=== block 1 ===
[src/rtl/io_pkg.sv]
// Shared types and defaults for the IO module row decoder.
// Holds the controller state enum and the pos-width helper.
package io_pkg;

  typedef enum logic [1:0] {
    IDLE,
    FETCH,
    DECODE,
    OUT
  } state_t;

  localparam int SECTION_SIZE = 4;
  localparam int ROW_SIZE     = 16;

  // Wide enough for every run in a word at max length, so pos never wraps.
  function automatic int posWidth(int ss, int rs);
    return $clog2((rs / ss) * ((1 << ss) - 1) + 1);
  endfunction

  localparam int POS_W = posWidth(SECTION_SIZE, ROW_SIZE);

endpackage

[src/rtl/rle_row_decode_ctrl_if.sv]
// Compressed-word input stream and decoded-row output stream.
// slave = decoder side, master = producer/consumer side.
interface rle_row_decode_ctrl_if
  import io_pkg::*;
#(
  parameter int rowSize = ROW_SIZE
) ();

  logic [rowSize-1:0] inData;
  logic               inValid;
  logic               inReady;
  logic [rowSize-1:0] outData;
  logic               outValid;
  logic               outReady;

  modport slave (
    input  inData,
    input  inValid,
    output inReady,
    output outData,
    output outValid,
    input  outReady
  );

  modport master (
    output inData,
    output inValid,
    input  inReady,
    input  outData,
    input  outValid,
    output outReady
  );

endinterface

[src/rtl/rle_row_decode_ctrl_run_mask.sv]
// OR-mask for one run of the current digit starting at pos.
// Bits at or beyond rowSize fall off the end of the row.
module rle_run_mask
  import io_pkg::*;
#(
  parameter int sectionSize = SECTION_SIZE,
  parameter int rowSize     = ROW_SIZE,
  parameter int posW        = POS_W
) (
  input  logic [posW-1:0]        pos,
  input  logic [sectionSize-1:0] runLen,
  input  logic                   digit,
  output logic [rowSize-1:0]     mask
);

  always_comb begin
    mask = '0;
    for (int i = 0; i < rowSize; i++) begin
      mask[i] = digit
        && (i >= int'(pos))
        && (i < int'(pos) + int'(runLen));
    end
  end

endmodule

[src/rtl/rle_row_decode_ctrl.sv]
// Run-length row decoder and frame controller, one section per clock.
// Define RLE_OVF_CHECK_EN to add the sticky run-overflow flag err.
module rle_row_decode_ctrl
  import io_pkg::*;
#(
  parameter int sectionSize = SECTION_SIZE,
  parameter int rowSize     = ROW_SIZE,
  parameter int rowCntW     = 16
) (
  input  logic               clk,
  input  logic               rst,
  input  logic               start,
  input  logic [rowCntW-1:0] cfgRows,
  rle_row_decode_ctrl_if.slave bus,
  output logic               busy,
  output logic               done
`ifdef RLE_OVF_CHECK_EN
  ,
  output logic               err
`endif
);

  localparam int posW = posWidth(sectionSize, rowSize);

  state_t state, stateNxt;

  logic [rowSize-1:0]     sreg;
  logic [rowSize-1:0]     row;
  logic [rowSize-1:0]     runMask;
  logic [posW-1:0]        pos;
  logic                   digit;
  logic [rowCntW-1:0]     rowCnt;
  logic [sectionSize-1:0] runLen;
  logic                   sregZero;

  assign runLen   = sreg[sectionSize-1:0];
  assign sregZero = (sreg == '0);

  assign bus.inReady  = (state == FETCH);
  assign bus.outValid = (state == OUT);
  assign bus.outData  = row;

  rle_run_mask #(
    .sectionSize(sectionSize),
    .rowSize    (rowSize),
    .posW       (posW)
  ) uMask (
    .pos   (pos),
    .runLen(runLen),
    .digit (digit),
    .mask  (runMask)
  );

  always_ff @(posedge clk or negedge rst) begin
    if (!rst) state <= IDLE;
    else      state <= stateNxt;
  end

  always_comb begin
    stateNxt = state;
    unique case (state)
      IDLE:
        if (start && cfgRows != '0)
          stateNxt = FETCH;
      FETCH:
        if (bus.inValid)
          stateNxt = DECODE;
      DECODE:
        if (sregZero)
          stateNxt = OUT;
      OUT:
        if (bus.outReady)
          stateNxt = (rowCnt == rowCntW'(1)) ? IDLE : FETCH;
      default:
        stateNxt = IDLE;
    endcase
  end

`ifdef RLE_OVF_CHECK_EN
  logic [posW:0] runEnd;
  logic          runOvf;

  assign runEnd = {1'b0, pos} + (posW + 1)'(runLen);
  assign runOvf = runEnd > (posW + 1)'(rowSize);

  always_ff @(posedge clk or negedge rst) begin
    if (!rst)
      err <= 1'b0;
    else if (state == IDLE && start)
      err <= 1'b0;
    else if (state == DECODE && !sregZero && runOvf)
      err <= 1'b1;
  end
`endif

  always_ff @(posedge clk or negedge rst) begin
    if (!rst) begin
      sreg   <= '0;
      row    <= '0;
      pos    <= '0;
      digit  <= 1'b0;
      rowCnt <= '0;
      busy   <= 1'b0;
      done   <= 1'b0;
    end else begin
      done <= 1'b0;
      unique case (state)
        IDLE:
          if (start) begin
            rowCnt <= cfgRows;
            if (cfgRows == '0) done <= 1'b1;
            else               busy <= 1'b1;
          end
        FETCH:
          if (bus.inValid) begin
            sreg  <= bus.inData;
            row   <= '0;
            pos   <= '0;
            digit <= 1'b0;
          end
        DECODE:
          if (!sregZero) begin
            row   <= row | runMask;
            pos   <= pos + posW'(runLen);
            sreg  <= sreg >> sectionSize;
            digit <= ~digit;
          end
        OUT:
          if (bus.outReady) begin
            rowCnt <= rowCnt - rowCntW'(1);
            if (rowCnt == rowCntW'(1)) begin
              done <= 1'b1;
              busy <= 1'b0;
            end
          end
        default: ;
      endcase
    end
  end

endmodule
[src/flat_wrapper.sv]
// flat-port wrapper written by rule: the top's interface ports become plain ports
module rle_row_decode_ctrl_flat import io_pkg::*;
#(
  parameter int sectionSize = SECTION_SIZE,
  parameter int rowSize     = ROW_SIZE,
  parameter int rowCntW     = 16
)
  (clk, rst, start, cfgRows, busy, done, bus_inData, bus_inValid, bus_inReady, bus_outData, bus_outValid, bus_outReady);
  rle_row_decode_ctrl_if #(.rowSize(rowSize)) bus_i ();
  input  logic clk;
  input  logic rst;
  input  logic start;
  input  logic [rowCntW-1:0] cfgRows;
  output logic busy;
  output logic done;
  input wire logic [$bits(bus_i.inData)-1:0] bus_inData;
  input wire logic [$bits(bus_i.inValid)-1:0] bus_inValid;
  output wire logic [$bits(bus_i.inReady)-1:0] bus_inReady;
  output wire logic [$bits(bus_i.outData)-1:0] bus_outData;
  output wire logic [$bits(bus_i.outValid)-1:0] bus_outValid;
  input wire logic [$bits(bus_i.outReady)-1:0] bus_outReady;
  assign bus_i.inData = bus_inData;
  assign bus_i.inValid = bus_inValid;
  assign bus_inReady = bus_i.inReady;
  assign bus_outData = bus_i.outData;
  assign bus_outValid = bus_i.outValid;
  assign bus_i.outReady = bus_outReady;
  rle_row_decode_ctrl #(.sectionSize(sectionSize), .rowSize(rowSize), .rowCntW(rowCntW)) u_core (.clk(clk), .rst(rst), .start(start), .cfgRows(cfgRows), .bus(bus_i), .busy(busy), .done(done));
endmodule
[config.mk]
export PLATFORM = sky130hd
export DESIGN_NAME = rle_row_decode_ctrl_flat
export DESIGN_NICKNAME = d
export VERILOG_FILES = /design/src/rtl/io_pkg.sv /design/src/rtl/rle_row_decode_ctrl_if.sv /design/src/rtl/rle_row_decode_ctrl_run_mask.sv /design/src/rtl/rle_row_decode_ctrl.sv /design/src/flat_wrapper.sv
export SDC_FILE = /design/constraint.sdc
export NUM_CORES = 1
export LEC_CHECK = 0
export ABC_AREA = 1
export CORE_ASPECT_RATIO = 0.9
export CORE_MARGIN = 8
export CORE_UTILIZATION = 49
export CTS_CLUSTER_SIZE = 8
export DETAILED_ROUTE_END_ITERATION = 6
export PLACE_DENSITY_LB_ADDON = 0.08
export RECOVER_POWER = 25
export SLEW_MARGIN = 15
export SYNTH_ARGS = -nofsm -noshare
export SYNTH_HDL_FRONTEND = slang
export SYNTH_SLANG_ARGS = --single-unit
[constraint.sdc]
create_clock -name clk -period 2.05 [get_ports clk]
set_clock_uncertainty 0.2 [all_clocks]
set_input_delay 0.41 -clock clk [delete_from_list [all_inputs] [get_ports clk]]
set_output_delay 0.41 -clock clk [all_outputs]
set_load 0.01 [all_outputs]
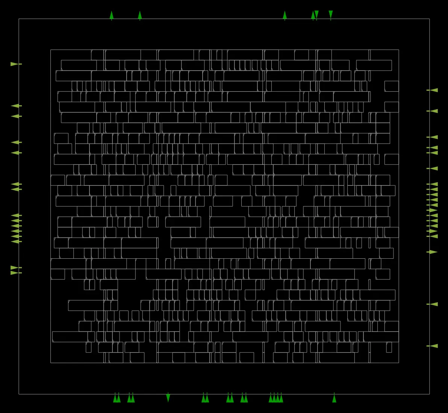
(block_1/placed.png)
row cnt: 30
flop count: 59
Core Area: 7395 um^2
final core occ: 69.37%
post-route insts no fill: 691

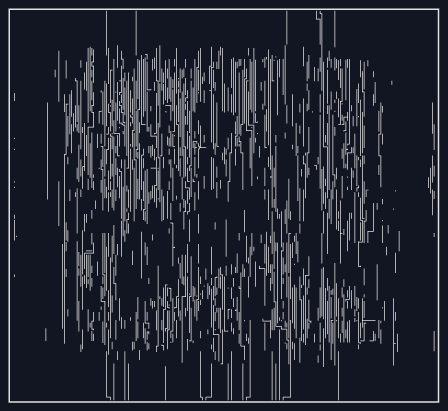
(block_1/m2.png)
Drawn at 4 px/um.
nets with wire on the layer = 540
share of all routed wire = 45%
Post-Route WL: 10.91 mm
Global Route met2 Usage: 30.29%

==> impl_metrics.toml <==
# implementation run metrics
[setup_path]
r2r_cells = 9
critPathTopFamily = "adder cells"
worstSetupPathType = "reg2reg"
required_ns = 2.08

[pwr]
p_total_w = 0.008894
vdd_drop_max_uv = 962.1
switching_share_pct = 47.27
seq-power_w = 0.00214

[synth]
synth_area_um2 = 3645
ys_sh_aoi_pct = 16.99
flop_cell = "dfrtp_1"
postSynthSeqShare_pct = 40.51
synth.top_cells.by_count = "nand2_1, inv_1, nor2_1"
ys.warnings.count = 0
synth.logic.top_family = "simple AND/OR/NAND/NOR gates"
ys.flops = 59

[floorplan]
taps = 96
fp_util_pct = 49.29

[final_layout]
comb_cells = 343
comb-cell-share_pct = 41.05
mi_logic_area_um2 = 2106
nets = 638
area_growth_pct = 40.75

[final_timing]
setup_ws_ns = -0.08938
max_freq_ghz = 0.4674
worst_slew_pin_slew_ns = 0.9349
setup_viol = 16

[run_status]
violations = "negative setup slack"
run_status = "finished with violations"

[clocking]
clock_sinks = 59
==> tightest hold or removal path, cell delays in order (launching register included) <==
cell and delay, ns:
dfrtp_1 0.37, a21oi_2 0.04, nor2_1 0.07
==> registers in the layout, summed over array words and instances, names as in the netlist <==
register and cells:
u_core.sreg 16, u_core.digit 1, u_core.rowCnt 16, u_core.busy 1, u_core.pos 6, u_core.bus.outData 16, u_core.state 2, u_core.done 1
==> repair_timing <==
action                     CTS  global route
cloned                       1             0
setup endpoints to repair   20            43
resized                     41            34
hold endpoints to repair    13             0
setup buffers                5             4
hold buffers                 1             0
pin swaps                   16            13

=== block 2 ===
==> block_2/placed.png <==
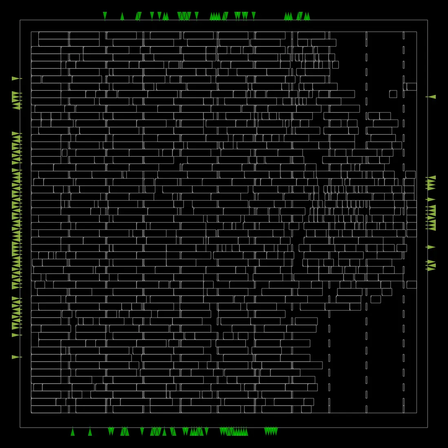
==> block_2/m2.png <==
Drawn at 3 px/um.
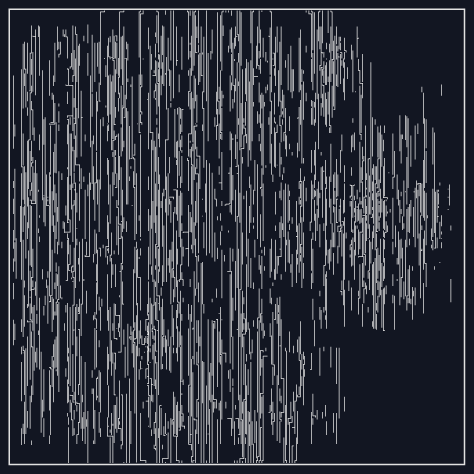
$ cat config.mk
export PLATFORM = sky130hd
export DESIGN_NAME = input_channel
export DESIGN_NICKNAME = d
export VERILOG_FILES = /design/src/rtl/input_channel.sv
export SDC_FILE = /design/constraint.sdc
export NUM_CORES = 1
export LEC_CHECK = 0
export CORE_MARGIN = 4
export CORE_UTILIZATION = 60
export CTS_BUF_LIST = sky130_fd_sc_hd__clkbuf_16
export DETAILED_ROUTE_END_ITERATION = 10
export PLACE_DENSITY = 0.89
export SLEW_MARGIN = 20
export SYNTH_ARGS = -nofsm -noshare
export SYNTH_HDL_FRONTEND = slang
export SYNTH_SLANG_ARGS = --single-unit
$ cat constraint.sdc
create_clock -name clk -period 7.6 [get_ports clk]
set_input_delay 1.52 -clock clk [delete_from_list [all_inputs] [get_ports clk]]
set_output_delay 1.52 -clock clk [all_outputs]
set_load 0.02 [all_outputs]
$ cat src/rtl/input_channel.sv
// rtl/input_channel.sv - per-input router stage: flit FIFO, node-table lookup, held output request
//
// One instance sits on each router input (inject/W/S/E/N). Incoming flits are
// buffered in a small FIFO. When a HEAD (or HEAD+TAIL) flit reaches the front,
// its destination id is looked up in a programmable node table. That gives the
// output port for the whole packet. req is then held to that output's mux
// controller until the packet's last flit has been popped.
//
// Ports
//   clk        clock, all state updates on posedge
//   rst_       asynchronous reset, active-high
//   in_flit    flit from upstream link
//   in_valid   in_flit is valid
//   in_ready   FIFO can accept (not full); transfer on in_valid & in_ready
//   tbl_we     node-table write strobe
//   tbl_addr   node-table entry to write
//   tbl_data   output port for that destination
//   port       output port of the current packet (latched per packet)
//   req        request to the mux controller selected by port
//   grt        grant to this input (OR over all controllers)
//   out_flit   FIFO head flit, to the crossbar
//   out_valid  out_flit is transferred this cycle
//   err        sticky: a non-head flit reached the FIFO front between packets
module input_channel #(
   parameter int DATAW    = 64,
   parameter int DSTW     = 4,
   parameter int DEPTH    = 4,
   parameter int PORTW_P1 = 3
) (
   input  logic                clk,
   input  logic                rst_,
   input  logic [DATAW-1:0]    in_flit,
   input  logic                in_valid,
   output logic                in_ready,
   input  logic                tbl_we,
   input  logic [DSTW-1:0]     tbl_addr,
   input  logic [PORTW_P1-1:0] tbl_data,
   output logic [PORTW_P1-1:0] port,
   output logic                req,
   input  logic                grt,
   output logic [DATAW-1:0]    out_flit,
   output logic                out_valid,
   output logic                err
);

   localparam int PTRW = $clog2(DEPTH);
   localparam int CNTW = PTRW + 1;
   localparam int NENT = 2 ** DSTW;

   typedef enum logic [1:0] {
      S_IDLE   = 2'd0,
      S_ROUTE  = 2'd1,
      S_ACTIVE = 2'd2
   } state_t;

   state_t              state;

   // FIFO storage and bookkeeping
   logic [DATAW-1:0]    mem [DEPTH];
   logic [PTRW-1:0]     wr_ptr;
   logic [PTRW-1:0]     rd_ptr;
   logic [CNTW-1:0]     count;
   logic                empty;
   logic                full;
   logic                push;
   logic                pop;
   logic                drop;

   // Head flit fields
   logic [DATAW-1:0]    head_flit;
   logic [1:0]          head_type;
   logic [DSTW-1:0]     head_dst;

   // Node table: destination id -> output port
   logic [PORTW_P1-1:0] node_tbl [NENT];

   always_comb begin
      empty     = (count == '0);
      full      = (count == CNTW'(DEPTH));
      in_ready  = !full;
      // A full FIFO refuses a push even when a pop frees a slot on the same
      // edge; in_ready stays a pure function of registered occupancy.
      push      = in_valid && !full;
      head_flit = mem[rd_ptr];
      head_type = head_flit[DATAW-1:DATAW-2];
      head_dst  = head_flit[DATAW-3 -: DSTW];
      out_flit  = head_flit;
      // Type bit 0 marks a packet start (HEAD, HEAD+TAIL); bit 1 marks a packet end (TAIL, HEAD+TAIL).
      drop      = (state == S_IDLE) && !empty && !head_type[0];
      out_valid = (state == S_ACTIVE) && grt && !empty;
      pop       = drop || out_valid;
   end

   // FIFO data array: no reset needed, contents are qualified by count
   always_ff @(posedge clk) begin
      if (push) begin
         mem[wr_ptr] <= in_flit;
      end
   end

   // FIFO pointers and occupancy; pointers wrap naturally (DEPTH is a power of 2)
   always_ff @(posedge clk or posedge rst_) begin
      if (rst_) begin
         wr_ptr <= '0;
         rd_ptr <= '0;
         count  <= '0;
      end else begin
         if (push) begin
            wr_ptr <= wr_ptr + PTRW'(1);
         end
         if (pop) begin
            rd_ptr <= rd_ptr + PTRW'(1);
         end
         case ({push, pop})
            2'b10:   count <= count + CNTW'(1);
            2'b01:   count <= count - CNTW'(1);
            default: count <= count;
         endcase
      end
   end

   // Node table writes land at the edge, so a lookup in the same cycle sees the old entry
   always_ff @(posedge clk or posedge rst_) begin
      if (rst_) begin
         for (int i = 0; i < NENT; i++) begin
            node_tbl[i] <= '0;
         end
      end else if (tbl_we) begin
         node_tbl[tbl_addr] <= tbl_data;
      end
   end

   // Packet state machine with registered port/req/err
   always_ff @(posedge clk or posedge rst_) begin
      if (rst_) begin
         state <= S_IDLE;
         port  <= '0;
         req   <= 1'b0;
         err   <= 1'b0;
      end else begin
         case (state)
            S_IDLE: begin
               if (!empty) begin
                  if (head_type[0]) begin
                     state <= S_ROUTE;
                  end else begin
                     // Stray BODY/TAIL between packets: popped via drop, flagged here
                     err <= 1'b1;
                  end
               end
            end
            S_ROUTE: begin
               port  <= node_tbl[head_dst];
               req   <= 1'b1;
               state <= S_ACTIVE;
            end
            S_ACTIVE: begin
               // req stays high even when the FIFO runs dry so the controller keeps its hold
               if (out_valid && head_type[1]) begin
                  req   <= 1'b0;
                  state <= S_IDLE;
               end
            end
            default: begin
               state <= S_IDLE;
               req   <= 1'b0;
            end
         endcase
      end
   end

endmodule

==> impl_metrics.toml <==
# implementation run metrics
[min_path]
holdCritStartpoint = "err"

[job]
cap_violations = 0
tool_warnings = 29

[synth]
top_area_share_pct = 62.43
synthMostInstantiatedCell = "edfxtp_1"
postSynthSeqShare_pct = 75.03
synth-async-reset-ratio_pct = 19.50
ys.flops = 318

[pwr]
p_leak_nw = 5.267

[global_route]
grt_pass1_wl_mm = 39.75
grt_overflow = 0
gr-usage-all-layers_pct = 23.22

[setup_path]
worstPathCellList = "buf_4 -> mux4_2 -> clkdlybuf4s50_1"
end_kind = "output pin"
r2r_cells = 9

[drt]
wl_met3_mm = 2.368

[final_layout]
top_regs = "mem (256), node_tbl (48)"

[floorplan]
fp.dieW_um = 151.3

[run_status]
run_status = "finished clean"

[clocking]
ctsHoldBuffers = 0
cts_resized = 0
Notes on block_2/placed.png above:
post-route insts no fill: 1038
Core Area: 20230 um^2

Notes on block_2/m2.png above:
longest straight run = 66.5 um
main direction = vertical
share of all routed wire = 52%
nets with wire on the layer = 783
total number of vias: 6219
Global Route met2 Usage: 39.54%
Post-Route WL: 26.05 mm

## cell type report
cell class	count	area, um^2	share of cell area, %
repair buffers	153	1514	10.09
multi-input cells	231	2899	19.32
well taps	270	337.8	2.251
diodes	1	2.502	0.01668
flip-flops and latches	318	9244	61.61
inverters	9	33.78	0.2251
clock inverters	25	197.7	1.318
clock buffers	31	775.7	5.170

=== block 3 ===
==> block_3/blocks.png <==
Drawn at 3 px/um. Other sequential cells in the stronger gray, the rest of the logic in the fainter gray.
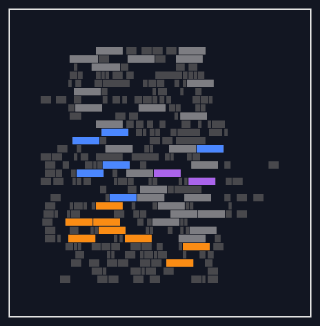
--- config.mk ---
export PLATFORM = sky130hd
export DESIGN_NAME = game_collision_ctrl
export DESIGN_NICKNAME = d
export VERILOG_FILES = /design/src/rtl/game_pkg.sv /design/src/rtl/frame_event_latch.sv /design/src/rtl/game_collision_ctrl.sv
export SDC_FILE = /design/constraint.sdc
export NUM_CORES = 1
export LEC_CHECK = 0
export CAP_MARGIN = 0
export CELL_PAD_IN_SITES_DETAIL_PLACEMENT = 0
export CELL_PAD_IN_SITES_GLOBAL_PLACEMENT = 2
export CORE_AREA = 10 10 90 92
export CTS_BUF_LIST = sky130_fd_sc_hd__clkbuf_16
export DETAILED_ROUTE_END_ITERATION = 8
export DIE_AREA = 0 0 100 102
export PLACE_DENSITY = 0.92
export SLEW_MARGIN = 20
export SYNTH_ARGS = -nofsm -noshare
export SYNTH_HDL_FRONTEND = slang
export SYNTH_SLANG_ARGS = --single-unit
--- constraint.sdc ---
create_clock -name clk -period 2.4 [get_ports clk]
set_input_delay 0.6 -clock clk [delete_from_list [all_inputs] [get_ports clk]]
set_output_delay 0.6 -clock clk [all_outputs]
set_load 0.01 [all_outputs]
--- src/rtl/game_pkg.sv ---
// Shared constants and types for the Digger collision/event controller.
// Gold-bag state encodings, player life-cycle states and counter widths.
package game_pkg;

    localparam int LIVES_W      = 4;
    localparam int GOLD_STATE_W = 4;
    localparam int DYING_W      = 8;

    localparam logic [GOLD_STATE_W-1:0] GOLD_IDLE    = 4'd0;
    localparam logic [GOLD_STATE_W-1:0] GOLD_FALLING = 4'd1;
    localparam logic [GOLD_STATE_W-1:0] GOLD_OPEN    = 4'd2;

    typedef enum logic [1:0] {
        ALIVE     = 2'd0,
        DYING     = 2'd1,
        GAME_OVER = 2'd2
    } player_state_t;

    function automatic logic [LIVES_W-1:0] lives_dec(
        input logic [LIVES_W-1:0] l
    );
        return (l == '0) ? '0 : l - 1'b1;
    endfunction

endpackage

--- src/rtl/frame_event_latch.sv ---
// Sticky per-frame accumulator; on startOfFrame the frame's flags become
// a one-cycle pulse and the accumulator restarts with the current cycle.
module frame_event_latch #(
    parameter int W = 1
) (
    input  logic         clk,
    input  logic         reset,
    input  logic         sof,
    input  logic [W-1:0] cond,
    output logic [W-1:0] flags,
    output logic [W-1:0] pulse
);

    always_ff @(posedge clk or posedge reset) begin
        if (reset) begin
            flags <= '0;
            pulse <= '0;
        end else if (sof) begin
            pulse <= flags;
            flags <= cond;
        end else begin
            pulse <= '0;
            flags <= flags | cond;
        end
    end

endmodule

--- src/rtl/game_collision_ctrl.sv ---
// Frame-based collision/event controller for the Digger playfield.
// Accumulates per-pixel overlaps per frame and runs the player life cycle.
module game_collision_ctrl
    import game_pkg::*;
#(
    parameter int N_GOLD       = 4,
    parameter int N_ALIEN      = 3,
    parameter int INIT_LIVES   = 3,
    parameter int DEATH_FRAMES = 60
) (
    input  logic                       clk,
    input  logic                       reset,
    input  logic                       startOfFrame,
    input  logic                       drawing_request_terrain,
    input  logic                       drawing_request_player,
    input  logic                       shot_dr,
    input  logic [N_ALIEN-1:0]         alien_dr,
    input  logic [N_GOLD-1:0]          gold_dr,
    input  logic [N_GOLD*GOLD_STATE_W-1:0] gold_state,
    input  logic                       player_awake,
    output logic                       collision_player_terrain,
    output logic                       colision_fire,
    output logic [N_GOLD-1:0]          collision_gold,
    output logic [N_GOLD-1:0]          player_eat_gold,
    output logic [N_ALIEN-1:0]         alien_died,
    output logic                       player_died,
    output logic                       player_respawn,
    output logic                       game_over,
    output logic [LIVES_W-1:0]         lives,
    output logic                       player_alive
);

    logic                any_alien;
    logic [N_GOLD-1:0]   gold_falling;
    logic [N_GOLD-1:0]   gold_open;
    logic                fire_cond;
    logic [N_GOLD-1:0]   gold_cond;
    logic [N_GOLD-1:0]   eat_cond;
    logic [N_ALIEN-1:0]  adie_cond;
    logic                pdie_cond;

    logic                fire_flags, fire_pulse;
    logic [N_GOLD-1:0]   gold_flags, gold_pulse;
    logic [N_GOLD-1:0]   eat_flags, eat_pulse;
    logic [N_ALIEN-1:0]  adie_flags, adie_pulse;
    logic                pdie_flags, pdie_pulse;

    player_state_t       state;
    logic [DYING_W-1:0]  dying_cnt;
    logic                unused_sigs;

    always_comb begin
        any_alien    = |alien_dr;
        gold_falling = '0;
        gold_open    = '0;
        for (int i = 0; i < N_GOLD; i++) begin
            gold_falling[i] = gold_dr[i] &&
                (gold_state[i*GOLD_STATE_W +: GOLD_STATE_W] == GOLD_FALLING);
            gold_open[i] = gold_dr[i] &&
                (gold_state[i*GOLD_STATE_W +: GOLD_STATE_W] == GOLD_OPEN);
        end
        fire_cond = shot_dr & (drawing_request_terrain | any_alien);
        gold_cond = gold_dr & {N_GOLD{drawing_request_player | any_alien}};
        eat_cond  = gold_open & {N_GOLD{drawing_request_player}};
        adie_cond = alien_dr & {N_ALIEN{shot_dr | (|gold_falling)}};
        pdie_cond = drawing_request_player & player_awake &
                    (any_alien | (|gold_falling));
    end

    assign collision_player_terrain =
        drawing_request_terrain & drawing_request_player;

    frame_event_latch #(.W(1)) u_fire (
        .clk   (clk),
        .reset (reset),
        .sof   (startOfFrame),
        .cond  (fire_cond),
        .flags (fire_flags),
        .pulse (fire_pulse)
    );

    frame_event_latch #(.W(N_GOLD)) u_gold (
        .clk   (clk),
        .reset (reset),
        .sof   (startOfFrame),
        .cond  (gold_cond),
        .flags (gold_flags),
        .pulse (gold_pulse)
    );

    frame_event_latch #(.W(N_GOLD)) u_eat (
        .clk   (clk),
        .reset (reset),
        .sof   (startOfFrame),
        .cond  (eat_cond),
        .flags (eat_flags),
        .pulse (eat_pulse)
    );

    frame_event_latch #(.W(N_ALIEN)) u_adie (
        .clk   (clk),
        .reset (reset),
        .sof   (startOfFrame),
        .cond  (adie_cond),
        .flags (adie_flags),
        .pulse (adie_pulse)
    );

    // The FSM reacts to the accumulated flag at the same edge the pulses load.
    frame_event_latch #(.W(1)) u_pdie (
        .clk   (clk),
        .reset (reset),
        .sof   (startOfFrame),
        .cond  (pdie_cond),
        .flags (pdie_flags),
        .pulse (pdie_pulse)
    );

    assign unused_sigs = ^{fire_flags, gold_flags, eat_flags,
                           adie_flags, pdie_pulse};

    always_ff @(posedge clk or posedge reset) begin
        if (reset) begin
            state          <= ALIVE;
            lives          <= LIVES_W'(INIT_LIVES);
            dying_cnt      <= '0;
            player_died    <= 1'b0;
            player_respawn <= 1'b0;
        end else begin
            player_died    <= 1'b0;
            player_respawn <= 1'b0;
            if (startOfFrame) begin
                unique case (state)
                    ALIVE: begin
                        if (pdie_flags) begin
                            player_died <= 1'b1;
                            lives       <= lives_dec(lives);
                            dying_cnt   <= DYING_W'(DEATH_FRAMES);
                            state       <= DYING;
                        end
                    end
                    DYING: begin
                        dying_cnt <= dying_cnt - 1'b1;
                        if (dying_cnt <= DYING_W'(1)) begin
                            dying_cnt <= '0;
                            if (lives == '0) begin
                                state <= GAME_OVER;
                            end else begin
                                player_respawn <= 1'b1;
                                state          <= ALIVE;
                            end
                        end
                    end
                    GAME_OVER: begin
                    end
                    default: state <= GAME_OVER;
                endcase
            end
        end
    end

    assign player_alive = (state == ALIVE);
    assign game_over    = (state == GAME_OVER);

    // Game over silences every frame report, including the entry cycle.
    assign colision_fire   = fire_pulse & ~game_over;
    assign collision_gold  = gold_pulse & {N_GOLD{~game_over}};
    assign player_eat_gold = eat_pulse & {N_GOLD{~game_over}};
    assign alien_died      = adie_pulse & {N_ALIEN{~game_over}};

endmodule

==> impl_metrics.toml <==
# implementation run metrics
[setup_path]
startpoint_type = "primary input"
critPathTopFamily = "buffers and inverters"

[placed_design]
dpl_cell_area_um2 = 2534
dp_slack_ns = 0.01947

[run_status]
run_status = "finished clean"

[pwr]
pwr-share-comb_pct = 25.4
powerClk_w = 0.000638

[clocking]
numCtsBuffers = 5
cts_tree = "yes"
root_buffer = "clkbuf_16"
ctsHoldBuffers = 0

[synth]
synth-async-reset-ratio_pct = 100.0
netlist.top_cell.by_area = "dfrtp_1"
ys.warnings.count = 0

[floorplan]
taps = 77
fp.dieW_um = 100

[drt]
routedWlPerCell_um = 14.11
drtIter0Drc = 65

[min_path]
min_path_type = "reg2reg"

[final_layout]
num-fill-cells = 604

[final_timing]
whs_ns = 0.4722
finalClockSkew_ns = 0.004772
## Picture notes: block_3/blocks.png
`u_eat` -> orange  # sequential cells 8
`u_adie` -> blue  # sequential cells 6
`u_fire` -> purple  # sequential cells 2
not colored = 25
final core occ: 42.67%
chip area: 10200 um^2
post-route insts no fill: 328

## sequential cells by signal, summed over array words and instances, names as in the netlist, 2 cells and up
signal        cells
dying_cnt         8
lives             4
u_eat.flags       4
u_eat.pulse       4
u_gold.flags      4
u_gold.pulse      4
u_adie.flags      3
u_adie.pulse      3
state             2
## cell families (layout without fill, tap and decap cells)
family,after synthesis,after routing,share of synthesized area (%)
buf+inv,23,81,4.934
flops,41,41,53.38
compound gates,43,43,15.78
fa+ha+maj,2,2,1.298
mux,3,3,1.623
simple gates,81,81,22.99

=== block 4 ===
### src/rtl/drap_pkg.sv
// rtl/drap_pkg.sv - shared width defaults and read-port limits for the drap register file
package drap_pkg;

    localparam int DRAP_B_DEFAULT = 32;
    localparam int DRAP_W_DEFAULT = 5;
    localparam int DRAP_NR_MIN    = 1;
    localparam int DRAP_NR_MAX    = 4;

    function automatic int drap_depth(input int w);
        return 1 << w;
    endfunction

endpackage

### src/rtl/drap_scoreboard.sv
// rtl/drap_scoreboard.sv - one busy bit per register; a set beats a clear to the same register
module drap_scoreboard
    import drap_pkg::*;
#(
    parameter int W       = DRAP_W_DEFAULT,
    parameter int ZERO_R0 = 1
) (
    input  logic                     clk,
    input  logic                     rst_n,
    input  logic                     set_en,
    input  logic [W-1:0]             set_addr,
    input  logic                     clr0_en,
    input  logic [W-1:0]             clr0_addr,
    input  logic                     clr1_en,
    input  logic [W-1:0]             clr1_addr,
    output logic [drap_depth(W)-1:0] busy
);

    localparam int DEPTH = drap_depth(W);

    logic [DEPTH-1:0] busy_q;
    logic [DEPTH-1:0] busy_d;
    logic             set_ok;

    // Register 0 can never have a producer outstanding when it is hardwired
    assign set_ok = set_en && !((ZERO_R0 != 0) && (set_addr == '0));

    always_comb begin
        busy_d = busy_q;
        if (clr0_en) begin
            busy_d[clr0_addr] = 1'b0;
        end
        if (clr1_en) begin
            busy_d[clr1_addr] = 1'b0;
        end
        if (set_ok) begin
            busy_d[set_addr] = 1'b1;
        end
    end

    always_ff @(posedge clk or negedge rst_n) begin
        if (!rst_n) begin
            busy_q <= '0;
        end else begin
            busy_q <= busy_d;
        end
    end

    assign busy = busy_q;

endmodule

### src/rtl/drap_regfile_mp.sv
// rtl/drap_regfile_mp.sv - two-write, NR-read register file with forwarding and busy scoreboard
module drap_regfile_mp
    import drap_pkg::*;
#(
    parameter int B       = DRAP_B_DEFAULT,
    parameter int W       = DRAP_W_DEFAULT,
    parameter int NR      = 3,
    parameter int BYPASS  = 1,
    parameter int ZERO_R0 = 1
) (
    input  logic            clk,
    input  logic            rst_n,
    input  logic            wr_en0,
    input  logic [W-1:0]    w_addr0,
    input  logic [B-1:0]    w_data0,
    input  logic            wr_en1,
    input  logic [W-1:0]    w_addr1,
    input  logic [B-1:0]    w_data1,
    input  logic [NR*W-1:0] r_addr,
    output logic [NR*B-1:0] r_data,
    output logic [NR-1:0]   r_busy,
    input  logic            set_en,
    input  logic [W-1:0]    set_addr
);

    localparam int DEPTH = drap_depth(W);

    if (NR < DRAP_NR_MIN || NR > DRAP_NR_MAX) begin : g_nr_check
        $error("drap_regfile_mp: NR outside supported range");
    end

    logic [B-1:0]     mem_q [DEPTH];
    logic [DEPTH-1:0] busy;
    logic             we0;
    logic             we1;

    // Writes aimed at a hardwired register 0 are dropped before storage, scoreboard and bypass
    assign we0 = wr_en0 && !((ZERO_R0 != 0) && (w_addr0 == '0));
    assign we1 = wr_en1 && !((ZERO_R0 != 0) && (w_addr1 == '0));

    always_ff @(posedge clk or negedge rst_n) begin
        if (!rst_n) begin
            for (int i = 0; i < DEPTH; i++) begin
                mem_q[i] <= '0;
            end
        end else begin
            if (we0) begin
                mem_q[w_addr0] <= w_data0;
            end
            if (we1) begin
                mem_q[w_addr1] <= w_data1;
            end
        end
    end

    drap_scoreboard #(
        .W       (W),
        .ZERO_R0 (ZERO_R0)
    ) u_scoreboard (
        .clk       (clk),
        .rst_n     (rst_n),
        .set_en    (set_en),
        .set_addr  (set_addr),
        .clr0_en   (we0),
        .clr0_addr (w_addr0),
        .clr1_en   (we1),
        .clr1_addr (w_addr1),
        .busy      (busy)
    );

    for (genvar k = 0; k < NR; k++) begin : g_rd
        logic [W-1:0] ra;
        logic [B-1:0] rd;
        logic         rb;
        logic         hit0;
        logic         hit1;
        logic         set_hit;

        assign ra      = r_addr[k*W +: W];
        assign hit0    = we0 && (w_addr0 == ra);
        assign hit1    = we1 && (w_addr1 == ra);
        assign set_hit = set_en && (set_addr == ra);

        always_comb begin
            rd = mem_q[ra];
            rb = busy[ra];
            if (BYPASS != 0) begin
                if (hit1) begin
                    rd = w_data1;
                end else if (hit0) begin
                    rd = w_data0;
                end
                // A same-cycle completion hides the busy bit unless a new producer claims it
                if ((hit0 || hit1) && !set_hit) begin
                    rb = 1'b0;
                end
            end
            if (!rst_n || ((ZERO_R0 != 0) && (ra == '0))) begin
                rd = '0;
                rb = 1'b0;
            end
        end

        assign r_data[k*B +: B] = rd;
        assign r_busy[k]        = rb;
    end

endmodule

### config.mk
export PLATFORM = sky130hd
export DESIGN_NAME = drap_regfile_mp
export DESIGN_NICKNAME = d
export VERILOG_FILES = /design/src/rtl/drap_pkg.sv /design/src/rtl/drap_scoreboard.sv /design/src/rtl/drap_regfile_mp.sv
export SDC_FILE = /design/constraint.sdc
export NUM_CORES = 2
export LEC_CHECK = 0
export ABC_CLOCK_PERIOD_IN_PS = 5900
export CELL_PAD_IN_SITES_DETAIL_PLACEMENT = 0
export CELL_PAD_IN_SITES_GLOBAL_PLACEMENT = 2
export CORE_MARGIN = 2
export CORE_UTILIZATION = 40
export CTS_CLUSTER_DIAMETER = 80
export DETAILED_ROUTE_END_ITERATION = 10
export PLACE_DENSITY = 0.75
export SYNTH_ARGS = -nofsm -noshare
export SYNTH_HDL_FRONTEND = slang
export SYNTH_SLANG_ARGS = --single-unit
### constraint.sdc
create_clock -name clk -period 5.9 [get_ports clk]
set_clock_uncertainty 0.1 [all_clocks]
set_input_delay 0.885 -clock clk [delete_from_list [all_inputs] [get_ports clk]]
set_output_delay 0.885 -clock clk [all_outputs]
set_load 0.01 [all_outputs]
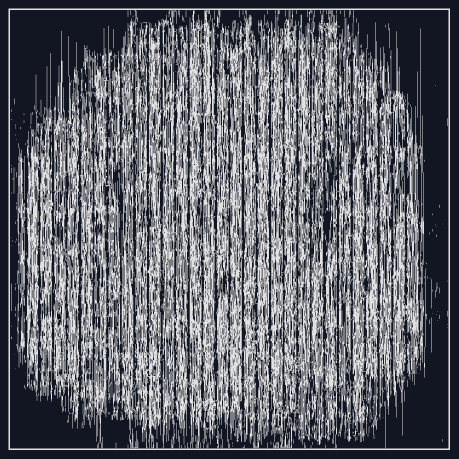
(block_4/m2.png)
Drawn at 1 px/um.
main direction = vertical
longest straight run = 150 um
share of all routed wire = 44%
wire length on this layer = 164 mm
total number of vias: 65.62k
Global Route met2 Usage: 57.54%
Post-Route WL: 377.4 mm

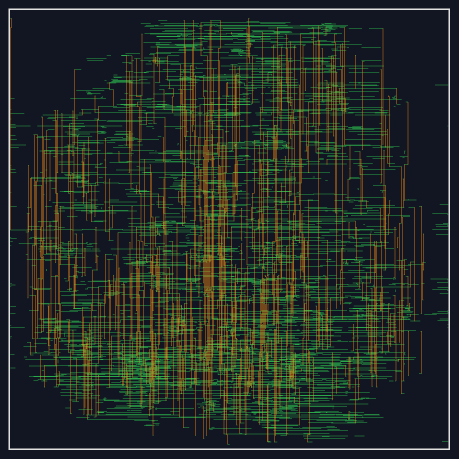
(block_4/layers.png)
Drawn at 1 px/um. Two of the layers only.
M4 -> orange  # wire length 32.5 mm
M3 -> green  # wire length 44.2 mm
WL per Instance: 40.36 um
All-Layer GR Usage: 38.76%

==> impl_metrics.toml <==
# implementation run metrics
[synth]
ys_sh_simple_pct = 7.860
ys_sh_adder_pct = 0
synth.logic.top_family = "multiplexers"
flop_cell = "dfrtp_1"
fp_nets = 7102
xor_area_share_pct = 0.5218
postSynthSeqShare_pct = 34.98

[setup_path]
required_ns = 4.91
reg2reg_setup_slack_ns = 4.77

[final_layout]
utilization_pct = 45.34
most-common-layout-cells = "mux2i_1, dfrtp_1, mux4_2"
area_growth_pct = 12.72
regMostFlops = "mem_q"
comb-cell-share_pct = 54.02

[global_route]
grt_pass1_vias = 62550
antenna_found_initial = 23

[final_timing]
period_needed_ns = 5.810
finalCritPeriodShare_pct = 98.47
max_freq_ghz = 0.1721

[pwr]
powerDensity_nw_per_um2 = 332.9
p_total_w = 0.02834

[min_path]
min_path_type = "in2async"

[drt]
drc = 15
drtIter0Drc = 9895
top_layer_used = "met5"
wl_met1_mm = 136.2

[floorplan]
taps = 2495

[run_status]
violations = "design-rule violations"
run_status = "finished with violations"
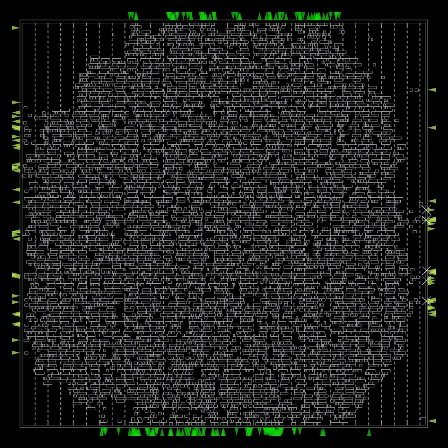
(block_4/placed.png)
Core Area: 187800 um^2
post-route insts no fill: 9351
number of fill cells: 17.50k

==> report_power, final <==
group	switching [W]	leakage (nW)	internal, W	total [W]
registers	0.00204	12.8	0.00914	0.0112
logic	0.00392	20.1	0.00467	0.00859
clock network	0.00363	2.17	0.00494	0.00857
total	0.00959	35.1	0.0187	0.0283
==> how the worst min path moves through the flow <==
stage                            to  slack (ns)
6_report                 mem_q[331]        0.03
5_1_grt                  mem_q[779]        0.03
4_1_cts                  mem_q[331]       0.002
3_5_place_dp             mem_q[997]        0.31
3_3_place_gp   u_scoreboard.busy[0]        0.29
2_1_floorplan           mem_q[1006]        0.36

=== block 5 ===
## config.mk

```make
export PLATFORM = sky130hd
export DESIGN_NAME = da_z7_reader
export DESIGN_NICKNAME = d
export VERILOG_FILES = /design/src/rtl/da_z7_reader.sv
export SDC_FILE = /design/constraint.sdc
export NUM_CORES = 1
export LEC_CHECK = 0
export CORE_MARGIN = 5
export CORE_UTILIZATION = 40
export CTS_CLUSTER_SIZE = 10
export DETAILED_ROUTE_END_ITERATION = 16
export HOLD_SLACK_MARGIN = 0.15
export PLACE_DENSITY_LB_ADDON = 0.1
export RECOVER_POWER = 50
export SLEW_MARGIN = 5
export SYNTH_ARGS = -nofsm -noshare
export SYNTH_HDL_FRONTEND = slang
export SYNTH_SLANG_ARGS = --single-unit
```

## constraint.sdc

```tcl
create_clock -name clk -period 11.35 [get_ports clk]
set_clock_uncertainty 0.2 [all_clocks]
set_input_delay 2.27 -clock clk [delete_from_list [all_inputs] [get_ports clk]]
set_output_delay 2.27 -clock clk [all_outputs]
set_load 0.1 [all_outputs]
```

## src/rtl/da_z7_reader.sv

```systemverilog
// Bit-serial distributed-arithmetic reader for the z7 DCT coefficient.
// Walks four signed samples LSB first, reads the z7 half-ROM once per bit-plane, shift-accumulates.
module da_z7_reader #(
  parameter int                     W    = 16,
  parameter int                     ACCW = 36,
  parameter logic signed [ACCW-1:0] Q0   = '0
) (
  input  logic            clk,
  input  logic            rst,
  // Handshakes: a transfer happens on a rising edge where valid and ready are both 1;
  // valid never depends on ready, and the data stays stable while valid waits for ready.
  input  logic            in_valid,
  output logic            in_ready,
  input  logic [W-1:0]    x0,
  input  logic [W-1:0]    x1,
  input  logic [W-1:0]    x2,
  input  logic [W-1:0]    x3,
  output logic            rom_cs,
  output logic [2:0]      rom_addr,
  input  logic [15:0]     rom_data,
  output logic            out_valid,
  input  logic            out_ready,
  output logic [ACCW-1:0] z,
  output logic [1:0]      dbg_state
);

  localparam int JW = $clog2(W);

  typedef enum logic [1:0] {
    ST_WAIT = 2'd0,
    ST_IDLE = 2'd1,
    ST_RUN  = 2'd2,
    ST_DONE = 2'd3
  } state_t;

  state_t                 state_q, state_d;
  logic [W-1:0]           sr0_q, sr1_q, sr2_q, sr3_q;
  logic [JW-1:0]          j_q;
  logic signed [ACCW-1:0] acc_q;
  logic [ACCW-1:0]        z_q;

  logic                   load, step, last;
  logic [2:0]             plane_addr;
  logic signed [16:0]     rom_word, term;
  logic signed [ACCW-1:0] term_ext, term_sh, acc_next;

  always_ff @(posedge clk) begin
    if (rst) state_q <= ST_WAIT;
    else     state_q <= state_d;
  end

  assign last = (j_q == JW'(W - 1));

  always_comb begin
    state_d   = state_q;
    in_ready  = 1'b0;
    out_valid = 1'b0;
    rom_cs    = 1'b0;
    load      = 1'b0;
    step      = 1'b0;
    case (state_q)
      // One dead cycle while the ROM still drives zero after reset.
      ST_WAIT: state_d = ST_IDLE;
      ST_IDLE: begin
        in_ready = 1'b1;
        if (in_valid) begin
          load    = 1'b1;
          state_d = ST_RUN;
        end
      end
      ST_RUN: begin
        rom_cs = 1'b1;
        step   = 1'b1;
        if (last) state_d = ST_DONE;
      end
      ST_DONE: begin
        out_valid = 1'b1;
        if (out_ready) state_d = ST_IDLE;
      end
      default: state_d = ST_WAIT;
    endcase
  end

  // Folded address: when x0's bit is set the other three bits are inverted and the word negated.
  always_comb begin
    plane_addr = {sr1_q[0], sr2_q[0], sr3_q[0]};
    if (sr0_q[0]) plane_addr = ~plane_addr;
    rom_addr = rom_cs ? plane_addr : 3'd0;
  end

  always_comb begin
    rom_word = {rom_data[15], rom_data};
    term     = sr0_q[0] ? -rom_word : rom_word;
    term_ext = {{(ACCW-17){term[16]}}, term};
    term_sh  = term_ext <<< j_q;
    // The sign plane carries negative weight.
    acc_next = last ? (acc_q - term_sh) : (acc_q + term_sh);
  end

  always_ff @(posedge clk) begin
    if (rst) begin
      sr0_q <= '0;
      sr1_q <= '0;
      sr2_q <= '0;
      sr3_q <= '0;
      j_q   <= '0;
      acc_q <= '0;
      z_q   <= '0;
    end else if (load) begin
      sr0_q <= x0;
      sr1_q <= x1;
      sr2_q <= x2;
      sr3_q <= x3;
      j_q   <= '0;
      acc_q <= Q0;
    end else if (step) begin
      sr0_q <= sr0_q >> 1;
      sr1_q <= sr1_q >> 1;
      sr2_q <= sr2_q >> 1;
      sr3_q <= sr3_q >> 1;
      j_q   <= j_q + JW'(1);
      acc_q <= acc_next;
      if (last) z_q <= acc_next;
    end
  end

  assign z         = z_q;
  assign dbg_state = state_q;

endmodule
```

==> impl_metrics.toml <==
# implementation run metrics
[setup_path]
cpMaxStageDelayCell = "a2111oi_0"
r2r-start = "j_q[1]"
critPathMaxStageDelay_ns = 0.87
critPathCapture = "acc_q[35]"

[run_status]
run_status = "finished with violations"
violations = "max-capacitance violations, max-slew violations"

[synth]
ys_sh_aoi_pct = 24.96

[pwr]
switching_share_pct = 42.68
powerComb_w = 0.00142

[placed_design]
hpwl_mm = 20.71

[floorplan]
fp.dieH_um = 169.2
chip_area_um2 = 28630

[final_timing]
worst_slew_pin_slew_ns = 4.908
drv_slew = 125

[job]
cap_violations = 1

[global_route]
grt_pass1_vias = 8850

[final_layout]
seq_cells = 142
==> per-layer routing <==
metal	vias up	GRT usage [%]	share of wire (%)
met2	193	31.06	45
met1	4397	27.95	50
met5	-	0	0
met3	23	3.331	4.3
li1	4809	-	-
met4	0	3.815	1.0
==> sequential cells by signal, summed over array words and instances (netlist names) <==
signal / flops
sr2_q: 16
sr1_q: 16
j_q: 4
z: 36
sr3_q: 16
sr0_q: 16
acc_q: 36
dbg_state: 2
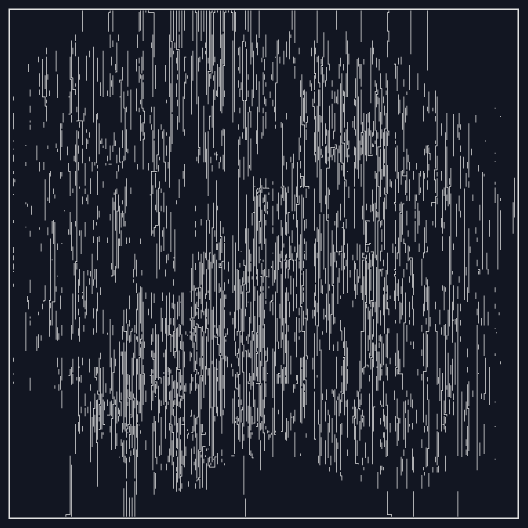
(block_5/m2.png)
Drawn at 3 px/um.
longest straight run = 50.7 um
share of all routed wire = 45%
nets with wire on the layer = 1191
wire length on this layer = 12800 um
main direction = vertical
total number of vias: 9422
Global Route met2 Usage: 31.06%


=== block 6 ===
==> block_6/pinout.png <==
Drawn at 4 px/um. Pins as bars across the die edge, other pins in gray.
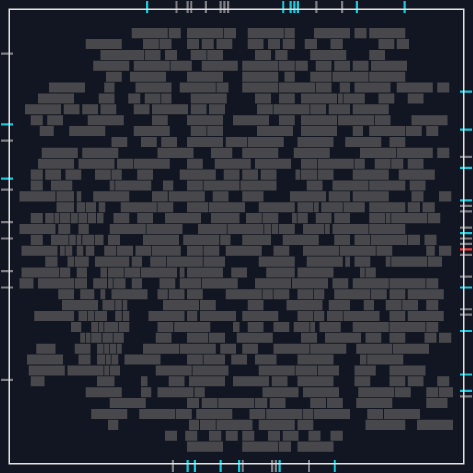
==> block_6/port_trees.png <==
Drawn at 2 px/um.
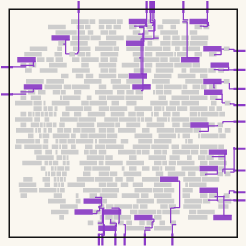
`src/rtl/i2s_pkg.sv`:
```
// i2s_pkg: shared constants and types for the I2S receive/transmit blocks.
//   WIDTH_DEF / SLOT_DEF : default sample width and bclk periods per half-frame
//   CH_LEFT / CH_RIGHT   : wclk level identifying each channel
//   state_t              : frame-alignment FSM encoding
package i2s_pkg;

   localparam int unsigned WIDTH_DEF = 24;
   localparam int unsigned SLOT_DEF  = 32;

   localparam logic CH_LEFT  = 1'b0;
   localparam logic CH_RIGHT = 1'b1;

   typedef enum logic [1:0] {
      SEARCH,
      LEFT,
      RIGHT
   } state_t;

endpackage

```
`src/rtl/i2s_bclk_edge.sv`:
```
// i2s_bclk_edge: registers the I2S lines into the adc_clk domain and flags
// the adc_clk cycle that follows a sampled rising edge of bclk.
//   clk, rst_n : system clock, asynchronous active-low reset
//   bclk       : bit clock (synchronous to clk)
//   wclk       : word clock
//   sdata      : serial data
//   bclk_rise  : one-cycle strobe, bclk_q high and bclk_d low
//   wclk_q     : registered word clock
//   sdata_q    : registered serial data
module i2s_bclk_edge (
   input  logic clk,
   input  logic rst_n,
   input  logic bclk,
   input  logic wclk,
   input  logic sdata,
   output logic bclk_rise,
   output logic wclk_q,
   output logic sdata_q
);

   logic bclk_q;
   logic bclk_d;

   always_ff @(posedge clk or negedge rst_n) begin
      if (!rst_n) begin
         bclk_q  <= 1'b0;
         bclk_d  <= 1'b0;
         wclk_q  <= 1'b0;
         sdata_q <= 1'b0;
      end else begin
         bclk_q  <= bclk;
         bclk_d  <= bclk_q;
         wclk_q  <= wclk;
         sdata_q <= sdata;
      end
   end

   assign bclk_rise = bclk_q & ~bclk_d;

endmodule

```
`src/rtl/i2s_rx_deserializer.sv`:
```
// i2s_rx_deserializer: Philips I2S receiver. Oversamples bclk/wclk/sdata in
// the adc_clk domain, aligns to the frame, and presents left/right pairs on a
// valid/ready interface.
//   adc_clk, adc_rst_n   : system clock, asynchronous active-low reset
//   i2s_bclk/wclk/sdata  : I2S bus (wclk 0 = left, 1 = right)
//   out_left, out_right  : sample pair, two's complement
//   out_valid, out_ready : pair handshake
//   locked               : frame alignment acquired
//   overrun              : pulse, completed pair dropped while output full
//   frame_err            : pulse, slot too short or too long
module i2s_rx_deserializer
   import i2s_pkg::*;
#(
   parameter int unsigned WIDTH = WIDTH_DEF,
   parameter int unsigned SLOT  = SLOT_DEF
) (
   input  logic             adc_clk,
   input  logic             adc_rst_n,
   input  logic             i2s_bclk,
   input  logic             i2s_wclk,
   input  logic             i2s_sdata,
   output logic [WIDTH-1:0] out_left,
   output logic [WIDTH-1:0] out_right,
   output logic             out_valid,
   input  logic             out_ready,
   output logic             locked,
   output logic             overrun,
   output logic             frame_err
);

   localparam int unsigned CW = $clog2(SLOT + 1);
   localparam logic [CW-1:0] CNT_WORD      = CW'(WIDTH);
   localparam logic [CW-1:0] CNT_WORD_LAST = CW'(WIDTH - 1);
   localparam logic [CW-1:0] CNT_SLOT      = CW'(SLOT);
   localparam logic [CW-1:0] CNT_SLOT_LAST = CW'(SLOT - 1);
   localparam logic [CW-1:0] CNT_ONE       = CW'(1);

   logic             bclk_rise;
   logic             wclk_q;
   logic             sdata_q;

   state_t           state;
   logic [CW-1:0]    bit_cnt;
   logic [WIDTH-1:0] shift_reg;
   logic             wclk_prev;
   logic [WIDTH-1:0] left_hold;
   logic [WIDTH-1:0] pair_left;
   logic [WIDTH-1:0] pair_right;
   logic             pair_pend;

   logic             boundary;
   logic             word_done;
   logic             slot_over;
   logic [WIDTH-1:0] captured;

   i2s_bclk_edge u_edge (
      .clk       (adc_clk),
      .rst_n     (adc_rst_n),
      .bclk      (i2s_bclk),
      .wclk      (i2s_wclk),
      .sdata     (i2s_sdata),
      .bclk_rise (bclk_rise),
      .wclk_q    (wclk_q),
      .sdata_q   (sdata_q)
   );

   // The rise that sees a new wclk level carries the previous slot's last
   // bit (one-bclk Philips delay), so it only restarts the count.
   always_comb begin
      boundary  = bclk_rise && (wclk_q != wclk_prev);
      word_done = bclk_rise && !boundary && (bit_cnt == CNT_WORD_LAST);
      slot_over = bclk_rise && !boundary && (bit_cnt == CNT_SLOT_LAST);
      captured  = {shift_reg[WIDTH-2:0], sdata_q};
   end

   // Bit counter and MSB-first shift register.
   always_ff @(posedge adc_clk or negedge adc_rst_n) begin
      if (!adc_rst_n) begin
         bit_cnt   <= '0;
         shift_reg <= '0;
         wclk_prev <= 1'b0;
      end else if (bclk_rise) begin
         wclk_prev <= wclk_q;
         if (boundary) begin
            bit_cnt <= '0;
         end else begin
            if (bit_cnt < CNT_WORD) begin
               shift_reg <= captured;
            end
            if (bit_cnt != CNT_SLOT) begin
               bit_cnt <= bit_cnt + CNT_ONE;
            end
         end
      end
   end

   // Frame-alignment FSM with registered status outputs. pair_pend is the
   // one-cycle hand-off to the output buffer.
   always_ff @(posedge adc_clk or negedge adc_rst_n) begin
      if (!adc_rst_n) begin
         state      <= SEARCH;
         left_hold  <= '0;
         pair_left  <= '0;
         pair_right <= '0;
         pair_pend  <= 1'b0;
         locked     <= 1'b0;
         frame_err  <= 1'b0;
      end else begin
         pair_pend <= 1'b0;
         frame_err <= 1'b0;
         case (state)
            SEARCH: begin
               if (boundary && (wclk_q == CH_LEFT)) begin
                  state <= LEFT;
               end
            end
            LEFT: begin
               if ((boundary && (bit_cnt < CNT_WORD)) || slot_over) begin
                  frame_err <= 1'b1;
                  locked    <= 1'b0;
                  state     <= SEARCH;
               end else if (boundary && (wclk_q == CH_RIGHT)) begin
                  state <= RIGHT;
               end else if (word_done) begin
                  left_hold <= captured;
               end
            end
            RIGHT: begin
               if ((boundary && (bit_cnt < CNT_WORD)) || slot_over) begin
                  frame_err <= 1'b1;
                  locked    <= 1'b0;
                  state     <= SEARCH;
               end else if (boundary && (wclk_q == CH_LEFT)) begin
                  state <= LEFT;
               end else if (word_done) begin
                  pair_left  <= left_hold;
                  pair_right <= captured;
                  pair_pend  <= 1'b1;
                  locked     <= 1'b1;
               end
            end
            default: begin
               state <= SEARCH;
            end
         endcase
      end
   end

   // Output buffer: a new pair may replace the held one only when the held
   // one is transferring in the same cycle.
   always_ff @(posedge adc_clk or negedge adc_rst_n) begin
      if (!adc_rst_n) begin
         out_left  <= '0;
         out_right <= '0;
         out_valid <= 1'b0;
         overrun   <= 1'b0;
      end else begin
         overrun <= 1'b0;
         if (pair_pend) begin
            if (out_valid && !out_ready) begin
               overrun <= 1'b1;
            end else begin
               out_left  <= pair_left;
               out_right <= pair_right;
               out_valid <= 1'b1;
            end
         end else if (out_valid && out_ready) begin
            out_valid <= 1'b0;
         end
      end
   end

endmodule

```
`config.mk`:
```
export PLATFORM = sky130hd
export DESIGN_NAME = i2s_rx_deserializer
export DESIGN_NICKNAME = d
export VERILOG_FILES = /design/src/rtl/i2s_pkg.sv /design/src/rtl/i2s_bclk_edge.sv /design/src/rtl/i2s_rx_deserializer.sv
export SDC_FILE = /design/constraint.sdc
export NUM_CORES = 1
export LEC_CHECK = 0
export ABC_CLOCK_PERIOD_IN_PS = 2000
export CORE_MARGIN = 2
export CORE_UTILIZATION = 53
export CTS_BUF_LIST = sky130_fd_sc_hd__clkbuf_4
export DETAILED_ROUTE_END_ITERATION = 12
export GPL_TIMING_DRIVEN = 0
export PLACE_DENSITY = 0.77
export SLEW_MARGIN = 5
export SYNTH_ARGS = -nofsm -noshare
export SYNTH_HDL_FRONTEND = slang
export SYNTH_HIERARCHICAL = 1
export SYNTH_SLANG_ARGS = --single-unit
```
`constraint.sdc`:
```
create_clock -name adc_clk -period 2 [get_ports adc_clk]
set_clock_uncertainty 0.1 [all_clocks]
set_input_delay 0.4 -clock adc_clk [delete_from_list [all_inputs] [get_ports adc_clk]]
set_output_delay 0.4 -clock adc_clk [all_outputs]
set_load 0.02 [all_outputs]
```
==> impl_metrics.toml <==
# implementation run metrics
[clocking]
cts_resized = 71
postCtsSetupBuffers = 5

[final_layout]
seq_share_pct = 54.01
largest_class = "flip-flops and latches"
comb-cell-share_pct = 29.69
n_antenna_cell = 0
comb_cells = 210
most-common-layout-cells = "dfrtp_1, mux2_2, dlygate4sd2_1"

[final_timing]
finalCritPeriodShare_pct = 96.19

[synth]
yosysChipArea_um2 = 6324
yosysCellCount = 395
ys_sh_adder_pct = 1.187
top_area_share_pct = 63.71
ys_sh_simple_pct = 3.700
synthMostInstantiatedCell = "dfrtp_1"
flop_cell = "dfrtp_1"
synth.top_cells.by_count = "dfrtp_1, mux2_2, mux2_4"
synth.logic.top_family = "multiplexers"
synth_area_um2 = 6324

[setup_path]
startpoint_type = "flip-flop"
end_kind = "flip-flop"

[drt]
drc = 9
antenna_left = 0

[pwr]
powerDensity_nw_per_um2 = 753.6

[floorplan]
fp.dieW_um = 113.2
core.rowCount = 39

[run_status]
violations = "design-rule violations"
run_status = "finished with violations"

[min_path]
holdCritStartpoint = "i2s_wclk"
About block_6/pinout.png:
`overrun` -> red  # pins 1, direction output, edge right
`out_left` -> cyan  # pins 24, direction output, edge 9 right, 7 top, 6 bottom, 2 left
all pins by edge = 21 right, 16 top, 11 bottom, 10 left
port bufs: 57
Die Ht: 113.2 um

About block_6/port_trees.png:
`out_left` -> purple  # bits 24, direction output, edge 9 right, 7 top, 6 bottom, 2 left, end cells 24, buffers 24, wire 546 um
num ports: 58

[per-layer routing]
metal	track usage (%)	up-vias	routed length [um]
met4	7.073	0	157
met2	30.38	73	5451
met1	23.63	1774	4726
met5	0	-	0
met3	5.088	15	401
li1	-	1575	-
[worst reg2reg max path, stage by stage, from the launching register on]
cell	delay (ns)
dfrtp_1	0.42
ha_4	0.17
and4b_1	0.23
nor4b_4	0.21
buf_6	0.20
buf_12	0.15
mux2_2	0.34
[power breakdown]
part           switching (W)  internal [W]
combinational       0.000233      0.000223
sequential          0.000145       0.00338
clock                0.00100      0.000636
total                0.00138       0.00424

=== block 7 ===
==> block_7/pinout.png <==
Drawn at 10 px/um. Pins as bars across the die edge, other pins in gray.
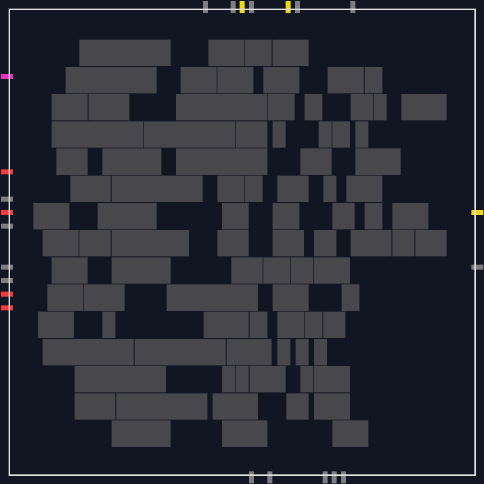
==> block_7/layers.png <==
Drawn at 6 px/um. Two of the layers only.
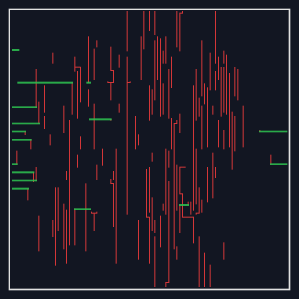
$ cat src/rtl/counter_seq_ctrl.sv
// Sequencer for an up-counter: clear, count to a latched terminal value, repeat reps+1 periods, pulse done.
// Optional CNT_SEQ_PAUSE_EN adds a pause input that freezes RUN.
module counter_seq_ctrl #(
  parameter int unsigned WIDTH = 4,
  parameter int unsigned REP_W = 3
) (
  input  logic             Clk,
  input  logic             ClrN,
  input  logic             start,
  input  logic [WIDTH-1:0] term,
  input  logic [REP_W-1:0] reps,
  input  logic             abort,
`ifdef CNT_SEQ_PAUSE_EN
  input  logic             pause,
`endif
  input  logic [WIDTH-1:0] cnt_q,
  output logic             cnt_en,
  output logic             cnt_clr_n,
  output logic             busy,
  output logic             done,
  output logic             period_tick,
  output logic [REP_W-1:0] periods_left
);

  typedef enum logic [1:0] {
    IDLE  = 2'd0,
    CLEAR = 2'd1,
    RUN   = 2'd2,
    DONE  = 2'd3
  } state_t;

  state_t           state, state_nxt;
  logic [WIDTH-1:0] term_r, term_nxt;
  logic [REP_W-1:0] left_nxt;
  logic             hit;
  logic             hold;

`ifdef CNT_SEQ_PAUSE_EN
  assign hold = pause;
`else
  assign hold = 1'b0;
`endif

  assign hit = (cnt_q == term_r);

  always_ff @(posedge Clk or negedge ClrN) begin
    if (!ClrN) begin
      state        <= IDLE;
      term_r       <= '0;
      periods_left <= '0;
    end else begin
      state        <= state_nxt;
      term_r       <= term_nxt;
      periods_left <= left_nxt;
    end
  end

  always_comb begin
    state_nxt   = state;
    term_nxt    = term_r;
    left_nxt    = periods_left;
    cnt_en      = 1'b0;
    cnt_clr_n   = 1'b1;
    busy        = 1'b0;
    done        = 1'b0;
    period_tick = 1'b0;
    unique case (state)
      IDLE: begin
        if (start) begin
          term_nxt  = term;
          left_nxt  = reps;
          state_nxt = CLEAR;
        end
      end
      CLEAR: begin
        cnt_clr_n = 1'b0;
        busy      = 1'b1;
        state_nxt = abort ? IDLE : RUN;
      end
      RUN: begin
        busy   = 1'b1;
        cnt_en = !hit && !hold;
        // abort suppresses the tick pulse as well as the transition it would cause
        if (abort) begin
          state_nxt = IDLE;
        end else if (hit && !hold) begin
          period_tick = 1'b1;
          if (periods_left == '0) begin
            state_nxt = DONE;
          end else begin
            left_nxt  = periods_left - REP_W'(1);
            state_nxt = CLEAR;
          end
        end
      end
      DONE: begin
        done      = !abort;
        state_nxt = IDLE;
      end
      default: state_nxt = IDLE;
    endcase
  end

endmodule

$ cat config.mk
export PLATFORM = sky130hd
export DESIGN_NAME = counter_seq_ctrl
export DESIGN_NICKNAME = d
export VERILOG_FILES = /design/src/rtl/counter_seq_ctrl.sv
export SDC_FILE = /design/constraint.sdc
export NUM_CORES = 1
export LEC_CHECK = 0
export CORE_MARGIN = 2
export CORE_UTILIZATION = 35
export CTS_BUF_LIST = sky130_fd_sc_hd__clkbuf_16
export DETAILED_ROUTE_END_ITERATION = 12
export PLACE_DENSITY = 0.65
export SLEW_MARGIN = 20
export SYNTH_ARGS = -nofsm -noshare
export SYNTH_HDL_FRONTEND = slang
export SYNTH_SLANG_ARGS = --single-unit
$ cat constraint.sdc
create_clock -name Clk -period 2.1 [get_ports Clk]
set_clock_uncertainty 0.05 [all_clocks]
set_input_delay 0.42 -clock Clk [delete_from_list [all_inputs] [get_ports Clk]]
set_output_delay 0.42 -clock Clk [all_outputs]
set_load 0.005 [all_outputs]
==> impl_metrics.toml <==
# implementation run metrics
[run_status]
run_status = "finished clean"

[drt]
drc = 0
wl_met2_um = 723
routedWlPerCell_um = 11.59
drtIter0Drc = 3

[synth]
synth.top_cells.by_count = "dfrtp_1, ha_1, inv_1"

[pwr]
p_seq_share_pct = 25.8
pwr-share-comb_pct = 49.6
seq-power_w = 0.000343
p_leak_nw = 0.4725

[clocking]
postCtsSetupBuffers = 1
clk_pin_slew_ns = 0.04

[global_route]
grt_overflow = 0
grt_pass1_vias = 532
use_met2_pct = 25.00
top_usage_layer = "met2"

[final_layout]
layout-drive-gt1-share_pct = 25.27
largest_class = "multi-input combinational cells"
nNonClkInverters = 6
regMostFlops = "term_r"

[final_timing]
period_needed_ns = 2.033

[floorplan]
design.core.area_um2 = 1708

[setup_path]
worstReg2RegEnd = "state[1]"
## Picture notes: block_7/pinout.png
`term` -> red  # pins 4, direction input, edge left
`periods_left` -> yellow  # pins 3, direction output, edge 2 top, 1 right
`Clk` -> magenta  # pins 1, direction input, edge left
all pins by edge = 9 left, 7 top, 5 bottom, 2 right
Die Span X: 46.45 um
Die Ht: 46.45 um

## Picture notes: block_7/layers.png
M3 -> green  # wire length 48.4 um
M2 -> red  # wire length 723 um
Post-Route WL: 1.345 mm
All-Layer GR Usage: 14.57%
total number of vias: 550

==> logic make-up (layout without fill, tap and decap cells) <==
group	Yosys count	after routing	share of synthesized area, %
AND-OR/OR-AND	12	12	13.69
XOR/XNOR	4	4	5.555
adder cells (fa/ha/maj)	6	6	11.90
buffers and inverters	7	36	4.166
flip-flops	9	9	35.71
multiplexers	4	4	7.142
AND/OR/NAND/NOR	20	20	21.83
==> critical path, cell delays in order <==
cell	delay, ns
dlygate4sd2_1	0.26
xor2_2	0.19
nor4_4	0.30
and2_4	0.18
dlygate4sd2_1	0.22

=== block 8 ===
`src/rtl/lzd_norm_shifter_if.sv`:
```
// Handshake bundle between an operand source, the normalization shifter and its consumer.
// Input side: in_valid/in_ready with in_data (operand), in_p (LZD count), in_v (LZD valid).
// Output side: out_valid/out_ready with out_data, out_p, out_zero, plus the sticky err flag.
interface lzd_norm_shifter_if #(
  parameter int WIDTH = 32,
  parameter int CW    = $clog2(WIDTH)
);
  logic             in_valid;
  logic             in_ready;
  logic [WIDTH-1:0] in_data;
  logic [CW-1:0]    in_p;
  logic             in_v;
  logic             out_valid;
  logic             out_ready;
  logic [WIDTH-1:0] out_data;
  logic [CW-1:0]    out_p;
  logic             out_zero;
  logic             err;

  // master drives operands and accepts results; slave is the shifter itself
  modport master (
    output in_valid, in_data, in_p, in_v, out_ready,
    input  in_ready, out_valid, out_data, out_p, out_zero, err
  );

  modport slave (
    input  in_valid, in_data, in_p, in_v, out_ready,
    output in_ready, out_valid, out_data, out_p, out_zero, err
  );
endinterface

```
`src/rtl/lzd_norm_shifter.sv`:
```
// Pipelined normalization shifter: left-shifts an operand by its LZD count, one count bit per stage.
// Latency: CW register stages (accept at edge N, result presented after edge N+CW-1).
// Backpressure: per-stage ready = !vld || downstream ready, so bubbles fill; in_ready drops only when all stages hold data and out_ready=0.
// Ports: clk, rst_n (async active-low) plus bus (slave modport of lzd_norm_shifter_if).
module lzd_norm_shifter #(
  parameter int WIDTH = 32,
  parameter int CW    = $clog2(WIDTH)
) (
  input  logic                  clk,
  input  logic                  rst_n,
  lzd_norm_shifter_if.slave     bus
);

  logic [CW-1:0]    vld_q;
  logic [WIDTH-1:0] data_q [CW];
  logic [CW-1:0]    p_q    [CW];
  logic [CW-1:0]    zero_q;
  logic             err_q;

  // Per-stage source values (what stage k would load) and the shifted result
  logic [CW-1:0]    src_v;
  logic [WIDTH-1:0] src_d  [CW];
  logic [CW-1:0]    src_p  [CW];
  logic [CW-1:0]    src_z;
  logic [WIDTH-1:0] data_d [CW];
  logic [CW-1:0]    load;
  logic [CW-1:0]    adv;
  logic             in_rdy;

  always_comb begin
    logic all_v;
    logic dn_rdy;
    logic stg_rdy;
    load   = '0;
    adv    = '0;
    in_rdy = 1'b0;
    all_v  = 1'b1;
    dn_rdy = 1'b0;
    stg_rdy = 1'b0;

    // Stage 0 sources from the input; an all-zero operand is forced to data=0, p=0
    src_v    = '0;
    src_z    = '0;
    src_v[0] = bus.in_valid;
    src_d[0] = bus.in_v ? bus.in_data : '0;
    src_p[0] = bus.in_v ? bus.in_p : '0;
    src_z[0] = !bus.in_v;
    for (int k = 1; k < CW; k++) begin
      src_v[k] = vld_q[k-1];
      src_d[k] = data_q[k-1];
      src_p[k] = p_q[k-1];
      src_z[k] = zero_q[k-1];
    end

    for (int k = 0; k < CW; k++) begin
      // Downstream of stage k is ready if out_ready or any later stage has a bubble
      all_v = 1'b1;
      for (int j = k + 1; j < CW; j++) begin
        all_v = all_v & vld_q[j];
      end
      dn_rdy  = bus.out_ready || !all_v;
      stg_rdy = !vld_q[k] || dn_rdy;
      adv[k]  = vld_q[k] && dn_rdy;
      load[k] = src_v[k] && stg_rdy;
      if (k == 0) begin
        in_rdy = stg_rdy;
      end
      // MSB of the count is handled first so the largest shift sits at the front
      data_d[k] = src_p[k][CW-1-k] ? (src_d[k] << (2 ** (CW - 1 - k))) : src_d[k];
    end
  end

  always_ff @(posedge clk or negedge rst_n) begin
    if (!rst_n) begin
      vld_q  <= '0;
      zero_q <= '0;
      err_q  <= 1'b0;
      for (int k = 0; k < CW; k++) begin
        data_q[k] <= '0;
        p_q[k]    <= '0;
      end
    end else begin
      for (int k = 0; k < CW; k++) begin
        if (load[k]) begin
          vld_q[k]  <= 1'b1;
          data_q[k] <= data_d[k];
          p_q[k]    <= src_p[k];
          zero_q[k] <= src_z[k];
        end else if (adv[k]) begin
          vld_q[k]  <= 1'b0;
        end
      end
      // A non-zero result whose MSB is clear means the LZD count was wrong
      if (vld_q[CW-1] && bus.out_ready && !zero_q[CW-1] && !data_q[CW-1][WIDTH-1]) begin
        err_q <= 1'b1;
      end
    end
  end

  assign bus.in_ready  = in_rdy;
  assign bus.out_valid = vld_q[CW-1];
  assign bus.out_data  = data_q[CW-1];
  assign bus.out_p     = p_q[CW-1];
  assign bus.out_zero  = zero_q[CW-1];
  assign bus.err       = err_q;

endmodule

```
`src/flat_wrapper.sv`:
```
// flat-port wrapper written by rule: the top's interface ports become plain ports
module lzd_norm_shifter_flat 
#(
  parameter int WIDTH = 32,
  parameter int CW    = $clog2(WIDTH)
)
  (clk, rst_n, bus_in_valid, bus_in_data, bus_in_p, bus_in_v, bus_out_ready, bus_in_ready, bus_out_valid, bus_out_data, bus_out_p, bus_out_zero, bus_err);
  lzd_norm_shifter_if #(.WIDTH(WIDTH), .CW(CW)) bus_i ();
  input  logic clk;
  input  logic rst_n;
  input wire logic [$bits(bus_i.in_valid)-1:0] bus_in_valid;
  input wire logic [$bits(bus_i.in_data)-1:0] bus_in_data;
  input wire logic [$bits(bus_i.in_p)-1:0] bus_in_p;
  input wire logic [$bits(bus_i.in_v)-1:0] bus_in_v;
  input wire logic [$bits(bus_i.out_ready)-1:0] bus_out_ready;
  output wire logic [$bits(bus_i.in_ready)-1:0] bus_in_ready;
  output wire logic [$bits(bus_i.out_valid)-1:0] bus_out_valid;
  output wire logic [$bits(bus_i.out_data)-1:0] bus_out_data;
  output wire logic [$bits(bus_i.out_p)-1:0] bus_out_p;
  output wire logic [$bits(bus_i.out_zero)-1:0] bus_out_zero;
  output wire logic [$bits(bus_i.err)-1:0] bus_err;
  assign bus_i.in_valid = bus_in_valid;
  assign bus_i.in_data = bus_in_data;
  assign bus_i.in_p = bus_in_p;
  assign bus_i.in_v = bus_in_v;
  assign bus_i.out_ready = bus_out_ready;
  assign bus_in_ready = bus_i.in_ready;
  assign bus_out_valid = bus_i.out_valid;
  assign bus_out_data = bus_i.out_data;
  assign bus_out_p = bus_i.out_p;
  assign bus_out_zero = bus_i.out_zero;
  assign bus_err = bus_i.err;
  lzd_norm_shifter #(.WIDTH(WIDTH), .CW(CW)) u_core (.clk(clk), .rst_n(rst_n), .bus(bus_i));
endmodule
```
`config.mk`:
```
export PLATFORM = sky130hd
export DESIGN_NAME = lzd_norm_shifter_flat
export DESIGN_NICKNAME = d
export VERILOG_FILES = /design/src/rtl/lzd_norm_shifter_if.sv /design/src/rtl/lzd_norm_shifter.sv /design/src/flat_wrapper.sv
export SDC_FILE = /design/constraint.sdc
export NUM_CORES = 1
export LEC_CHECK = 0
export CAP_MARGIN = 20
export CORE_AREA = 2 2 111 221
export DETAILED_ROUTE_END_ITERATION = 8
export DIE_AREA = 0 0 113 223
export HOLD_SLACK_MARGIN = 0.12
export PLACE_DENSITY_LB_ADDON = 0.15
export SLEW_MARGIN = 25
export SYNTH_ARGS = -nofsm -noshare
export SYNTH_HDL_FRONTEND = slang
export SYNTH_SLANG_ARGS = --single-unit
export TNS_END_PERCENT = 1
```
`constraint.sdc`:
```
create_clock -name clk -period 4.9 [get_ports clk]
set_input_delay 0.98 -clock clk [delete_from_list [all_inputs] [get_ports clk]]
set_output_delay 0.98 -clock clk [all_outputs]
set_load 0.03 [all_outputs]
```
==> impl_metrics.toml <==
# implementation run metrics
[global_route]
grt_max_degree = 105
grt_pass1_vias = 5984

[run_status]
run_status = "finished with violations"
violations = "design-rule violations"

[final_layout]
n_antenna_cell = 0
nonClkBufAreaFrac_pct = 9.088

[setup_path]
required_ns = 3.92
crit_top_cell = "clkdlybuf4s50_1"

[pwr]
p_total_w = 0.005931
power_switching_w = 0.001967

[synth]
ys.flops = 196
ys_top_cells_by_area = "dfrtp_1, mux2_2, mux2i_1, a21oi_1, buf_4"

[min_path]
min_path_type = "reg2reg"

[drt]
wirelength_mm = 20.57
drtIter0Drc = 247
drc = 6

[clocking]
insertion_delay_ns = 0.44
postCtsSetupBuffers = 0
clock_sinks = 196
placed cells by master, fill, tap and decap left out, types with 2 or more instances in the layout:
master / n
a21oi_1: 90
nand2_1: 4
clkbuf_16: 17
dfrtp_1: 195
inv_1: 5
mux2_2: 139
mux2_1: 22
o21ai_4: 2
a31oi_1: 28
a32o_1: 18
clkdlybuf4s50_1: 81
o2bb2ai_1: 19
a21o_1: 2
nor2_1: 2
clkinvlp_4: 4
buf_4: 19
nand3_1: 19
mux2i_1: 61
clkinv_4: 2
clkinv_2: 2
nor2b_1: 15
clkbuf_8: 4
nand2b_1: 3
bufinv_16: 4
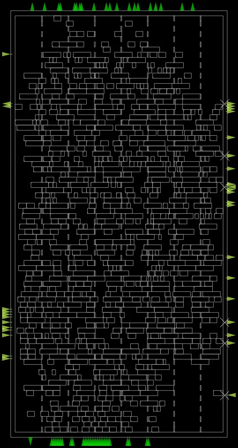
(block_8/placed.png)
final core occ: 45.05%
row cnt: 80
number of fill cells: 2216
Core Area: 23620 um^2

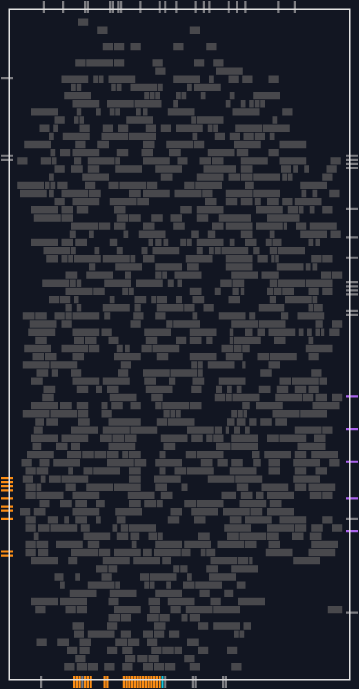
(block_8/pinout.png)
Drawn at 3 px/um. Pins as bars across the die edge, other pins in gray.
`bus_in_data` -> orange  # pins 32, direction input, edge 22 bottom, 10 left
`bus_in_valid` -> cyan  # pins 1, direction input, edge bottom
`bus_out_p` -> purple  # pins 5, direction output, edge right
all pins by edge = 30 bottom, 20 right, 20 top, 13 left
port bufs: 82
Die Span X: 113 um
Die Ht: 223 um


=== block 9 ===
==> block_9/pinout.png <==
Drawn at 6 px/um. Pins as bars across the die edge, other pins in gray.
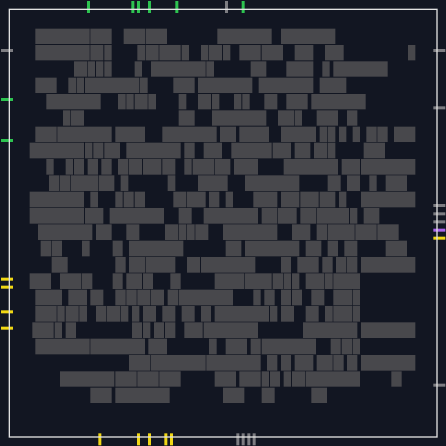
==> block_9/placed.png <==
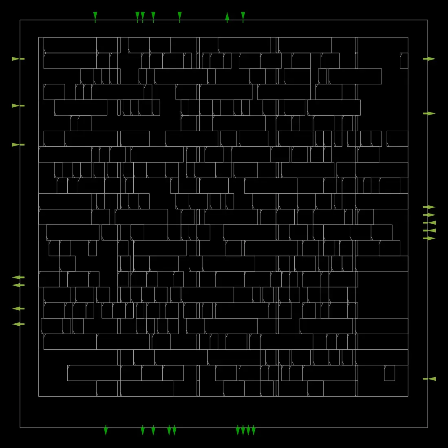
==> config.mk <==
export PLATFORM = sky130hd
export DESIGN_NAME = fpga_efuse_cfg_loader
export DESIGN_NICKNAME = d
export VERILOG_FILES = /design/src/rtl/fpga_efuse_loader_pkg.sv /design/src/rtl/fpga_efuse_crc8.sv /design/src/rtl/fpga_efuse_cfg_loader.sv
export SDC_FILE = /design/constraint.sdc
export NUM_CORES = 1
export LEC_CHECK = 0
export CAP_MARGIN = 20
export CORE_MARGIN = 3
export CORE_UTILIZATION = 55
export CTS_CLUSTER_DIAMETER = 100
export DETAILED_ROUTE_END_ITERATION = 10
export HOLD_SLACK_MARGIN = 0.06
export PLACE_DENSITY = 0.76
export SETUP_SLACK_MARGIN = 0.02
export SYNTH_ARGS = -nofsm -noshare
export SYNTH_HDL_FRONTEND = slang
export SYNTH_SLANG_ARGS = --single-unit
==> constraint.sdc <==
create_clock -name clk_i -period 2.6 [get_ports clk_i]
set_input_delay 0.52 -clock clk_i [delete_from_list [all_inputs] [get_ports clk_i]]
set_output_delay 0.52 -clock clk_i [all_outputs]
set_load 0.01 [all_outputs]
==> src/rtl/fpga_efuse_loader_pkg.sv <==
// Shared types and constants for the eFuse configuration loader.
// The CRC helper is only used when FPGA_EFUSE_LOADER_CRC8_EN is defined.
package fpga_efuse_loader_pkg;

  typedef enum logic [2:0] {
    ST_IDLE  = 3'd0,
    ST_REQ   = 3'd1,
    ST_SHIFT = 3'd2,
    ST_CHECK = 3'd3,
    ST_DONE  = 3'd4,
    ST_ERR   = 3'd5
  } state_e;

  localparam logic [7:0] CRC8_POLY = 8'h07;
  localparam logic [7:0] CRC8_INIT = 8'h00;

  // One MSB-first step of CRC-8: feed back the top bit XOR the incoming bit.
  function automatic logic [7:0] crc8_step(input logic [7:0] crc, input logic din);
    logic fb;
    fb = crc[7] ^ din;
    return {crc[6:0], 1'b0} ^ (fb ? CRC8_POLY : 8'h00);
  endfunction

endpackage

==> src/rtl/fpga_efuse_crc8.sv <==
// Bit-serial CRC-8 over the configuration stream (built only with FPGA_EFUSE_LOADER_CRC8_EN).
// Accumulates one bit per enabled cycle; cleared when a load is accepted.
`ifdef FPGA_EFUSE_LOADER_CRC8_EN
module fpga_efuse_crc8
  import fpga_efuse_loader_pkg::*;
(
  input  logic       clk,
  input  logic       rst_n,
  input  logic       clr,
  input  logic       en,
  input  logic       din,
  output logic [7:0] crc
);

  always_ff @(posedge clk or negedge rst_n) begin
    if (!rst_n) begin
      crc <= CRC8_INIT;
    end else if (clr) begin
      crc <= CRC8_INIT;
    end else if (en) begin
      crc <= crc8_step(crc, din);
    end
  end

endmodule
`endif

==> src/rtl/fpga_efuse_cfg_loader.sv <==
// Boot-time eFuse reader: fetches bytes over Wishbone and shifts them MSB-first into the config chain.
// Optional CRC-8 trailer byte check is enabled by defining FPGA_EFUSE_LOADER_CRC8_EN.
module fpga_efuse_cfg_loader
  import fpga_efuse_loader_pkg::*;
#(
  parameter int          BYTE_COUNT  = 64,
  parameter logic [9:0]  BASE_ADDR   = 10'd0,
  parameter int          ACK_TIMEOUT = 255
) (
  input  logic       clk_i,
  input  logic       rstn_i,
  input  logic       start_i,
  output logic       wb_cyc_o,
  output logic       wb_stb_o,
  output logic       wb_we_o,
  output logic       wb_sel_o,
  output logic [9:0] wb_adr_o,
  input  logic [7:0] wb_dat_i,
  input  logic       wb_ack_i,
  output logic       cfg_data_o,
  output logic       cfg_shift_o,
  output logic       busy_o,
  output logic       done_o,
  output logic       err_o
);

  localparam int IDX_W = $clog2(BYTE_COUNT + 1);
  localparam logic [IDX_W-1:0] LAST_IDX = IDX_W'(BYTE_COUNT - 1);
  localparam logic [7:0]       TO_LAST  = 8'(ACK_TIMEOUT - 1);

  state_e           state;
  logic [IDX_W-1:0] idx;
  logic [7:0]       tcnt;
  logic [2:0]       bitcnt;
  logic [7:0]       shreg;

  assign wb_we_o  = 1'b0;
  assign wb_sel_o = wb_stb_o;

`ifdef FPGA_EFUSE_LOADER_CRC8_EN
  localparam logic [IDX_W-1:0] CRC_IDX = IDX_W'(BYTE_COUNT);

  logic       start_ok;
  logic [7:0] crc_val;

  assign start_ok = start_i && (state == ST_IDLE || state == ST_DONE || state == ST_ERR);

  fpga_efuse_crc8 u_crc (
    .clk   (clk_i),
    .rst_n (rstn_i),
    .clr   (start_ok),
    .en    (cfg_shift_o),
    .din   (cfg_data_o),
    .crc   (crc_val)
  );
`endif

  always_ff @(posedge clk_i or negedge rstn_i) begin
    if (!rstn_i) begin
      state       <= ST_IDLE;
      idx         <= '0;
      tcnt        <= '0;
      bitcnt      <= '0;
      shreg       <= '0;
      wb_cyc_o    <= 1'b0;
      wb_stb_o    <= 1'b0;
      wb_adr_o    <= '0;
      cfg_data_o  <= 1'b0;
      cfg_shift_o <= 1'b0;
      busy_o      <= 1'b0;
      done_o      <= 1'b0;
      err_o       <= 1'b0;
    end else begin
      case (state)
        ST_IDLE, ST_DONE, ST_ERR: begin
          if (start_i) begin
            state    <= ST_REQ;
            idx      <= '0;
            tcnt     <= '0;
            wb_adr_o <= BASE_ADDR;
            wb_cyc_o <= 1'b1;
            wb_stb_o <= 1'b1;
            busy_o   <= 1'b1;
            done_o   <= 1'b0;
            err_o    <= 1'b0;
          end
        end

        // An ack on the final allowed cycle wins over the timeout.
        ST_REQ: begin
          if (wb_ack_i) begin
            wb_cyc_o <= 1'b0;
            wb_stb_o <= 1'b0;
            tcnt     <= '0;
            shreg    <= wb_dat_i;
`ifdef FPGA_EFUSE_LOADER_CRC8_EN
            if (idx == CRC_IDX) begin
              state <= ST_CHECK;
            end else
`endif
            begin
              state       <= ST_SHIFT;
              cfg_shift_o <= 1'b1;
              cfg_data_o  <= wb_dat_i[7];
              bitcnt      <= '0;
            end
          end else if (tcnt == TO_LAST) begin
            wb_cyc_o <= 1'b0;
            wb_stb_o <= 1'b0;
            state    <= ST_ERR;
            busy_o   <= 1'b0;
            err_o    <= 1'b1;
          end else begin
            tcnt <= tcnt + 8'd1;
          end
        end

        // Bit 7 went out on entry; shreg[6] is always the next bit to present.
        ST_SHIFT: begin
          if (bitcnt == 3'd7) begin
            cfg_shift_o <= 1'b0;
`ifdef FPGA_EFUSE_LOADER_CRC8_EN
            idx      <= idx + 1'b1;
            wb_adr_o <= wb_adr_o + 10'd1;
            wb_cyc_o <= 1'b1;
            wb_stb_o <= 1'b1;
            state    <= ST_REQ;
`else
            if (idx == LAST_IDX) begin
              state  <= ST_DONE;
              busy_o <= 1'b0;
              done_o <= 1'b1;
            end else begin
              idx      <= idx + 1'b1;
              wb_adr_o <= wb_adr_o + 10'd1;
              wb_cyc_o <= 1'b1;
              wb_stb_o <= 1'b1;
              state    <= ST_REQ;
            end
`endif
          end else begin
            cfg_data_o <= shreg[6];
            shreg      <= shreg << 1;
            bitcnt     <= bitcnt + 3'd1;
          end
        end

`ifdef FPGA_EFUSE_LOADER_CRC8_EN
        ST_CHECK: begin
          busy_o <= 1'b0;
          if (crc_val == shreg) begin
            state  <= ST_DONE;
            done_o <= 1'b1;
          end else begin
            state <= ST_ERR;
            err_o <= 1'b1;
          end
        end
`endif

        default: state <= ST_IDLE;
      endcase
    end
  end

endmodule

==> impl_metrics.toml <==
# implementation run metrics
[synth]
synth.avg_cell_area_um2 = 9.455
yosysChipArea_um2 = 2326
yosysCellCount = 246
fp_nets = 264
edf_count = 0
synthMuxAreaShare_pct = 0.9145

[setup_path]
worstPathCellList = "ha_1 -> ha_1 -> or3b_1 -> a21oi_4 -> buf_4 -> nor2_1 -> a31oi_1"

[global_route]
grt_overflow = 0
globalRouteMet1Util_pct = 29.56

[final_timing]
setup_viol = 0
max_freq_ghz = 0.5023
maxSlewHeadroom_pct = 63.88

[placed_design]
gp_congestion = 0.8122

[run_status]
run_status = "finished clean"

[floorplan]
design.core.area_um2 = 4029

[pwr]
vdd_drop_max_uv = 469.7
clockPowerShare_pct = 17.8
switching_share_pct = 38.44
pwr-share-comb_pct = 38.1

[clocking]
clk_pin_slew_ns = 0.08

[min_path]
min_path_type = "in2async"
## Picture notes: block_9/pinout.png
`wb_adr_o` -> yellow  # pins 10, direction output, edge 5 bottom, 4 left, 1 right
`wb_dat_i` -> green  # pins 8, direction input, edge 6 top, 2 left
`start_i` -> purple  # pins 1, direction input, edge right
port bufs: 29
Die Ht: 71.03 um
Die Span X: 71.03 um

## Picture notes: block_9/placed.png
Seq/total area: 40.50%
post-route insts no fill: 327
final core occ: 67.48%

cell type report:
class / instances / area share (%)
clock buffers: 6 / 2.669
clock inverters: 1 / 0.1841
inverters: 6 / 0.8283
multi-input cells: 184 / 41.10
flip-flops and latches: 44 / 40.50
well taps: 50 / 2.301
repair buffers: 36 / 12.43
flip-flops by register name, summed over array words and instances, names as in the netlist:
signal / cells
state: 3
bitcnt: 3
err_o: 1
wb_adr_o: 10
done_o: 1
tcnt: 8
idx: 7
busy_o: 1
shreg: 7
wb_sel_o: 1
cfg_shift_o: 1
cfg_data_o: 1

=== block 10 ===
==> block_10/m2.png <==
Drawn at 2 px/um.
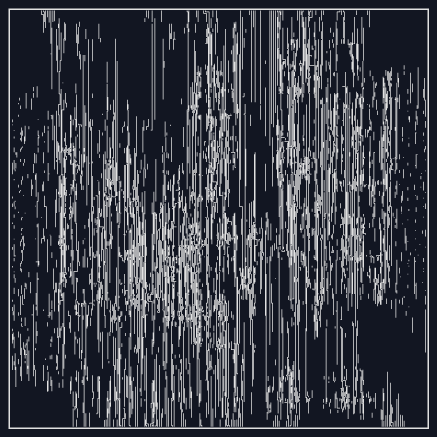
==> block_10/placed.png <==
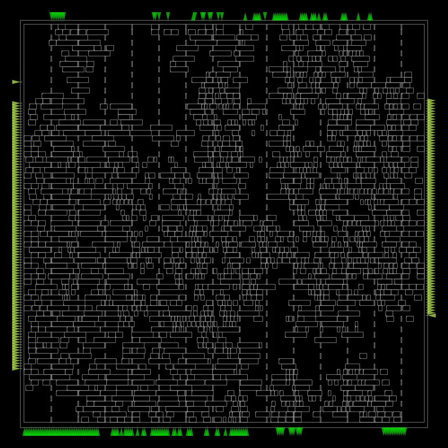
==> block_10/pinout.png <==
Drawn at 2 px/um. Pins as bars across the die edge, other pins in gray.
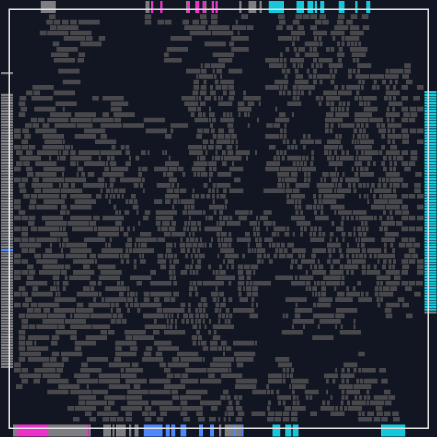
--- src/rtl/spi_flash_seq_pkg.sv ---
// Shared types and constants for the SPI flash command sequencer:
// FSM states, command-select codes, flash opcodes and command decode helpers.
package spi_flash_pkg;

  localparam int BUF_BYTES_DEF = 16;

  typedef enum logic [2:0] {
    ST_IDLE,
    ST_CMD,
    ST_ADDR,
    ST_DATA,
    ST_END
  } state_e;

  localparam logic [7:0] CMD_READ = 8'd1;
  localparam logic [7:0] CMD_PP   = 8'd2;
  localparam logic [7:0] CMD_WREN = 8'd3;
  localparam logic [7:0] CMD_SE   = 8'd4;
  localparam logic [7:0] CMD_RDSR = 8'd5;

  localparam logic [7:0] OP_READ = 8'h03;
  localparam logic [7:0] OP_PP   = 8'h02;
  localparam logic [7:0] OP_WREN = 8'h06;
  localparam logic [7:0] OP_SE   = 8'h20;
  localparam logic [7:0] OP_RDSR = 8'h05;

  function automatic logic cmd_valid(input logic [7:0] c);
    return (c >= CMD_READ) && (c <= CMD_RDSR);
  endfunction

  function automatic logic [7:0] cmd_opcode(input logic [7:0] c);
    case (c)
      CMD_READ: return OP_READ;
      CMD_PP:   return OP_PP;
      CMD_WREN: return OP_WREN;
      CMD_SE:   return OP_SE;
      CMD_RDSR: return OP_RDSR;
      default:  return 8'h00;
    endcase
  endfunction

  function automatic logic cmd_has_addr(input logic [7:0] c);
    return (c == CMD_READ) || (c == CMD_PP) || (c == CMD_SE);
  endfunction

  function automatic logic cmd_is_rx(input logic [7:0] c);
    return (c == CMD_READ) || (c == CMD_RDSR);
  endfunction

endpackage

--- src/rtl/spi_flash_seq_if.sv ---
// Register-file side of the sequencer: configuration words in, status and read buffer out.
interface spi_flash_seq_if
  import spi_flash_pkg::*;
#(
  parameter int CMD_W     = 4,
  parameter int BUF_BYTES = BUF_BYTES_DEF
);
  logic [CMD_W-1:0]       i_cmd;
  logic [23:0]            i_addr;
  logic [23:0]            i_len;
  logic [8*BUF_BYTES-1:0] i_wr_data;
  logic [25:0]            i_clk_div;
  logic                   i_start;
  logic                   o_done;
  logic                   o_busy;
  logic                   o_err;
  logic [8*BUF_BYTES-1:0] o_rx_data;

  modport master (
    output i_cmd, i_addr, i_len, i_wr_data, i_clk_div, i_start,
    input  o_done, o_busy, o_err, o_rx_data
  );

  modport slave (
    input  i_cmd, i_addr, i_len, i_wr_data, i_clk_div, i_start,
    output o_done, o_busy, o_err, o_rx_data
  );
endinterface

--- src/rtl/spi_flash_seq_shifter.sv ---
// One-byte SPI mode-0 shifter: divider counting, SCK generation, MSB-first shift out/in.
// A load on the same cycle as byte_done chains the next byte with no gap.
module spi_byte_shifter (
  input  logic       clk,
  input  logic       rst,
  input  logic       load,
  input  logic [7:0] tx_byte,
  input  logic [7:0] div,
  input  logic       miso,
  output logic       sck,
  output logic       mosi,
  output logic       byte_done,
  output logic [7:0] rx_byte
);
  logic       active_q;
  logic       sck_q;
  logic       mosi_q;
  logic [7:0] cnt_q;
  logic [2:0] bit_q;
  logic [7:0] sh_q;
  logic [7:0] rx_q;
  logic       half_end;

  assign half_end  = (cnt_q == div);
  assign byte_done = active_q & sck_q & half_end & (bit_q == 3'd7);
  assign sck       = sck_q;
  assign mosi      = mosi_q;
  assign rx_byte   = rx_q;

  always_ff @(posedge clk) begin
    if (rst) begin
      active_q <= 1'b0;
      sck_q    <= 1'b0;
      mosi_q   <= 1'b0;
      cnt_q    <= '0;
      bit_q    <= '0;
    end else if (load) begin
      active_q <= 1'b1;
      sck_q    <= 1'b0;
      mosi_q   <= tx_byte[7];
      cnt_q    <= '0;
      bit_q    <= '0;
    end else if (active_q) begin
      if (!half_end) begin
        cnt_q <= cnt_q + 8'd1;
      end else begin
        cnt_q <= '0;
        if (!sck_q) begin
          sck_q <= 1'b1;
        end else begin
          sck_q <= 1'b0;
          if (bit_q == 3'd7) begin
            active_q <= 1'b0;
            mosi_q   <= 1'b0;
          end else begin
            bit_q  <= bit_q + 3'd1;
            mosi_q <= sh_q[6];
          end
        end
      end
    end
  end

  // MISO is captured on the low-to-high SCK transition, so the byte is complete before byte_done.
  always_ff @(posedge clk) begin
    if (load) begin
      sh_q <= tx_byte;
    end else if (active_q && sck_q && half_end) begin
      sh_q <= {sh_q[6:0], 1'b0};
    end
    if (active_q && !sck_q && half_end) begin
      rx_q <= {rx_q[6:0], miso};
    end
  end
endmodule

--- src/rtl/spi_flash_seq.sv ---
// SPI flash command sequencer: turns a register-file command into one mode-0 transaction
// (opcode, optional 3-byte address, optional data phase) and reports done/err/read data.
module spi_flash_seq
  import spi_flash_pkg::*;
#(
  parameter int CMD_W     = 4,
  parameter int BUF_BYTES = BUF_BYTES_DEF
) (
  input  logic           i_clk_ahb,
  input  logic           i_rst,
  spi_flash_seq_if.slave rg,
  output logic           o_cs_n,
  output logic           o_sck,
  output logic           o_mosi,
  input  logic           i_miso
);
  localparam int IDX_W = $clog2(BUF_BYTES + 1);
  localparam int BI_W  = $clog2(BUF_BYTES);

  state_e                 state_q, state_n;
  logic                   start_q, start_rise;
  logic [7:0]             cmd_ext;
  logic [4:0]             len5;
  logic                   accept, reject;
  logic                   cs_n_q, busy_q, done_q, err_q;
  logic [8*BUF_BYTES-1:0] rx_q;
  logic [8*BUF_BYTES-1:0] wr_q;
  logic [23:0]            addr_q;
  logic [7:0]             div_q;
  logic [IDX_W-1:0]       nbytes_q;
  logic                   has_addr_q, rx_dir_q;
  logic [IDX_W-1:0]       idx_q, data_idx;
  logic [7:0]             end_cnt_q;
  logic [7:0]             data_tx;
  logic                   load, byte_done;
  logic [7:0]             tx_byte, rx_byte;
  logic                   unused_bits;

  assign unused_bits = ^{rg.i_len[23:5], rg.i_clk_div[25:8]};

  assign cmd_ext    = 8'(rg.i_cmd);
  assign len5       = rg.i_len[4:0];
  assign start_rise = rg.i_start & ~start_q;
  assign accept     = (state_q == ST_IDLE) && start_rise && cmd_valid(cmd_ext);
  assign reject     = (state_q == ST_IDLE) && start_rise && !cmd_valid(cmd_ext);

  assign data_idx = (state_q == ST_DATA) ? idx_q + IDX_W'(1) : '0;
  assign data_tx  = rx_dir_q ? 8'h00 : wr_q[8*data_idx[BI_W-1:0] +: 8];

  always_ff @(posedge i_clk_ahb) begin
    if (i_rst) state_q <= ST_IDLE;
    else       state_q <= state_n;
  end

  always_comb begin
    state_n = state_q;
    load    = 1'b0;
    tx_byte = '0;
    unique case (state_q)
      ST_IDLE: if (accept) begin
        state_n = ST_CMD;
        load    = 1'b1;
        tx_byte = cmd_opcode(cmd_ext);
      end
      ST_CMD: if (byte_done) begin
        if (has_addr_q) begin
          state_n = ST_ADDR;
          load    = 1'b1;
          tx_byte = addr_q[23:16];
        end else if (nbytes_q != '0) begin
          state_n = ST_DATA;
          load    = 1'b1;
          tx_byte = data_tx;
        end else begin
          state_n = ST_END;
        end
      end
      ST_ADDR: if (byte_done) begin
        if (idx_q != IDX_W'(2)) begin
          load    = 1'b1;
          tx_byte = (idx_q == '0) ? addr_q[15:8] : addr_q[7:0];
        end else if (nbytes_q != '0) begin
          state_n = ST_DATA;
          load    = 1'b1;
          tx_byte = data_tx;
        end else begin
          state_n = ST_END;
        end
      end
      ST_DATA: if (byte_done) begin
        if (idx_q == nbytes_q - IDX_W'(1)) begin
          state_n = ST_END;
        end else begin
          load    = 1'b1;
          tx_byte = data_tx;
        end
      end
      ST_END: if (end_cnt_q == div_q) state_n = ST_IDLE;
      default: state_n = ST_IDLE;
    endcase
  end

  // Status flags, CS and the read buffer; accepting any start clears the previous results.
  always_ff @(posedge i_clk_ahb) begin
    if (i_rst) begin
      start_q <= 1'b0;
      cs_n_q  <= 1'b1;
      busy_q  <= 1'b0;
      done_q  <= 1'b0;
      err_q   <= 1'b0;
      rx_q    <= '0;
    end else begin
      start_q <= rg.i_start;
      if (accept || reject) begin
        done_q <= reject;
        err_q  <= reject;
        rx_q   <= '0;
      end
      if (accept) begin
        cs_n_q <= 1'b0;
        busy_q <= 1'b1;
      end
      if (state_q == ST_END && state_n == ST_IDLE) begin
        cs_n_q <= 1'b1;
        busy_q <= 1'b0;
        done_q <= 1'b1;
      end
      if (state_q == ST_DATA && byte_done && rx_dir_q) begin
        rx_q[8*idx_q[BI_W-1:0] +: 8] <= rx_byte;
      end
    end
  end

  // Command context is frozen at accept so register writes mid-transaction are ignored.
  always_ff @(posedge i_clk_ahb) begin
    if (accept) begin
      addr_q     <= rg.i_addr;
      wr_q       <= rg.i_wr_data;
      div_q      <= rg.i_clk_div[7:0];
      has_addr_q <= cmd_has_addr(cmd_ext);
      rx_dir_q   <= cmd_is_rx(cmd_ext);
      if (cmd_ext == CMD_RDSR) begin
        nbytes_q <= IDX_W'(1);
      end else if (cmd_ext == CMD_READ || cmd_ext == CMD_PP) begin
        nbytes_q <= (len5 > 5'(BUF_BYTES)) ? IDX_W'(BUF_BYTES) : IDX_W'(len5);
      end else begin
        nbytes_q <= '0;
      end
    end
    if (state_n != state_q)  idx_q <= '0;
    else if (byte_done)      idx_q <= idx_q + IDX_W'(1);
    if (state_q != ST_END)   end_cnt_q <= '0;
    else                     end_cnt_q <= end_cnt_q + 8'd1;
  end

  spi_byte_shifter u_shifter (
    .clk       (i_clk_ahb),
    .rst       (i_rst),
    .load      (load),
    .tx_byte   (tx_byte),
    .div       (div_q),
    .miso      (i_miso),
    .sck       (o_sck),
    .mosi      (o_mosi),
    .byte_done (byte_done),
    .rx_byte   (rx_byte)
  );

  assign o_cs_n       = cs_n_q;
  assign rg.o_busy    = busy_q;
  assign rg.o_done    = done_q;
  assign rg.o_err     = err_q;
  assign rg.o_rx_data = rx_q;
endmodule

--- src/flat_wrapper.sv ---
// flat-port wrapper written by rule: the top's interface ports become plain ports
module spi_flash_seq_flat import spi_flash_pkg::*;
#(
  parameter int CMD_W     = 4,
  parameter int BUF_BYTES = BUF_BYTES_DEF
)
  (i_clk_ahb, i_rst, o_cs_n, o_sck, o_mosi, i_miso, rg_i_cmd, rg_i_addr, rg_i_len, rg_i_wr_data, rg_i_clk_div, rg_i_start, rg_o_done, rg_o_busy, rg_o_err, rg_o_rx_data);
  spi_flash_seq_if #(.CMD_W(CMD_W), .BUF_BYTES(BUF_BYTES)) rg_i ();
  input  logic i_clk_ahb;
  input  logic i_rst;
  output logic o_cs_n;
  output logic o_sck;
  output logic o_mosi;
  input  logic i_miso;
  input wire logic [$bits(rg_i.i_cmd)-1:0] rg_i_cmd;
  input wire logic [$bits(rg_i.i_addr)-1:0] rg_i_addr;
  input wire logic [$bits(rg_i.i_len)-1:0] rg_i_len;
  input wire logic [$bits(rg_i.i_wr_data)-1:0] rg_i_wr_data;
  input wire logic [$bits(rg_i.i_clk_div)-1:0] rg_i_clk_div;
  input wire logic [$bits(rg_i.i_start)-1:0] rg_i_start;
  output wire logic [$bits(rg_i.o_done)-1:0] rg_o_done;
  output wire logic [$bits(rg_i.o_busy)-1:0] rg_o_busy;
  output wire logic [$bits(rg_i.o_err)-1:0] rg_o_err;
  output wire logic [$bits(rg_i.o_rx_data)-1:0] rg_o_rx_data;
  assign rg_i.i_cmd = rg_i_cmd;
  assign rg_i.i_addr = rg_i_addr;
  assign rg_i.i_len = rg_i_len;
  assign rg_i.i_wr_data = rg_i_wr_data;
  assign rg_i.i_clk_div = rg_i_clk_div;
  assign rg_i.i_start = rg_i_start;
  assign rg_o_done = rg_i.o_done;
  assign rg_o_busy = rg_i.o_busy;
  assign rg_o_err = rg_i.o_err;
  assign rg_o_rx_data = rg_i.o_rx_data;
  spi_flash_seq #(.CMD_W(CMD_W), .BUF_BYTES(BUF_BYTES)) u_core (.i_clk_ahb(i_clk_ahb), .i_rst(i_rst), .rg(rg_i), .o_cs_n(o_cs_n), .o_sck(o_sck), .o_mosi(o_mosi), .i_miso(i_miso));
endmodule
--- config.mk ---
export PLATFORM = sky130hd
export DESIGN_NAME = spi_flash_seq_flat
export DESIGN_NICKNAME = d
export VERILOG_FILES = /design/src/rtl/spi_flash_seq_pkg.sv /design/src/rtl/spi_flash_seq_if.sv /design/src/rtl/spi_flash_seq_shifter.sv /design/src/rtl/spi_flash_seq.sv /design/src/flat_wrapper.sv
export SDC_FILE = /design/constraint.sdc
export NUM_CORES = 1
export LEC_CHECK = 0
export ABC_AREA = 0
export CAP_MARGIN = 20
export CORE_MARGIN = 1.5
export CORE_UTILIZATION = 35
export DETAILED_ROUTE_END_ITERATION = 10
export GPL_TIMING_DRIVEN = 0
export SLEW_MARGIN = 0
export SYNTH_ARGS = -nofsm -noshare
export SYNTH_HDL_FRONTEND = slang
export SYNTH_SLANG_ARGS = --single-unit
--- constraint.sdc ---
create_clock -name i_clk_ahb -period 7.43 [get_ports i_clk_ahb]
set_clock_uncertainty 0.05 [all_clocks]
set_input_delay 1.8575 -clock i_clk_ahb [delete_from_list [all_inputs] [get_ports i_clk_ahb]]
set_output_delay 1.8575 -clock i_clk_ahb [all_outputs]
set_load 0.01 [all_outputs]
==> impl_metrics.toml <==
# implementation run metrics
[run_status]
run_status = "finished clean"

[global_route]
antenna_found_initial = 1

[final_layout]
nets = 1918
most-common-layout-cells = "clkdlybuf4s50_1, edfxtp_1, nand3_1"
num-nonclk-buffers = 399
num-fill-cells = 3875
finalNonFillerCells = 2266
final_common_cell = "clkdlybuf4s50_1"
layout.clock.cell_area_share_pct = 6.532

[drt]
top_layer_used = "met5"
antenna_left = 0
drtIter0Drc = 884

[final_timing]
setup_ws_ns = 2.546
period_needed_ns = 4.884

[setup_path]
required_ns = 7.69
crit_fanout = 12
r2r-start = "u_core.idx_q[0]"

[synth]
synth.distinct_cells = 78
netlist.top_cell.by_area = "edfxtp_1"
synthMuxAreaShare_pct = 2.940
yosysCellCount = 1349

[placed_design]
dp_slack_ns = 2.563
dp.cells = 2192

[clocking]
clock_sinks = 345

[floorplan]
fp_util_pct = 35.38
Notes on block_10/m2.png above:
main direction = vertical
nets with wire on the layer = 1599
wire length on this layer = 22.6 mm
Global Route met2 Usage: 36.38%
Post-Route WL: 46.33 mm
total number of vias: 12.02k

Notes on block_10/placed.png above:
flop count: 345
final core occ: 47.42%
Seq/total area: 43.98%
Core Area: 41850 um^2

Notes on block_10/pinout.png above:
`rg_o_rx_data` -> cyan  # pins 128, direction output, edge 81 right, 24 top, 23 bottom
`rg_i_clk_div` -> magenta  # pins 26, direction input, edge 18 bottom, 8 top
`rg_i_addr` -> blue  # pins 24, direction input, edge 23 bottom, 1 left
Die Span X: 208.7 um
port bufs: 301

## cell families after synthesis
| kind of cell | count (synthesis) |
|---|---|
| adder cells (fa/ha/maj) | 12 |
| AND-OR/OR-AND | 284 |
| buffers and inverters | 109 |
| XOR/XNOR | 44 |
| flip-flops | 345 |
| AND/OR/NAND/NOR | 520 |
| multiplexers | 35 |
## power breakdown
group,leakage (nW),internal [W],switching [W]
registers,2.97,0.00205,0.0000153
logic,2.78,0.000113,0.000115
clock network,0.626,0.00114,0.000808

=== block 11 ===
==> block_11/pinout.png <==
Drawn at 6 px/um. Pins as bars across the die edge, other pins in gray.
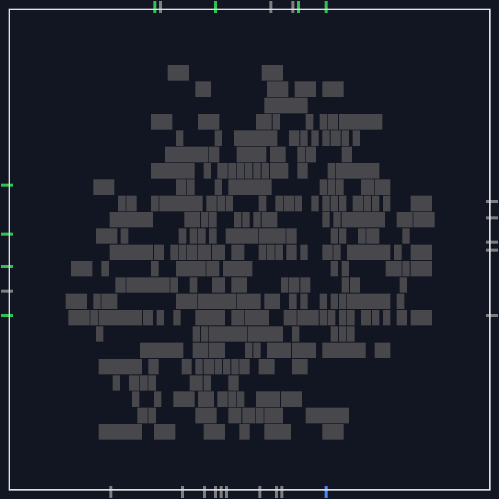
<file path="src/rtl/down_timer_if.sv">
// Control and status bundle for down_timer: the master drives commands and
// the timer (slave) drives count and status back.
interface down_timer_if #(
    parameter int unsigned WIDTH = 8
);
    logic             load;
    logic [WIDTH-1:0] load_value;
    logic             start;
    logic             stop;
    logic             enable;
    logic             periodic;
    logic [WIDTH-1:0] count;
    logic             zero_reached;
    logic             underflow;
    logic             busy;
    logic             done;

    modport master (
        output load, load_value, start, stop, enable, periodic,
        input  count, zero_reached, underflow, busy, done
    );

    modport slave (
        input  load, load_value, start, stop, enable, periodic,
        output count, zero_reached, underflow, busy, done
    );
endinterface

</file>
<file path="src/rtl/down_timer.sv">
// Loadable down-counting timer with one-shot and periodic (auto-reload) modes.
// Per edge: reset > load > stop > start > enable-driven counting.
module down_timer #(
    parameter int unsigned       WIDTH          = 8,
    parameter logic [WIDTH-1:0]  DEFAULT_RELOAD = 8'hFF
) (
    input  logic         clk,
    input  logic         reset,
    down_timer_if.slave  tmr
);

    typedef enum logic [1:0] {StIdle, StRun, StPaused, StDone} state_e;

    state_e           state_q;
    logic [WIDTH-1:0] count_q;
    logic [WIDTH-1:0] reload_q;
    logic             underflow_q;
    logic             done_q;

    always_ff @(posedge clk) begin
        if (reset) begin
            state_q     <= StIdle;
            count_q     <= '0;
            reload_q    <= DEFAULT_RELOAD;
            underflow_q <= 1'b0;
            done_q      <= 1'b0;
        end else begin
            underflow_q <= 1'b0;
            if (tmr.load) begin
                reload_q <= tmr.load_value;
                count_q  <= tmr.load_value;
                state_q  <= StIdle;
                done_q   <= 1'b0;
            end else if (tmr.stop) begin
                // stop also masks a same-cycle start, so non-RUN states hold
                if (state_q == StRun) begin
                    state_q <= StPaused;
                end
            end else if (tmr.start && (state_q != StRun)) begin
                if (state_q == StDone) begin
                    count_q <= reload_q;
                    done_q  <= 1'b0;
                end
                state_q <= StRun;
            end else if ((state_q == StRun) && tmr.enable) begin
                if (count_q != '0) begin
                    count_q <= count_q - 1'b1;
                end else begin
                    underflow_q <= 1'b1;
                    if (tmr.periodic) begin
                        count_q <= reload_q;
                    end else begin
                        state_q <= StDone;
                        done_q  <= 1'b1;
                    end
                end
            end
        end
    end

    assign tmr.count        = count_q;
    assign tmr.zero_reached = (count_q == '0);
    assign tmr.underflow    = underflow_q;
    assign tmr.busy         = (state_q == StRun);
    assign tmr.done         = done_q;

endmodule

</file>
<file path="src/flat_wrapper.sv">
// flat-port wrapper written by rule: the top's interface ports become plain ports
module down_timer_flat 
#(
    parameter int unsigned       WIDTH          = 8,
    parameter logic [WIDTH-1:0]  DEFAULT_RELOAD = 8'hFF
)
  (clk, reset, tmr_load, tmr_load_value, tmr_start, tmr_stop, tmr_enable, tmr_periodic, tmr_count, tmr_zero_reached, tmr_underflow, tmr_busy, tmr_done);
  down_timer_if #(.WIDTH(WIDTH)) tmr_i ();
  input  logic clk;
  input  logic reset;
  input wire logic [$bits(tmr_i.load)-1:0] tmr_load;
  input wire logic [$bits(tmr_i.load_value)-1:0] tmr_load_value;
  input wire logic [$bits(tmr_i.start)-1:0] tmr_start;
  input wire logic [$bits(tmr_i.stop)-1:0] tmr_stop;
  input wire logic [$bits(tmr_i.enable)-1:0] tmr_enable;
  input wire logic [$bits(tmr_i.periodic)-1:0] tmr_periodic;
  output wire logic [$bits(tmr_i.count)-1:0] tmr_count;
  output wire logic [$bits(tmr_i.zero_reached)-1:0] tmr_zero_reached;
  output wire logic [$bits(tmr_i.underflow)-1:0] tmr_underflow;
  output wire logic [$bits(tmr_i.busy)-1:0] tmr_busy;
  output wire logic [$bits(tmr_i.done)-1:0] tmr_done;
  assign tmr_i.load = tmr_load;
  assign tmr_i.load_value = tmr_load_value;
  assign tmr_i.start = tmr_start;
  assign tmr_i.stop = tmr_stop;
  assign tmr_i.enable = tmr_enable;
  assign tmr_i.periodic = tmr_periodic;
  assign tmr_count = tmr_i.count;
  assign tmr_zero_reached = tmr_i.zero_reached;
  assign tmr_underflow = tmr_i.underflow;
  assign tmr_busy = tmr_i.busy;
  assign tmr_done = tmr_i.done;
  down_timer #(.WIDTH(WIDTH), .DEFAULT_RELOAD(DEFAULT_RELOAD)) u_core (.clk(clk), .reset(reset), .tmr(tmr_i));
endmodule
</file>
<file path="config.mk">
export PLATFORM = sky130hd
export DESIGN_NAME = down_timer_flat
export DESIGN_NICKNAME = d
export VERILOG_FILES = /design/src/rtl/down_timer_if.sv /design/src/rtl/down_timer.sv /design/src/flat_wrapper.sv
export SDC_FILE = /design/constraint.sdc
export NUM_CORES = 1
export LEC_CHECK = 0
export ABC_AREA = 1
export CORE_MARGIN = 8
export CORE_UTILIZATION = 30
export DETAILED_ROUTE_END_ITERATION = 16
export GPL_ROUTABILITY_DRIVEN = 0
export SYNTH_ARGS = -nofsm -noshare
export SYNTH_HDL_FRONTEND = slang
export SYNTH_SLANG_ARGS = --single-unit
</file>
<file path="constraint.sdc">
create_clock -name clk -period 1.7 [get_ports clk]
set_input_delay 0.34 -clock clk [delete_from_list [all_inputs] [get_ports clk]]
set_output_delay 0.34 -clock clk [all_outputs]
set_load 0.01 [all_outputs]
</file>
==> impl_metrics.toml <==
# implementation run metrics
[floorplan]
chip_area_um2 = 6374
taps = 50

[synth]
synth.avg_cell_area_um2 = 6.400
netlist.top_cell.by_area = "dfxtp_1"
synthMostInstantiatedCell = "nand2_1"
ys_sh_simple_pct = 49.13

[final_timing]
hold_viol_final = 0
maxSlewHeadroom_pct = 82.33
worst_slew_pin_slew_ns = 0.2640

[run_status]
run_status = "finished clean"

[final_layout]
num-nonclk-buffers = 43
mi_logic_area_um2 = 723.2
clkbuf_count = 4

[pwr]
powerComb_w = 0.000509

[setup_path]
critPathTopFamily = "buffers and inverters"

[global_route]
antenna_found_initial = 0

[drt]
dr.pass1.iters = 4
via_count = 1285

[clocking]
clock_sinks = 20
Notes on block_11/pinout.png above:
`tmr_underflow` -> blue  # pins 1, direction output, edge bottom
`tmr_load_value` -> green  # pins 8, direction input, edge 4 top, 4 left
all pins by edge = 10 bottom, 7 top, 5 left, 5 right
port bufs: 26
Die Ht: 79.84 um
Die Span X: 79.84 um

layer usage:
| metal | global-route usage, % | vias to the layer above | wire [um] |
|---|---|---|---|
| met3 | 1.802 | 2 | 146 |
| met1 | 14.09 | 563 | 1563 |
| met2 | 16.79 | 28 | 1549 |
| li1 | - | 692 | - |
| met5 | 0 | - | 0 |
| met4 | 4.364 | 0 | 34 |
what timing repair did:
item / 4_1_cts / 5_1_grt
pin swaps: 0 / 0
gates resized: 4 / 5
hold endpoints to repair: 0 / 0
setup endpoints to repair: 2 / 5

=== block 12 ===
**src/rtl/sync_byte_aligner.sv**
```systemverilog
// Byte aligner behind an MSB-first serial shift register.
// Hunts for a sync byte, frames payload and flywheels over missed syncs.
module sync_byte_aligner #(
  parameter logic [7:0] SYNC_BYTE  = 8'h47,
  parameter int         FRAME_LEN  = 4,
  parameter int         MISS_LIMIT = 2
) (
  input  logic       clk,
  input  logic       reset,
  input  logic [7:0] window,
  output logic [7:0] byte_data,
  output logic       byte_valid,
  output logic       frame_start,
  output logic       frame_end,
  output logic       locked,
  output logic       sync_err
);

  localparam int BW = $clog2(FRAME_LEN + 1);
  localparam logic [BW-1:0] LAST = BW'(FRAME_LEN - 1);
  localparam logic [BW-1:0] ONE  = BW'(1);
  localparam logic [3:0]    MLIM = 4'(MISS_LIMIT);

  typedef enum logic [1:0] {
    SEARCH,
    PAYLOAD,
    CHECK
  } state_t;

  state_t          state;
  logic [2:0]      bit_cnt;
  logic [BW-1:0]   byte_cnt;
  logic [3:0]      miss_cnt;
  logic            hit;
  logic            slot;

  assign hit  = (window == SYNC_BYTE);
  // bit_cnt==7 means this edge is a multiple of 8 after the boundary
  assign slot = (bit_cnt == 3'd7);

  always_ff @(posedge clk or negedge reset) begin
    if (!reset) begin
      state       <= SEARCH;
      bit_cnt     <= 3'd0;
      byte_cnt    <= '0;
      miss_cnt    <= 4'd0;
      byte_data   <= 8'h00;
      byte_valid  <= 1'b0;
      frame_start <= 1'b0;
      frame_end   <= 1'b0;
      locked      <= 1'b0;
      sync_err    <= 1'b0;
    end else begin
      byte_valid  <= 1'b0;
      frame_start <= 1'b0;
      frame_end   <= 1'b0;
      sync_err    <= 1'b0;
      unique case (state)
        SEARCH: begin
          if (hit) begin
            state       <= PAYLOAD;
            frame_start <= 1'b1;
            locked      <= 1'b1;
            miss_cnt    <= 4'd0;
            bit_cnt     <= 3'd0;
            byte_cnt    <= '0;
          end
        end
        PAYLOAD: begin
          bit_cnt <= bit_cnt + 3'd1;
          if (slot) begin
            byte_data  <= window;
            byte_valid <= 1'b1;
            byte_cnt   <= byte_cnt + ONE;
            if (byte_cnt == LAST) begin
              frame_end <= 1'b1;
              state     <= CHECK;
            end
          end
        end
        CHECK: begin
          bit_cnt <= bit_cnt + 3'd1;
          if (slot) begin
            byte_cnt <= '0;
            if (hit) begin
              miss_cnt    <= 4'd0;
              frame_start <= 1'b1;
              state       <= PAYLOAD;
            end else begin
              sync_err <= 1'b1;
              miss_cnt <= miss_cnt + 4'd1;
              if ((miss_cnt + 4'd1) == MLIM) begin
                locked <= 1'b0;
                state  <= SEARCH;
              end else begin
                state <= PAYLOAD;
              end
            end
          end
        end
        default: state <= SEARCH;
      endcase
    end
  end

endmodule
```
**config.mk**
```make
export PLATFORM = sky130hd
export DESIGN_NAME = sync_byte_aligner
export DESIGN_NICKNAME = d
export VERILOG_FILES = /design/src/rtl/sync_byte_aligner.sv
export SDC_FILE = /design/constraint.sdc
export NUM_CORES = 1
export LEC_CHECK = 0
export CAP_MARGIN = 10
export CELL_PAD_IN_SITES_DETAIL_PLACEMENT = 2
export CELL_PAD_IN_SITES_GLOBAL_PLACEMENT = 2
export CORE_MARGIN = 2
export CORE_UTILIZATION = 34
export DETAILED_ROUTE_END_ITERATION = 7
export PLACE_DENSITY_LB_ADDON = 0.1
export SKIP_CTS_REPAIR_TIMING = 1
export SLEW_MARGIN = 25
export SYNTH_ARGS = -nofsm -noshare
export SYNTH_HDL_FRONTEND = slang
export SYNTH_SLANG_ARGS = --single-unit
```
**constraint.sdc**
```tcl
create_clock -name clk -period 2.2 [get_ports clk]
set_clock_uncertainty 0.2 [all_clocks]
set_input_delay 0.44 -clock clk [delete_from_list [all_inputs] [get_ports clk]]
set_output_delay 0.44 -clock clk [all_outputs]
set_load 0.05 [all_outputs]
```
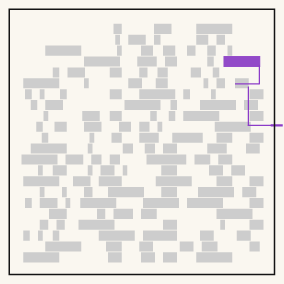
(block_12/port_trees.png)
Drawn at 4 px/um.
`frame_start` -> purple  # bits 1, direction output, edge right, end cells 1, buffers 1, wire 26.4 um
num ports: 23
port bufs: 22

-- placed cells by master (no fill, tap or decap), types with 2 or more instances in the layout --
cell type,instances
a21oi_1,3
a22o_1,4
buf_4,6
clkbuf_8,3
clkdlybuf4s50_1,22
dfrtp_1,25
ha_1,10
inv_1,10
mux2_2,8
nand2_1,8
nand2b_1,3
nand3_1,5
nor2b_1,2
o21ai_0,5
o21ai_1,3
o22ai_1,4
xnor2_1,2
==> impl_metrics.toml <==
# implementation run metrics
[final_timing]
period_needed_ns = 2.108
drv_slew = 0

[final_layout]
nonClkBufAreaFrac_pct = 15.94
finalInstanceArea_um2 = 1664
mi_logic_area_um2 = 626.9
layout.clock.cell_area_share_pct = 2.932

[global_route]
grt_pass1_wl_mm = 5.023
top_usage_layer = "met2"

[drt]
drtIter0Drc = 22
wl_met1_mm = 1.239
wl_met2_mm = 1.410

[placed_design]
dp.cells = 184

[run_status]
run_status = "finished clean"

[job]
tool_warnings = 30

[synth]
edf_count = 0

[floorplan]
taps = 48

=== block 13 ===
==> block_13/port_trees.png <==
Drawn at 4 px/um.
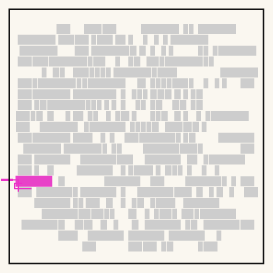
==> block_13/pinout.png <==
Drawn at 8 px/um. Pins as bars across the die edge, other pins in gray.
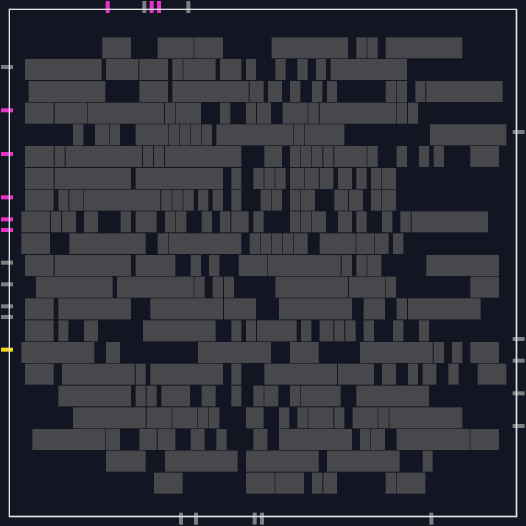
==> block_13/layers.png <==
Drawn at 4 px/um. Two of the layers only.
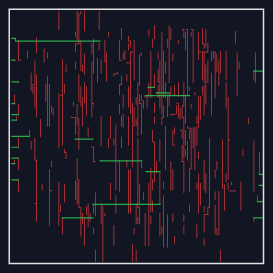
==> config.mk <==
export PLATFORM = sky130hd
export DESIGN_NAME = spi_responder
export DESIGN_NICKNAME = d
export VERILOG_FILES = /design/src/rtl/spi_responder.sv
export SDC_FILE = /design/constraint.sdc
export NUM_CORES = 1
export LEC_CHECK = 0
export ABC_AREA = 1
export CAP_MARGIN = 20
export CORE_UTILIZATION = 54
export DETAILED_ROUTE_END_ITERATION = 10
export PLACE_DENSITY = 0.78
export RECOVER_POWER = 100
export SYNTH_ARGS = -nofsm -noshare
export SYNTH_HDL_FRONTEND = slang
export SYNTH_SLANG_ARGS = --single-unit
==> constraint.sdc <==
create_clock -name clock -period 1.6 [get_ports clock]
set_input_delay 0.24 -clock clock [delete_from_list [all_inputs] [get_ports clock]]
set_output_delay 0.24 -clock clock [all_outputs]
set_load 0.005 [all_outputs]
==> src/rtl/spi_responder.sv <==
// spi_responder: SPI mode-0 responder clocked by the system clock.
// sck/mosi/ncs are synchronized and edge-detected internally. Received bytes
// are presented as single-cycle strobes. Transmit bytes come from a
// single-entry holding buffer; when that buffer is empty, FILL is sent instead.
module spi_responder #(
    parameter int         SYNC_STAGES = 2,
    parameter logic [7:0] FILL        = 8'hFF
) (
    input  logic       clock,
    input  logic       rst,
    input  logic       sck,
    input  logic       mosi,
    input  logic       ncs,
    output logic       miso,
    output logic [7:0] rx_data,
    output logic       rx_valid,
    input  logic [7:0] tx_data,
    input  logic       tx_load,
    output logic       tx_empty,
    output logic       busy
);

    typedef enum logic {IDLE = 1'b0, SHIFT = 1'b1} state_t;

    logic [SYNC_STAGES-1:0] r_sck_sync;
    logic [SYNC_STAGES-1:0] r_mosi_sync;
    logic [SYNC_STAGES-1:0] r_ncs_sync;
    logic                   r_sck_hist;
    logic                   r_ncs_hist;

    state_t     r_state;
    logic [2:0] r_cnt;
    logic [7:0] r_rx_shift;
    logic [7:0] r_tx_shift;
    logic [7:0] r_rx_data;
    logic       r_rx_valid;
    logic [7:0] r_tx_buf;
    logic       r_tx_empty;

    logic       w_sck;
    logic       w_mosi;
    logic       w_ncs;
    logic       w_sck_rise;
    logic       w_sck_fall;
    logic       w_ncs_rise;
    logic       w_ncs_fall;
    logic       w_start;
    logic       w_reload;
    logic       w_consume;
    logic [7:0] w_tx_src;
    logic [7:0] w_rx_next;

    // Synchronizer chains plus one history flop for edge detection.
    // ncs resets high so that leaving reset does not look like a select.
    always_ff @(posedge clock or posedge rst) begin
        if (rst) begin
            r_sck_sync  <= '0;
            r_mosi_sync <= '0;
            r_ncs_sync  <= '1;
            r_sck_hist  <= 1'b0;
            r_ncs_hist  <= 1'b1;
        end else begin
            r_sck_sync  <= {r_sck_sync[SYNC_STAGES-2:0], sck};
            r_mosi_sync <= {r_mosi_sync[SYNC_STAGES-2:0], mosi};
            r_ncs_sync  <= {r_ncs_sync[SYNC_STAGES-2:0], ncs};
            r_sck_hist  <= r_sck_sync[SYNC_STAGES-1];
            r_ncs_hist  <= r_ncs_sync[SYNC_STAGES-1];
        end
    end

    assign w_sck      = r_sck_sync[SYNC_STAGES-1];
    assign w_mosi     = r_mosi_sync[SYNC_STAGES-1];
    assign w_ncs      = r_ncs_sync[SYNC_STAGES-1];
    assign w_sck_rise = w_sck & ~r_sck_hist;
    assign w_sck_fall = ~w_sck & r_sck_hist;
    assign w_ncs_rise = w_ncs & ~r_ncs_hist;
    assign w_ncs_fall = ~w_ncs & r_ncs_hist;

    // Loading the shift register consumes the holding buffer. That happens at
    // select, and again at every byte-boundary falling edge. A deselect in the
    // same cycle suppresses the reload, so the pending byte survives.
    assign w_start   = (r_state == IDLE) && w_ncs_fall;
    assign w_reload  = (r_state == SHIFT) && w_sck_fall && (r_cnt == 3'd0) && !w_ncs_rise;
    assign w_consume = w_start || w_reload;
    assign w_tx_src  = r_tx_empty ? FILL : r_tx_buf;
    assign w_rx_next = {r_rx_shift[6:0], w_mosi};

    // Holding buffer: a load always wins over a coincident consume. The consume
    // still takes the old contents, through w_tx_src.
    always_ff @(posedge clock or posedge rst) begin
        if (rst) begin
            r_tx_buf   <= FILL;
            r_tx_empty <= 1'b1;
        end else if (tx_load) begin
            r_tx_buf   <= tx_data;
            r_tx_empty <= 1'b0;
        end else if (w_consume) begin
            r_tx_empty <= 1'b1;
        end
    end

    // Transfer FSM. miso is bit 7 of the tx shift register, which is held at
    // all-ones while deselected.
    always_ff @(posedge clock or posedge rst) begin
        if (rst) begin
            r_state    <= IDLE;
            r_cnt      <= 3'd0;
            r_rx_shift <= 8'h00;
            r_tx_shift <= 8'hFF;
            r_rx_data  <= 8'h00;
            r_rx_valid <= 1'b0;
        end else begin
            r_rx_valid <= 1'b0;
            case (r_state)
                IDLE: begin
                    r_cnt      <= 3'd0;
                    r_tx_shift <= 8'hFF;
                    if (w_ncs_fall) begin
                        r_state    <= SHIFT;
                        r_tx_shift <= w_tx_src;
                    end
                end
                SHIFT: begin
                    if (w_sck_rise) begin
                        r_rx_shift <= w_rx_next;
                        r_cnt      <= r_cnt + 3'd1;
                        if (r_cnt == 3'd7) begin
                            r_rx_data  <= w_rx_next;
                            r_rx_valid <= 1'b1;
                        end
                    end
                    if (w_reload) begin
                        r_tx_shift <= w_tx_src;
                    end else if (w_sck_fall && (r_cnt != 3'd0)) begin
                        r_tx_shift <= {r_tx_shift[6:0], 1'b1};
                    end
                    // A byte completing in this same cycle has already been
                    // latched above. Any partial byte is simply dropped.
                    if (w_ncs_rise) begin
                        r_state    <= IDLE;
                        r_cnt      <= 3'd0;
                        r_tx_shift <= 8'hFF;
                    end
                end
                default: r_state <= IDLE;
            endcase
        end
    end

    assign miso     = r_tx_shift[7];
    assign rx_data  = r_rx_data;
    assign rx_valid = r_rx_valid;
    assign tx_empty = r_tx_empty;
    assign busy     = ~w_ncs;

endmodule

==> impl_metrics.toml <==
# implementation run metrics
[run_status]
run_status = "finished clean"

[pwr]
internal-power_w = 0.001933
powerClk_w = 0.000840

[final_layout]
comb-cell-share_pct = 27.93
largest_class = "flip-flops and latches"
nets = 263

[final_timing]
finalCritPeriodShare_pct = 97.40
worst_slew_pin_slew_ns = 0.8339
setup_viol = 0

[drt]
drc = 0
routedWlPerCell_um = 11.15

[clocking]
htree_levels = 2

[job]
tool_warnings = 27

[synth]
synthMostInstantiatedCell = "nand2_1"
postSynthSeqShare_pct = 56.90

[setup_path]
startpoint_type = "flip-flop"

[global_route]
grt_pass1_vias = 1324
About block_13/port_trees.png:
`mosi` -> magenta  # bits 1, direction input, edge left, end cells 1, buffers 1, wire 11.8 um
port bufs: 25
num ports: 26

About block_13/pinout.png:
`mosi` -> yellow  # pins 1, direction input, edge left
`tx_data` -> magenta  # pins 8, direction input, edge 5 left, 3 top
all pins by edge = 11 left, 5 right, 5 bottom, 5 top
Die Span X: 63.21 um
Die Ht: 63.21 um

About block_13/layers.png:
M3 -> green  # wire length 103 um
M2 -> red  # wire length 1450 um
Post-Route WL: 3.266 mm
All-Layer GR Usage: 19.33%
total number of vias: 1371

## per-stage QoR
step	setup WS [ns]	cells	total power, W	utilization, %	area (um^2)
2_1_floorplan	0.3158	213	0.001705	-	2023
3_3_place_gp	0.2438	283	0.001828	67.21	2331
3_5_place_dp	0.2163	283	0.001839	67.21	2331
4_1_cts	0.007046	293	0.002689	70.85	2457
5_1_grt	0.01052	293	0.002757	68.72	2384
6_report	0.04167	293	0.002611	68.72	2384
## per-layer routing
metal	part of all wire, %	vias to the layer above
met1	50	617
met3	3.2	7
met4	2.1	0
met5	0	-
met2	44	26
li1	-	721


==> gallery <==
Wiring by layer.
image #1
Drawn at 1.5 px/um. Two of the layers only.
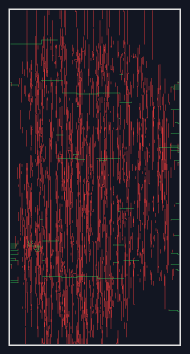
image #2
Drawn at 3 px/um. Two of the layers only.
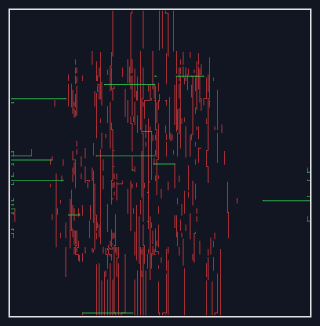
image #3
Drawn at 2 px/um. Two of the layers only.
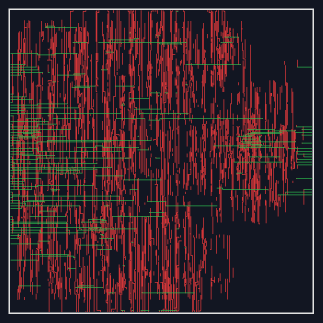
image #4
Drawn at 1.5 px/um. Two of the layers only.
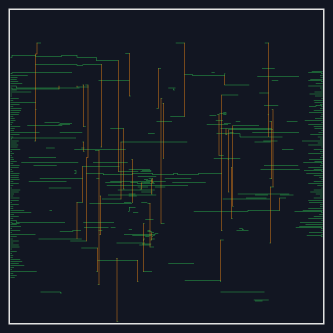
image #5
Drawn at 4 px/um. Two of the layers only.
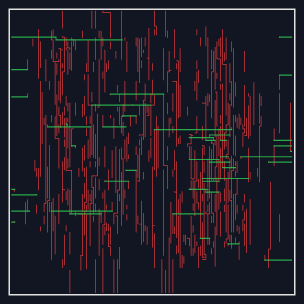
image #6
Drawn at 2 px/um. Two of the layers only.
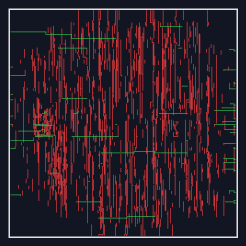
image #5 -> block 9
image #1 -> block 8
image #4 -> block 10
image #3 -> block 2
image #2 -> block 3
image #6 -> block 6
The one with the largest die is image #4.
The one with the smallest die is image #5.

Key to image #4:
M3 -> green  # wire length 3090 um
M4 -> orange  # wire length 1470 um


==> gallery <==
Signal wires on met2.
panel A
Drawn at 6 px/um.
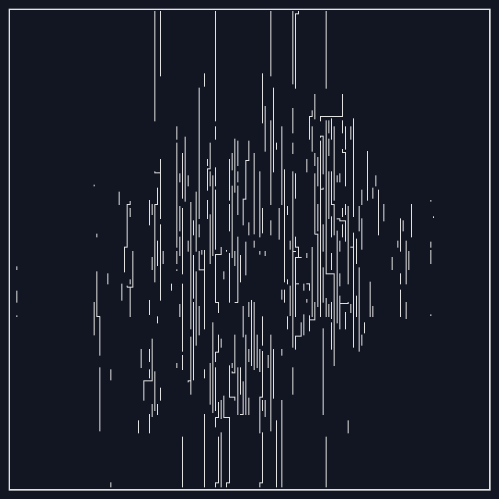
panel B
Drawn at 4 px/um.
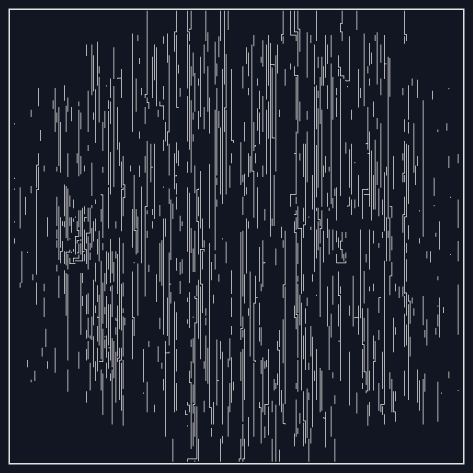
panel C
Drawn at 4 px/um.
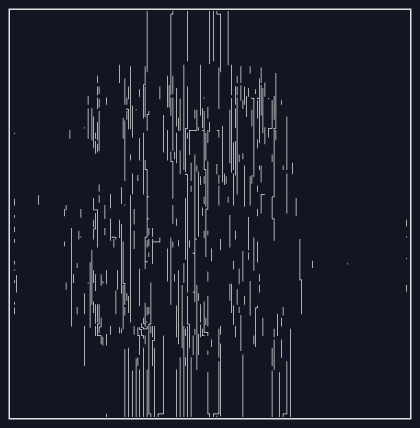
panel D
Drawn at 6 px/um.
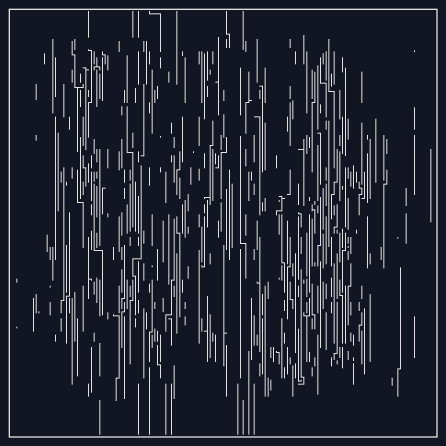
panel E
Drawn at 3 px/um.
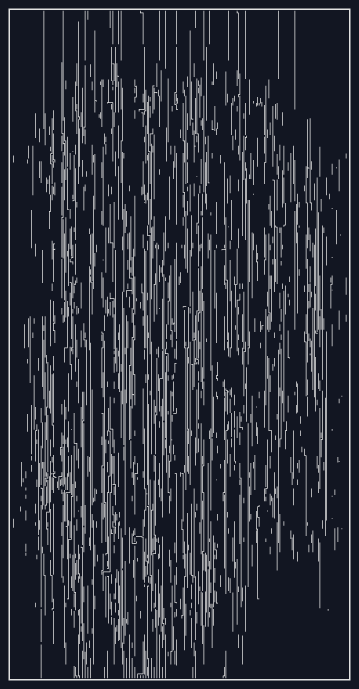
panel F
Drawn at 8 px/um.
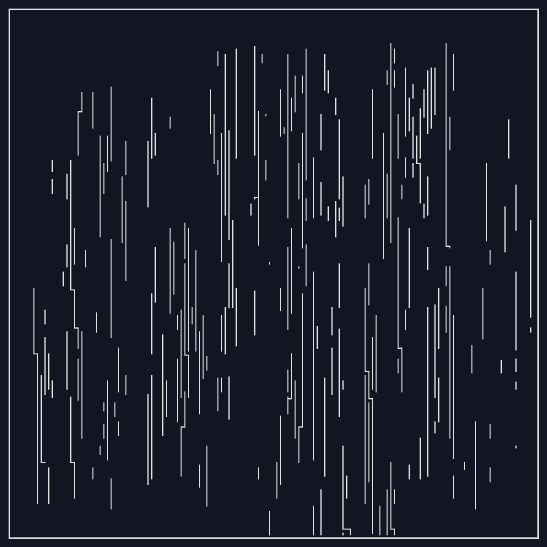
For block 3, see panel C.
For block 11, see panel A.
For block 9, see panel D.
For block 8, see panel E.
For block 6, see panel B.
For block 12, see panel F.
Of these, smallest die: panel F

Key to panel B:
nets with wire on the layer = 470
longest straight run = 48.3 um

Power is estimated from default activity; no workload was simulated.
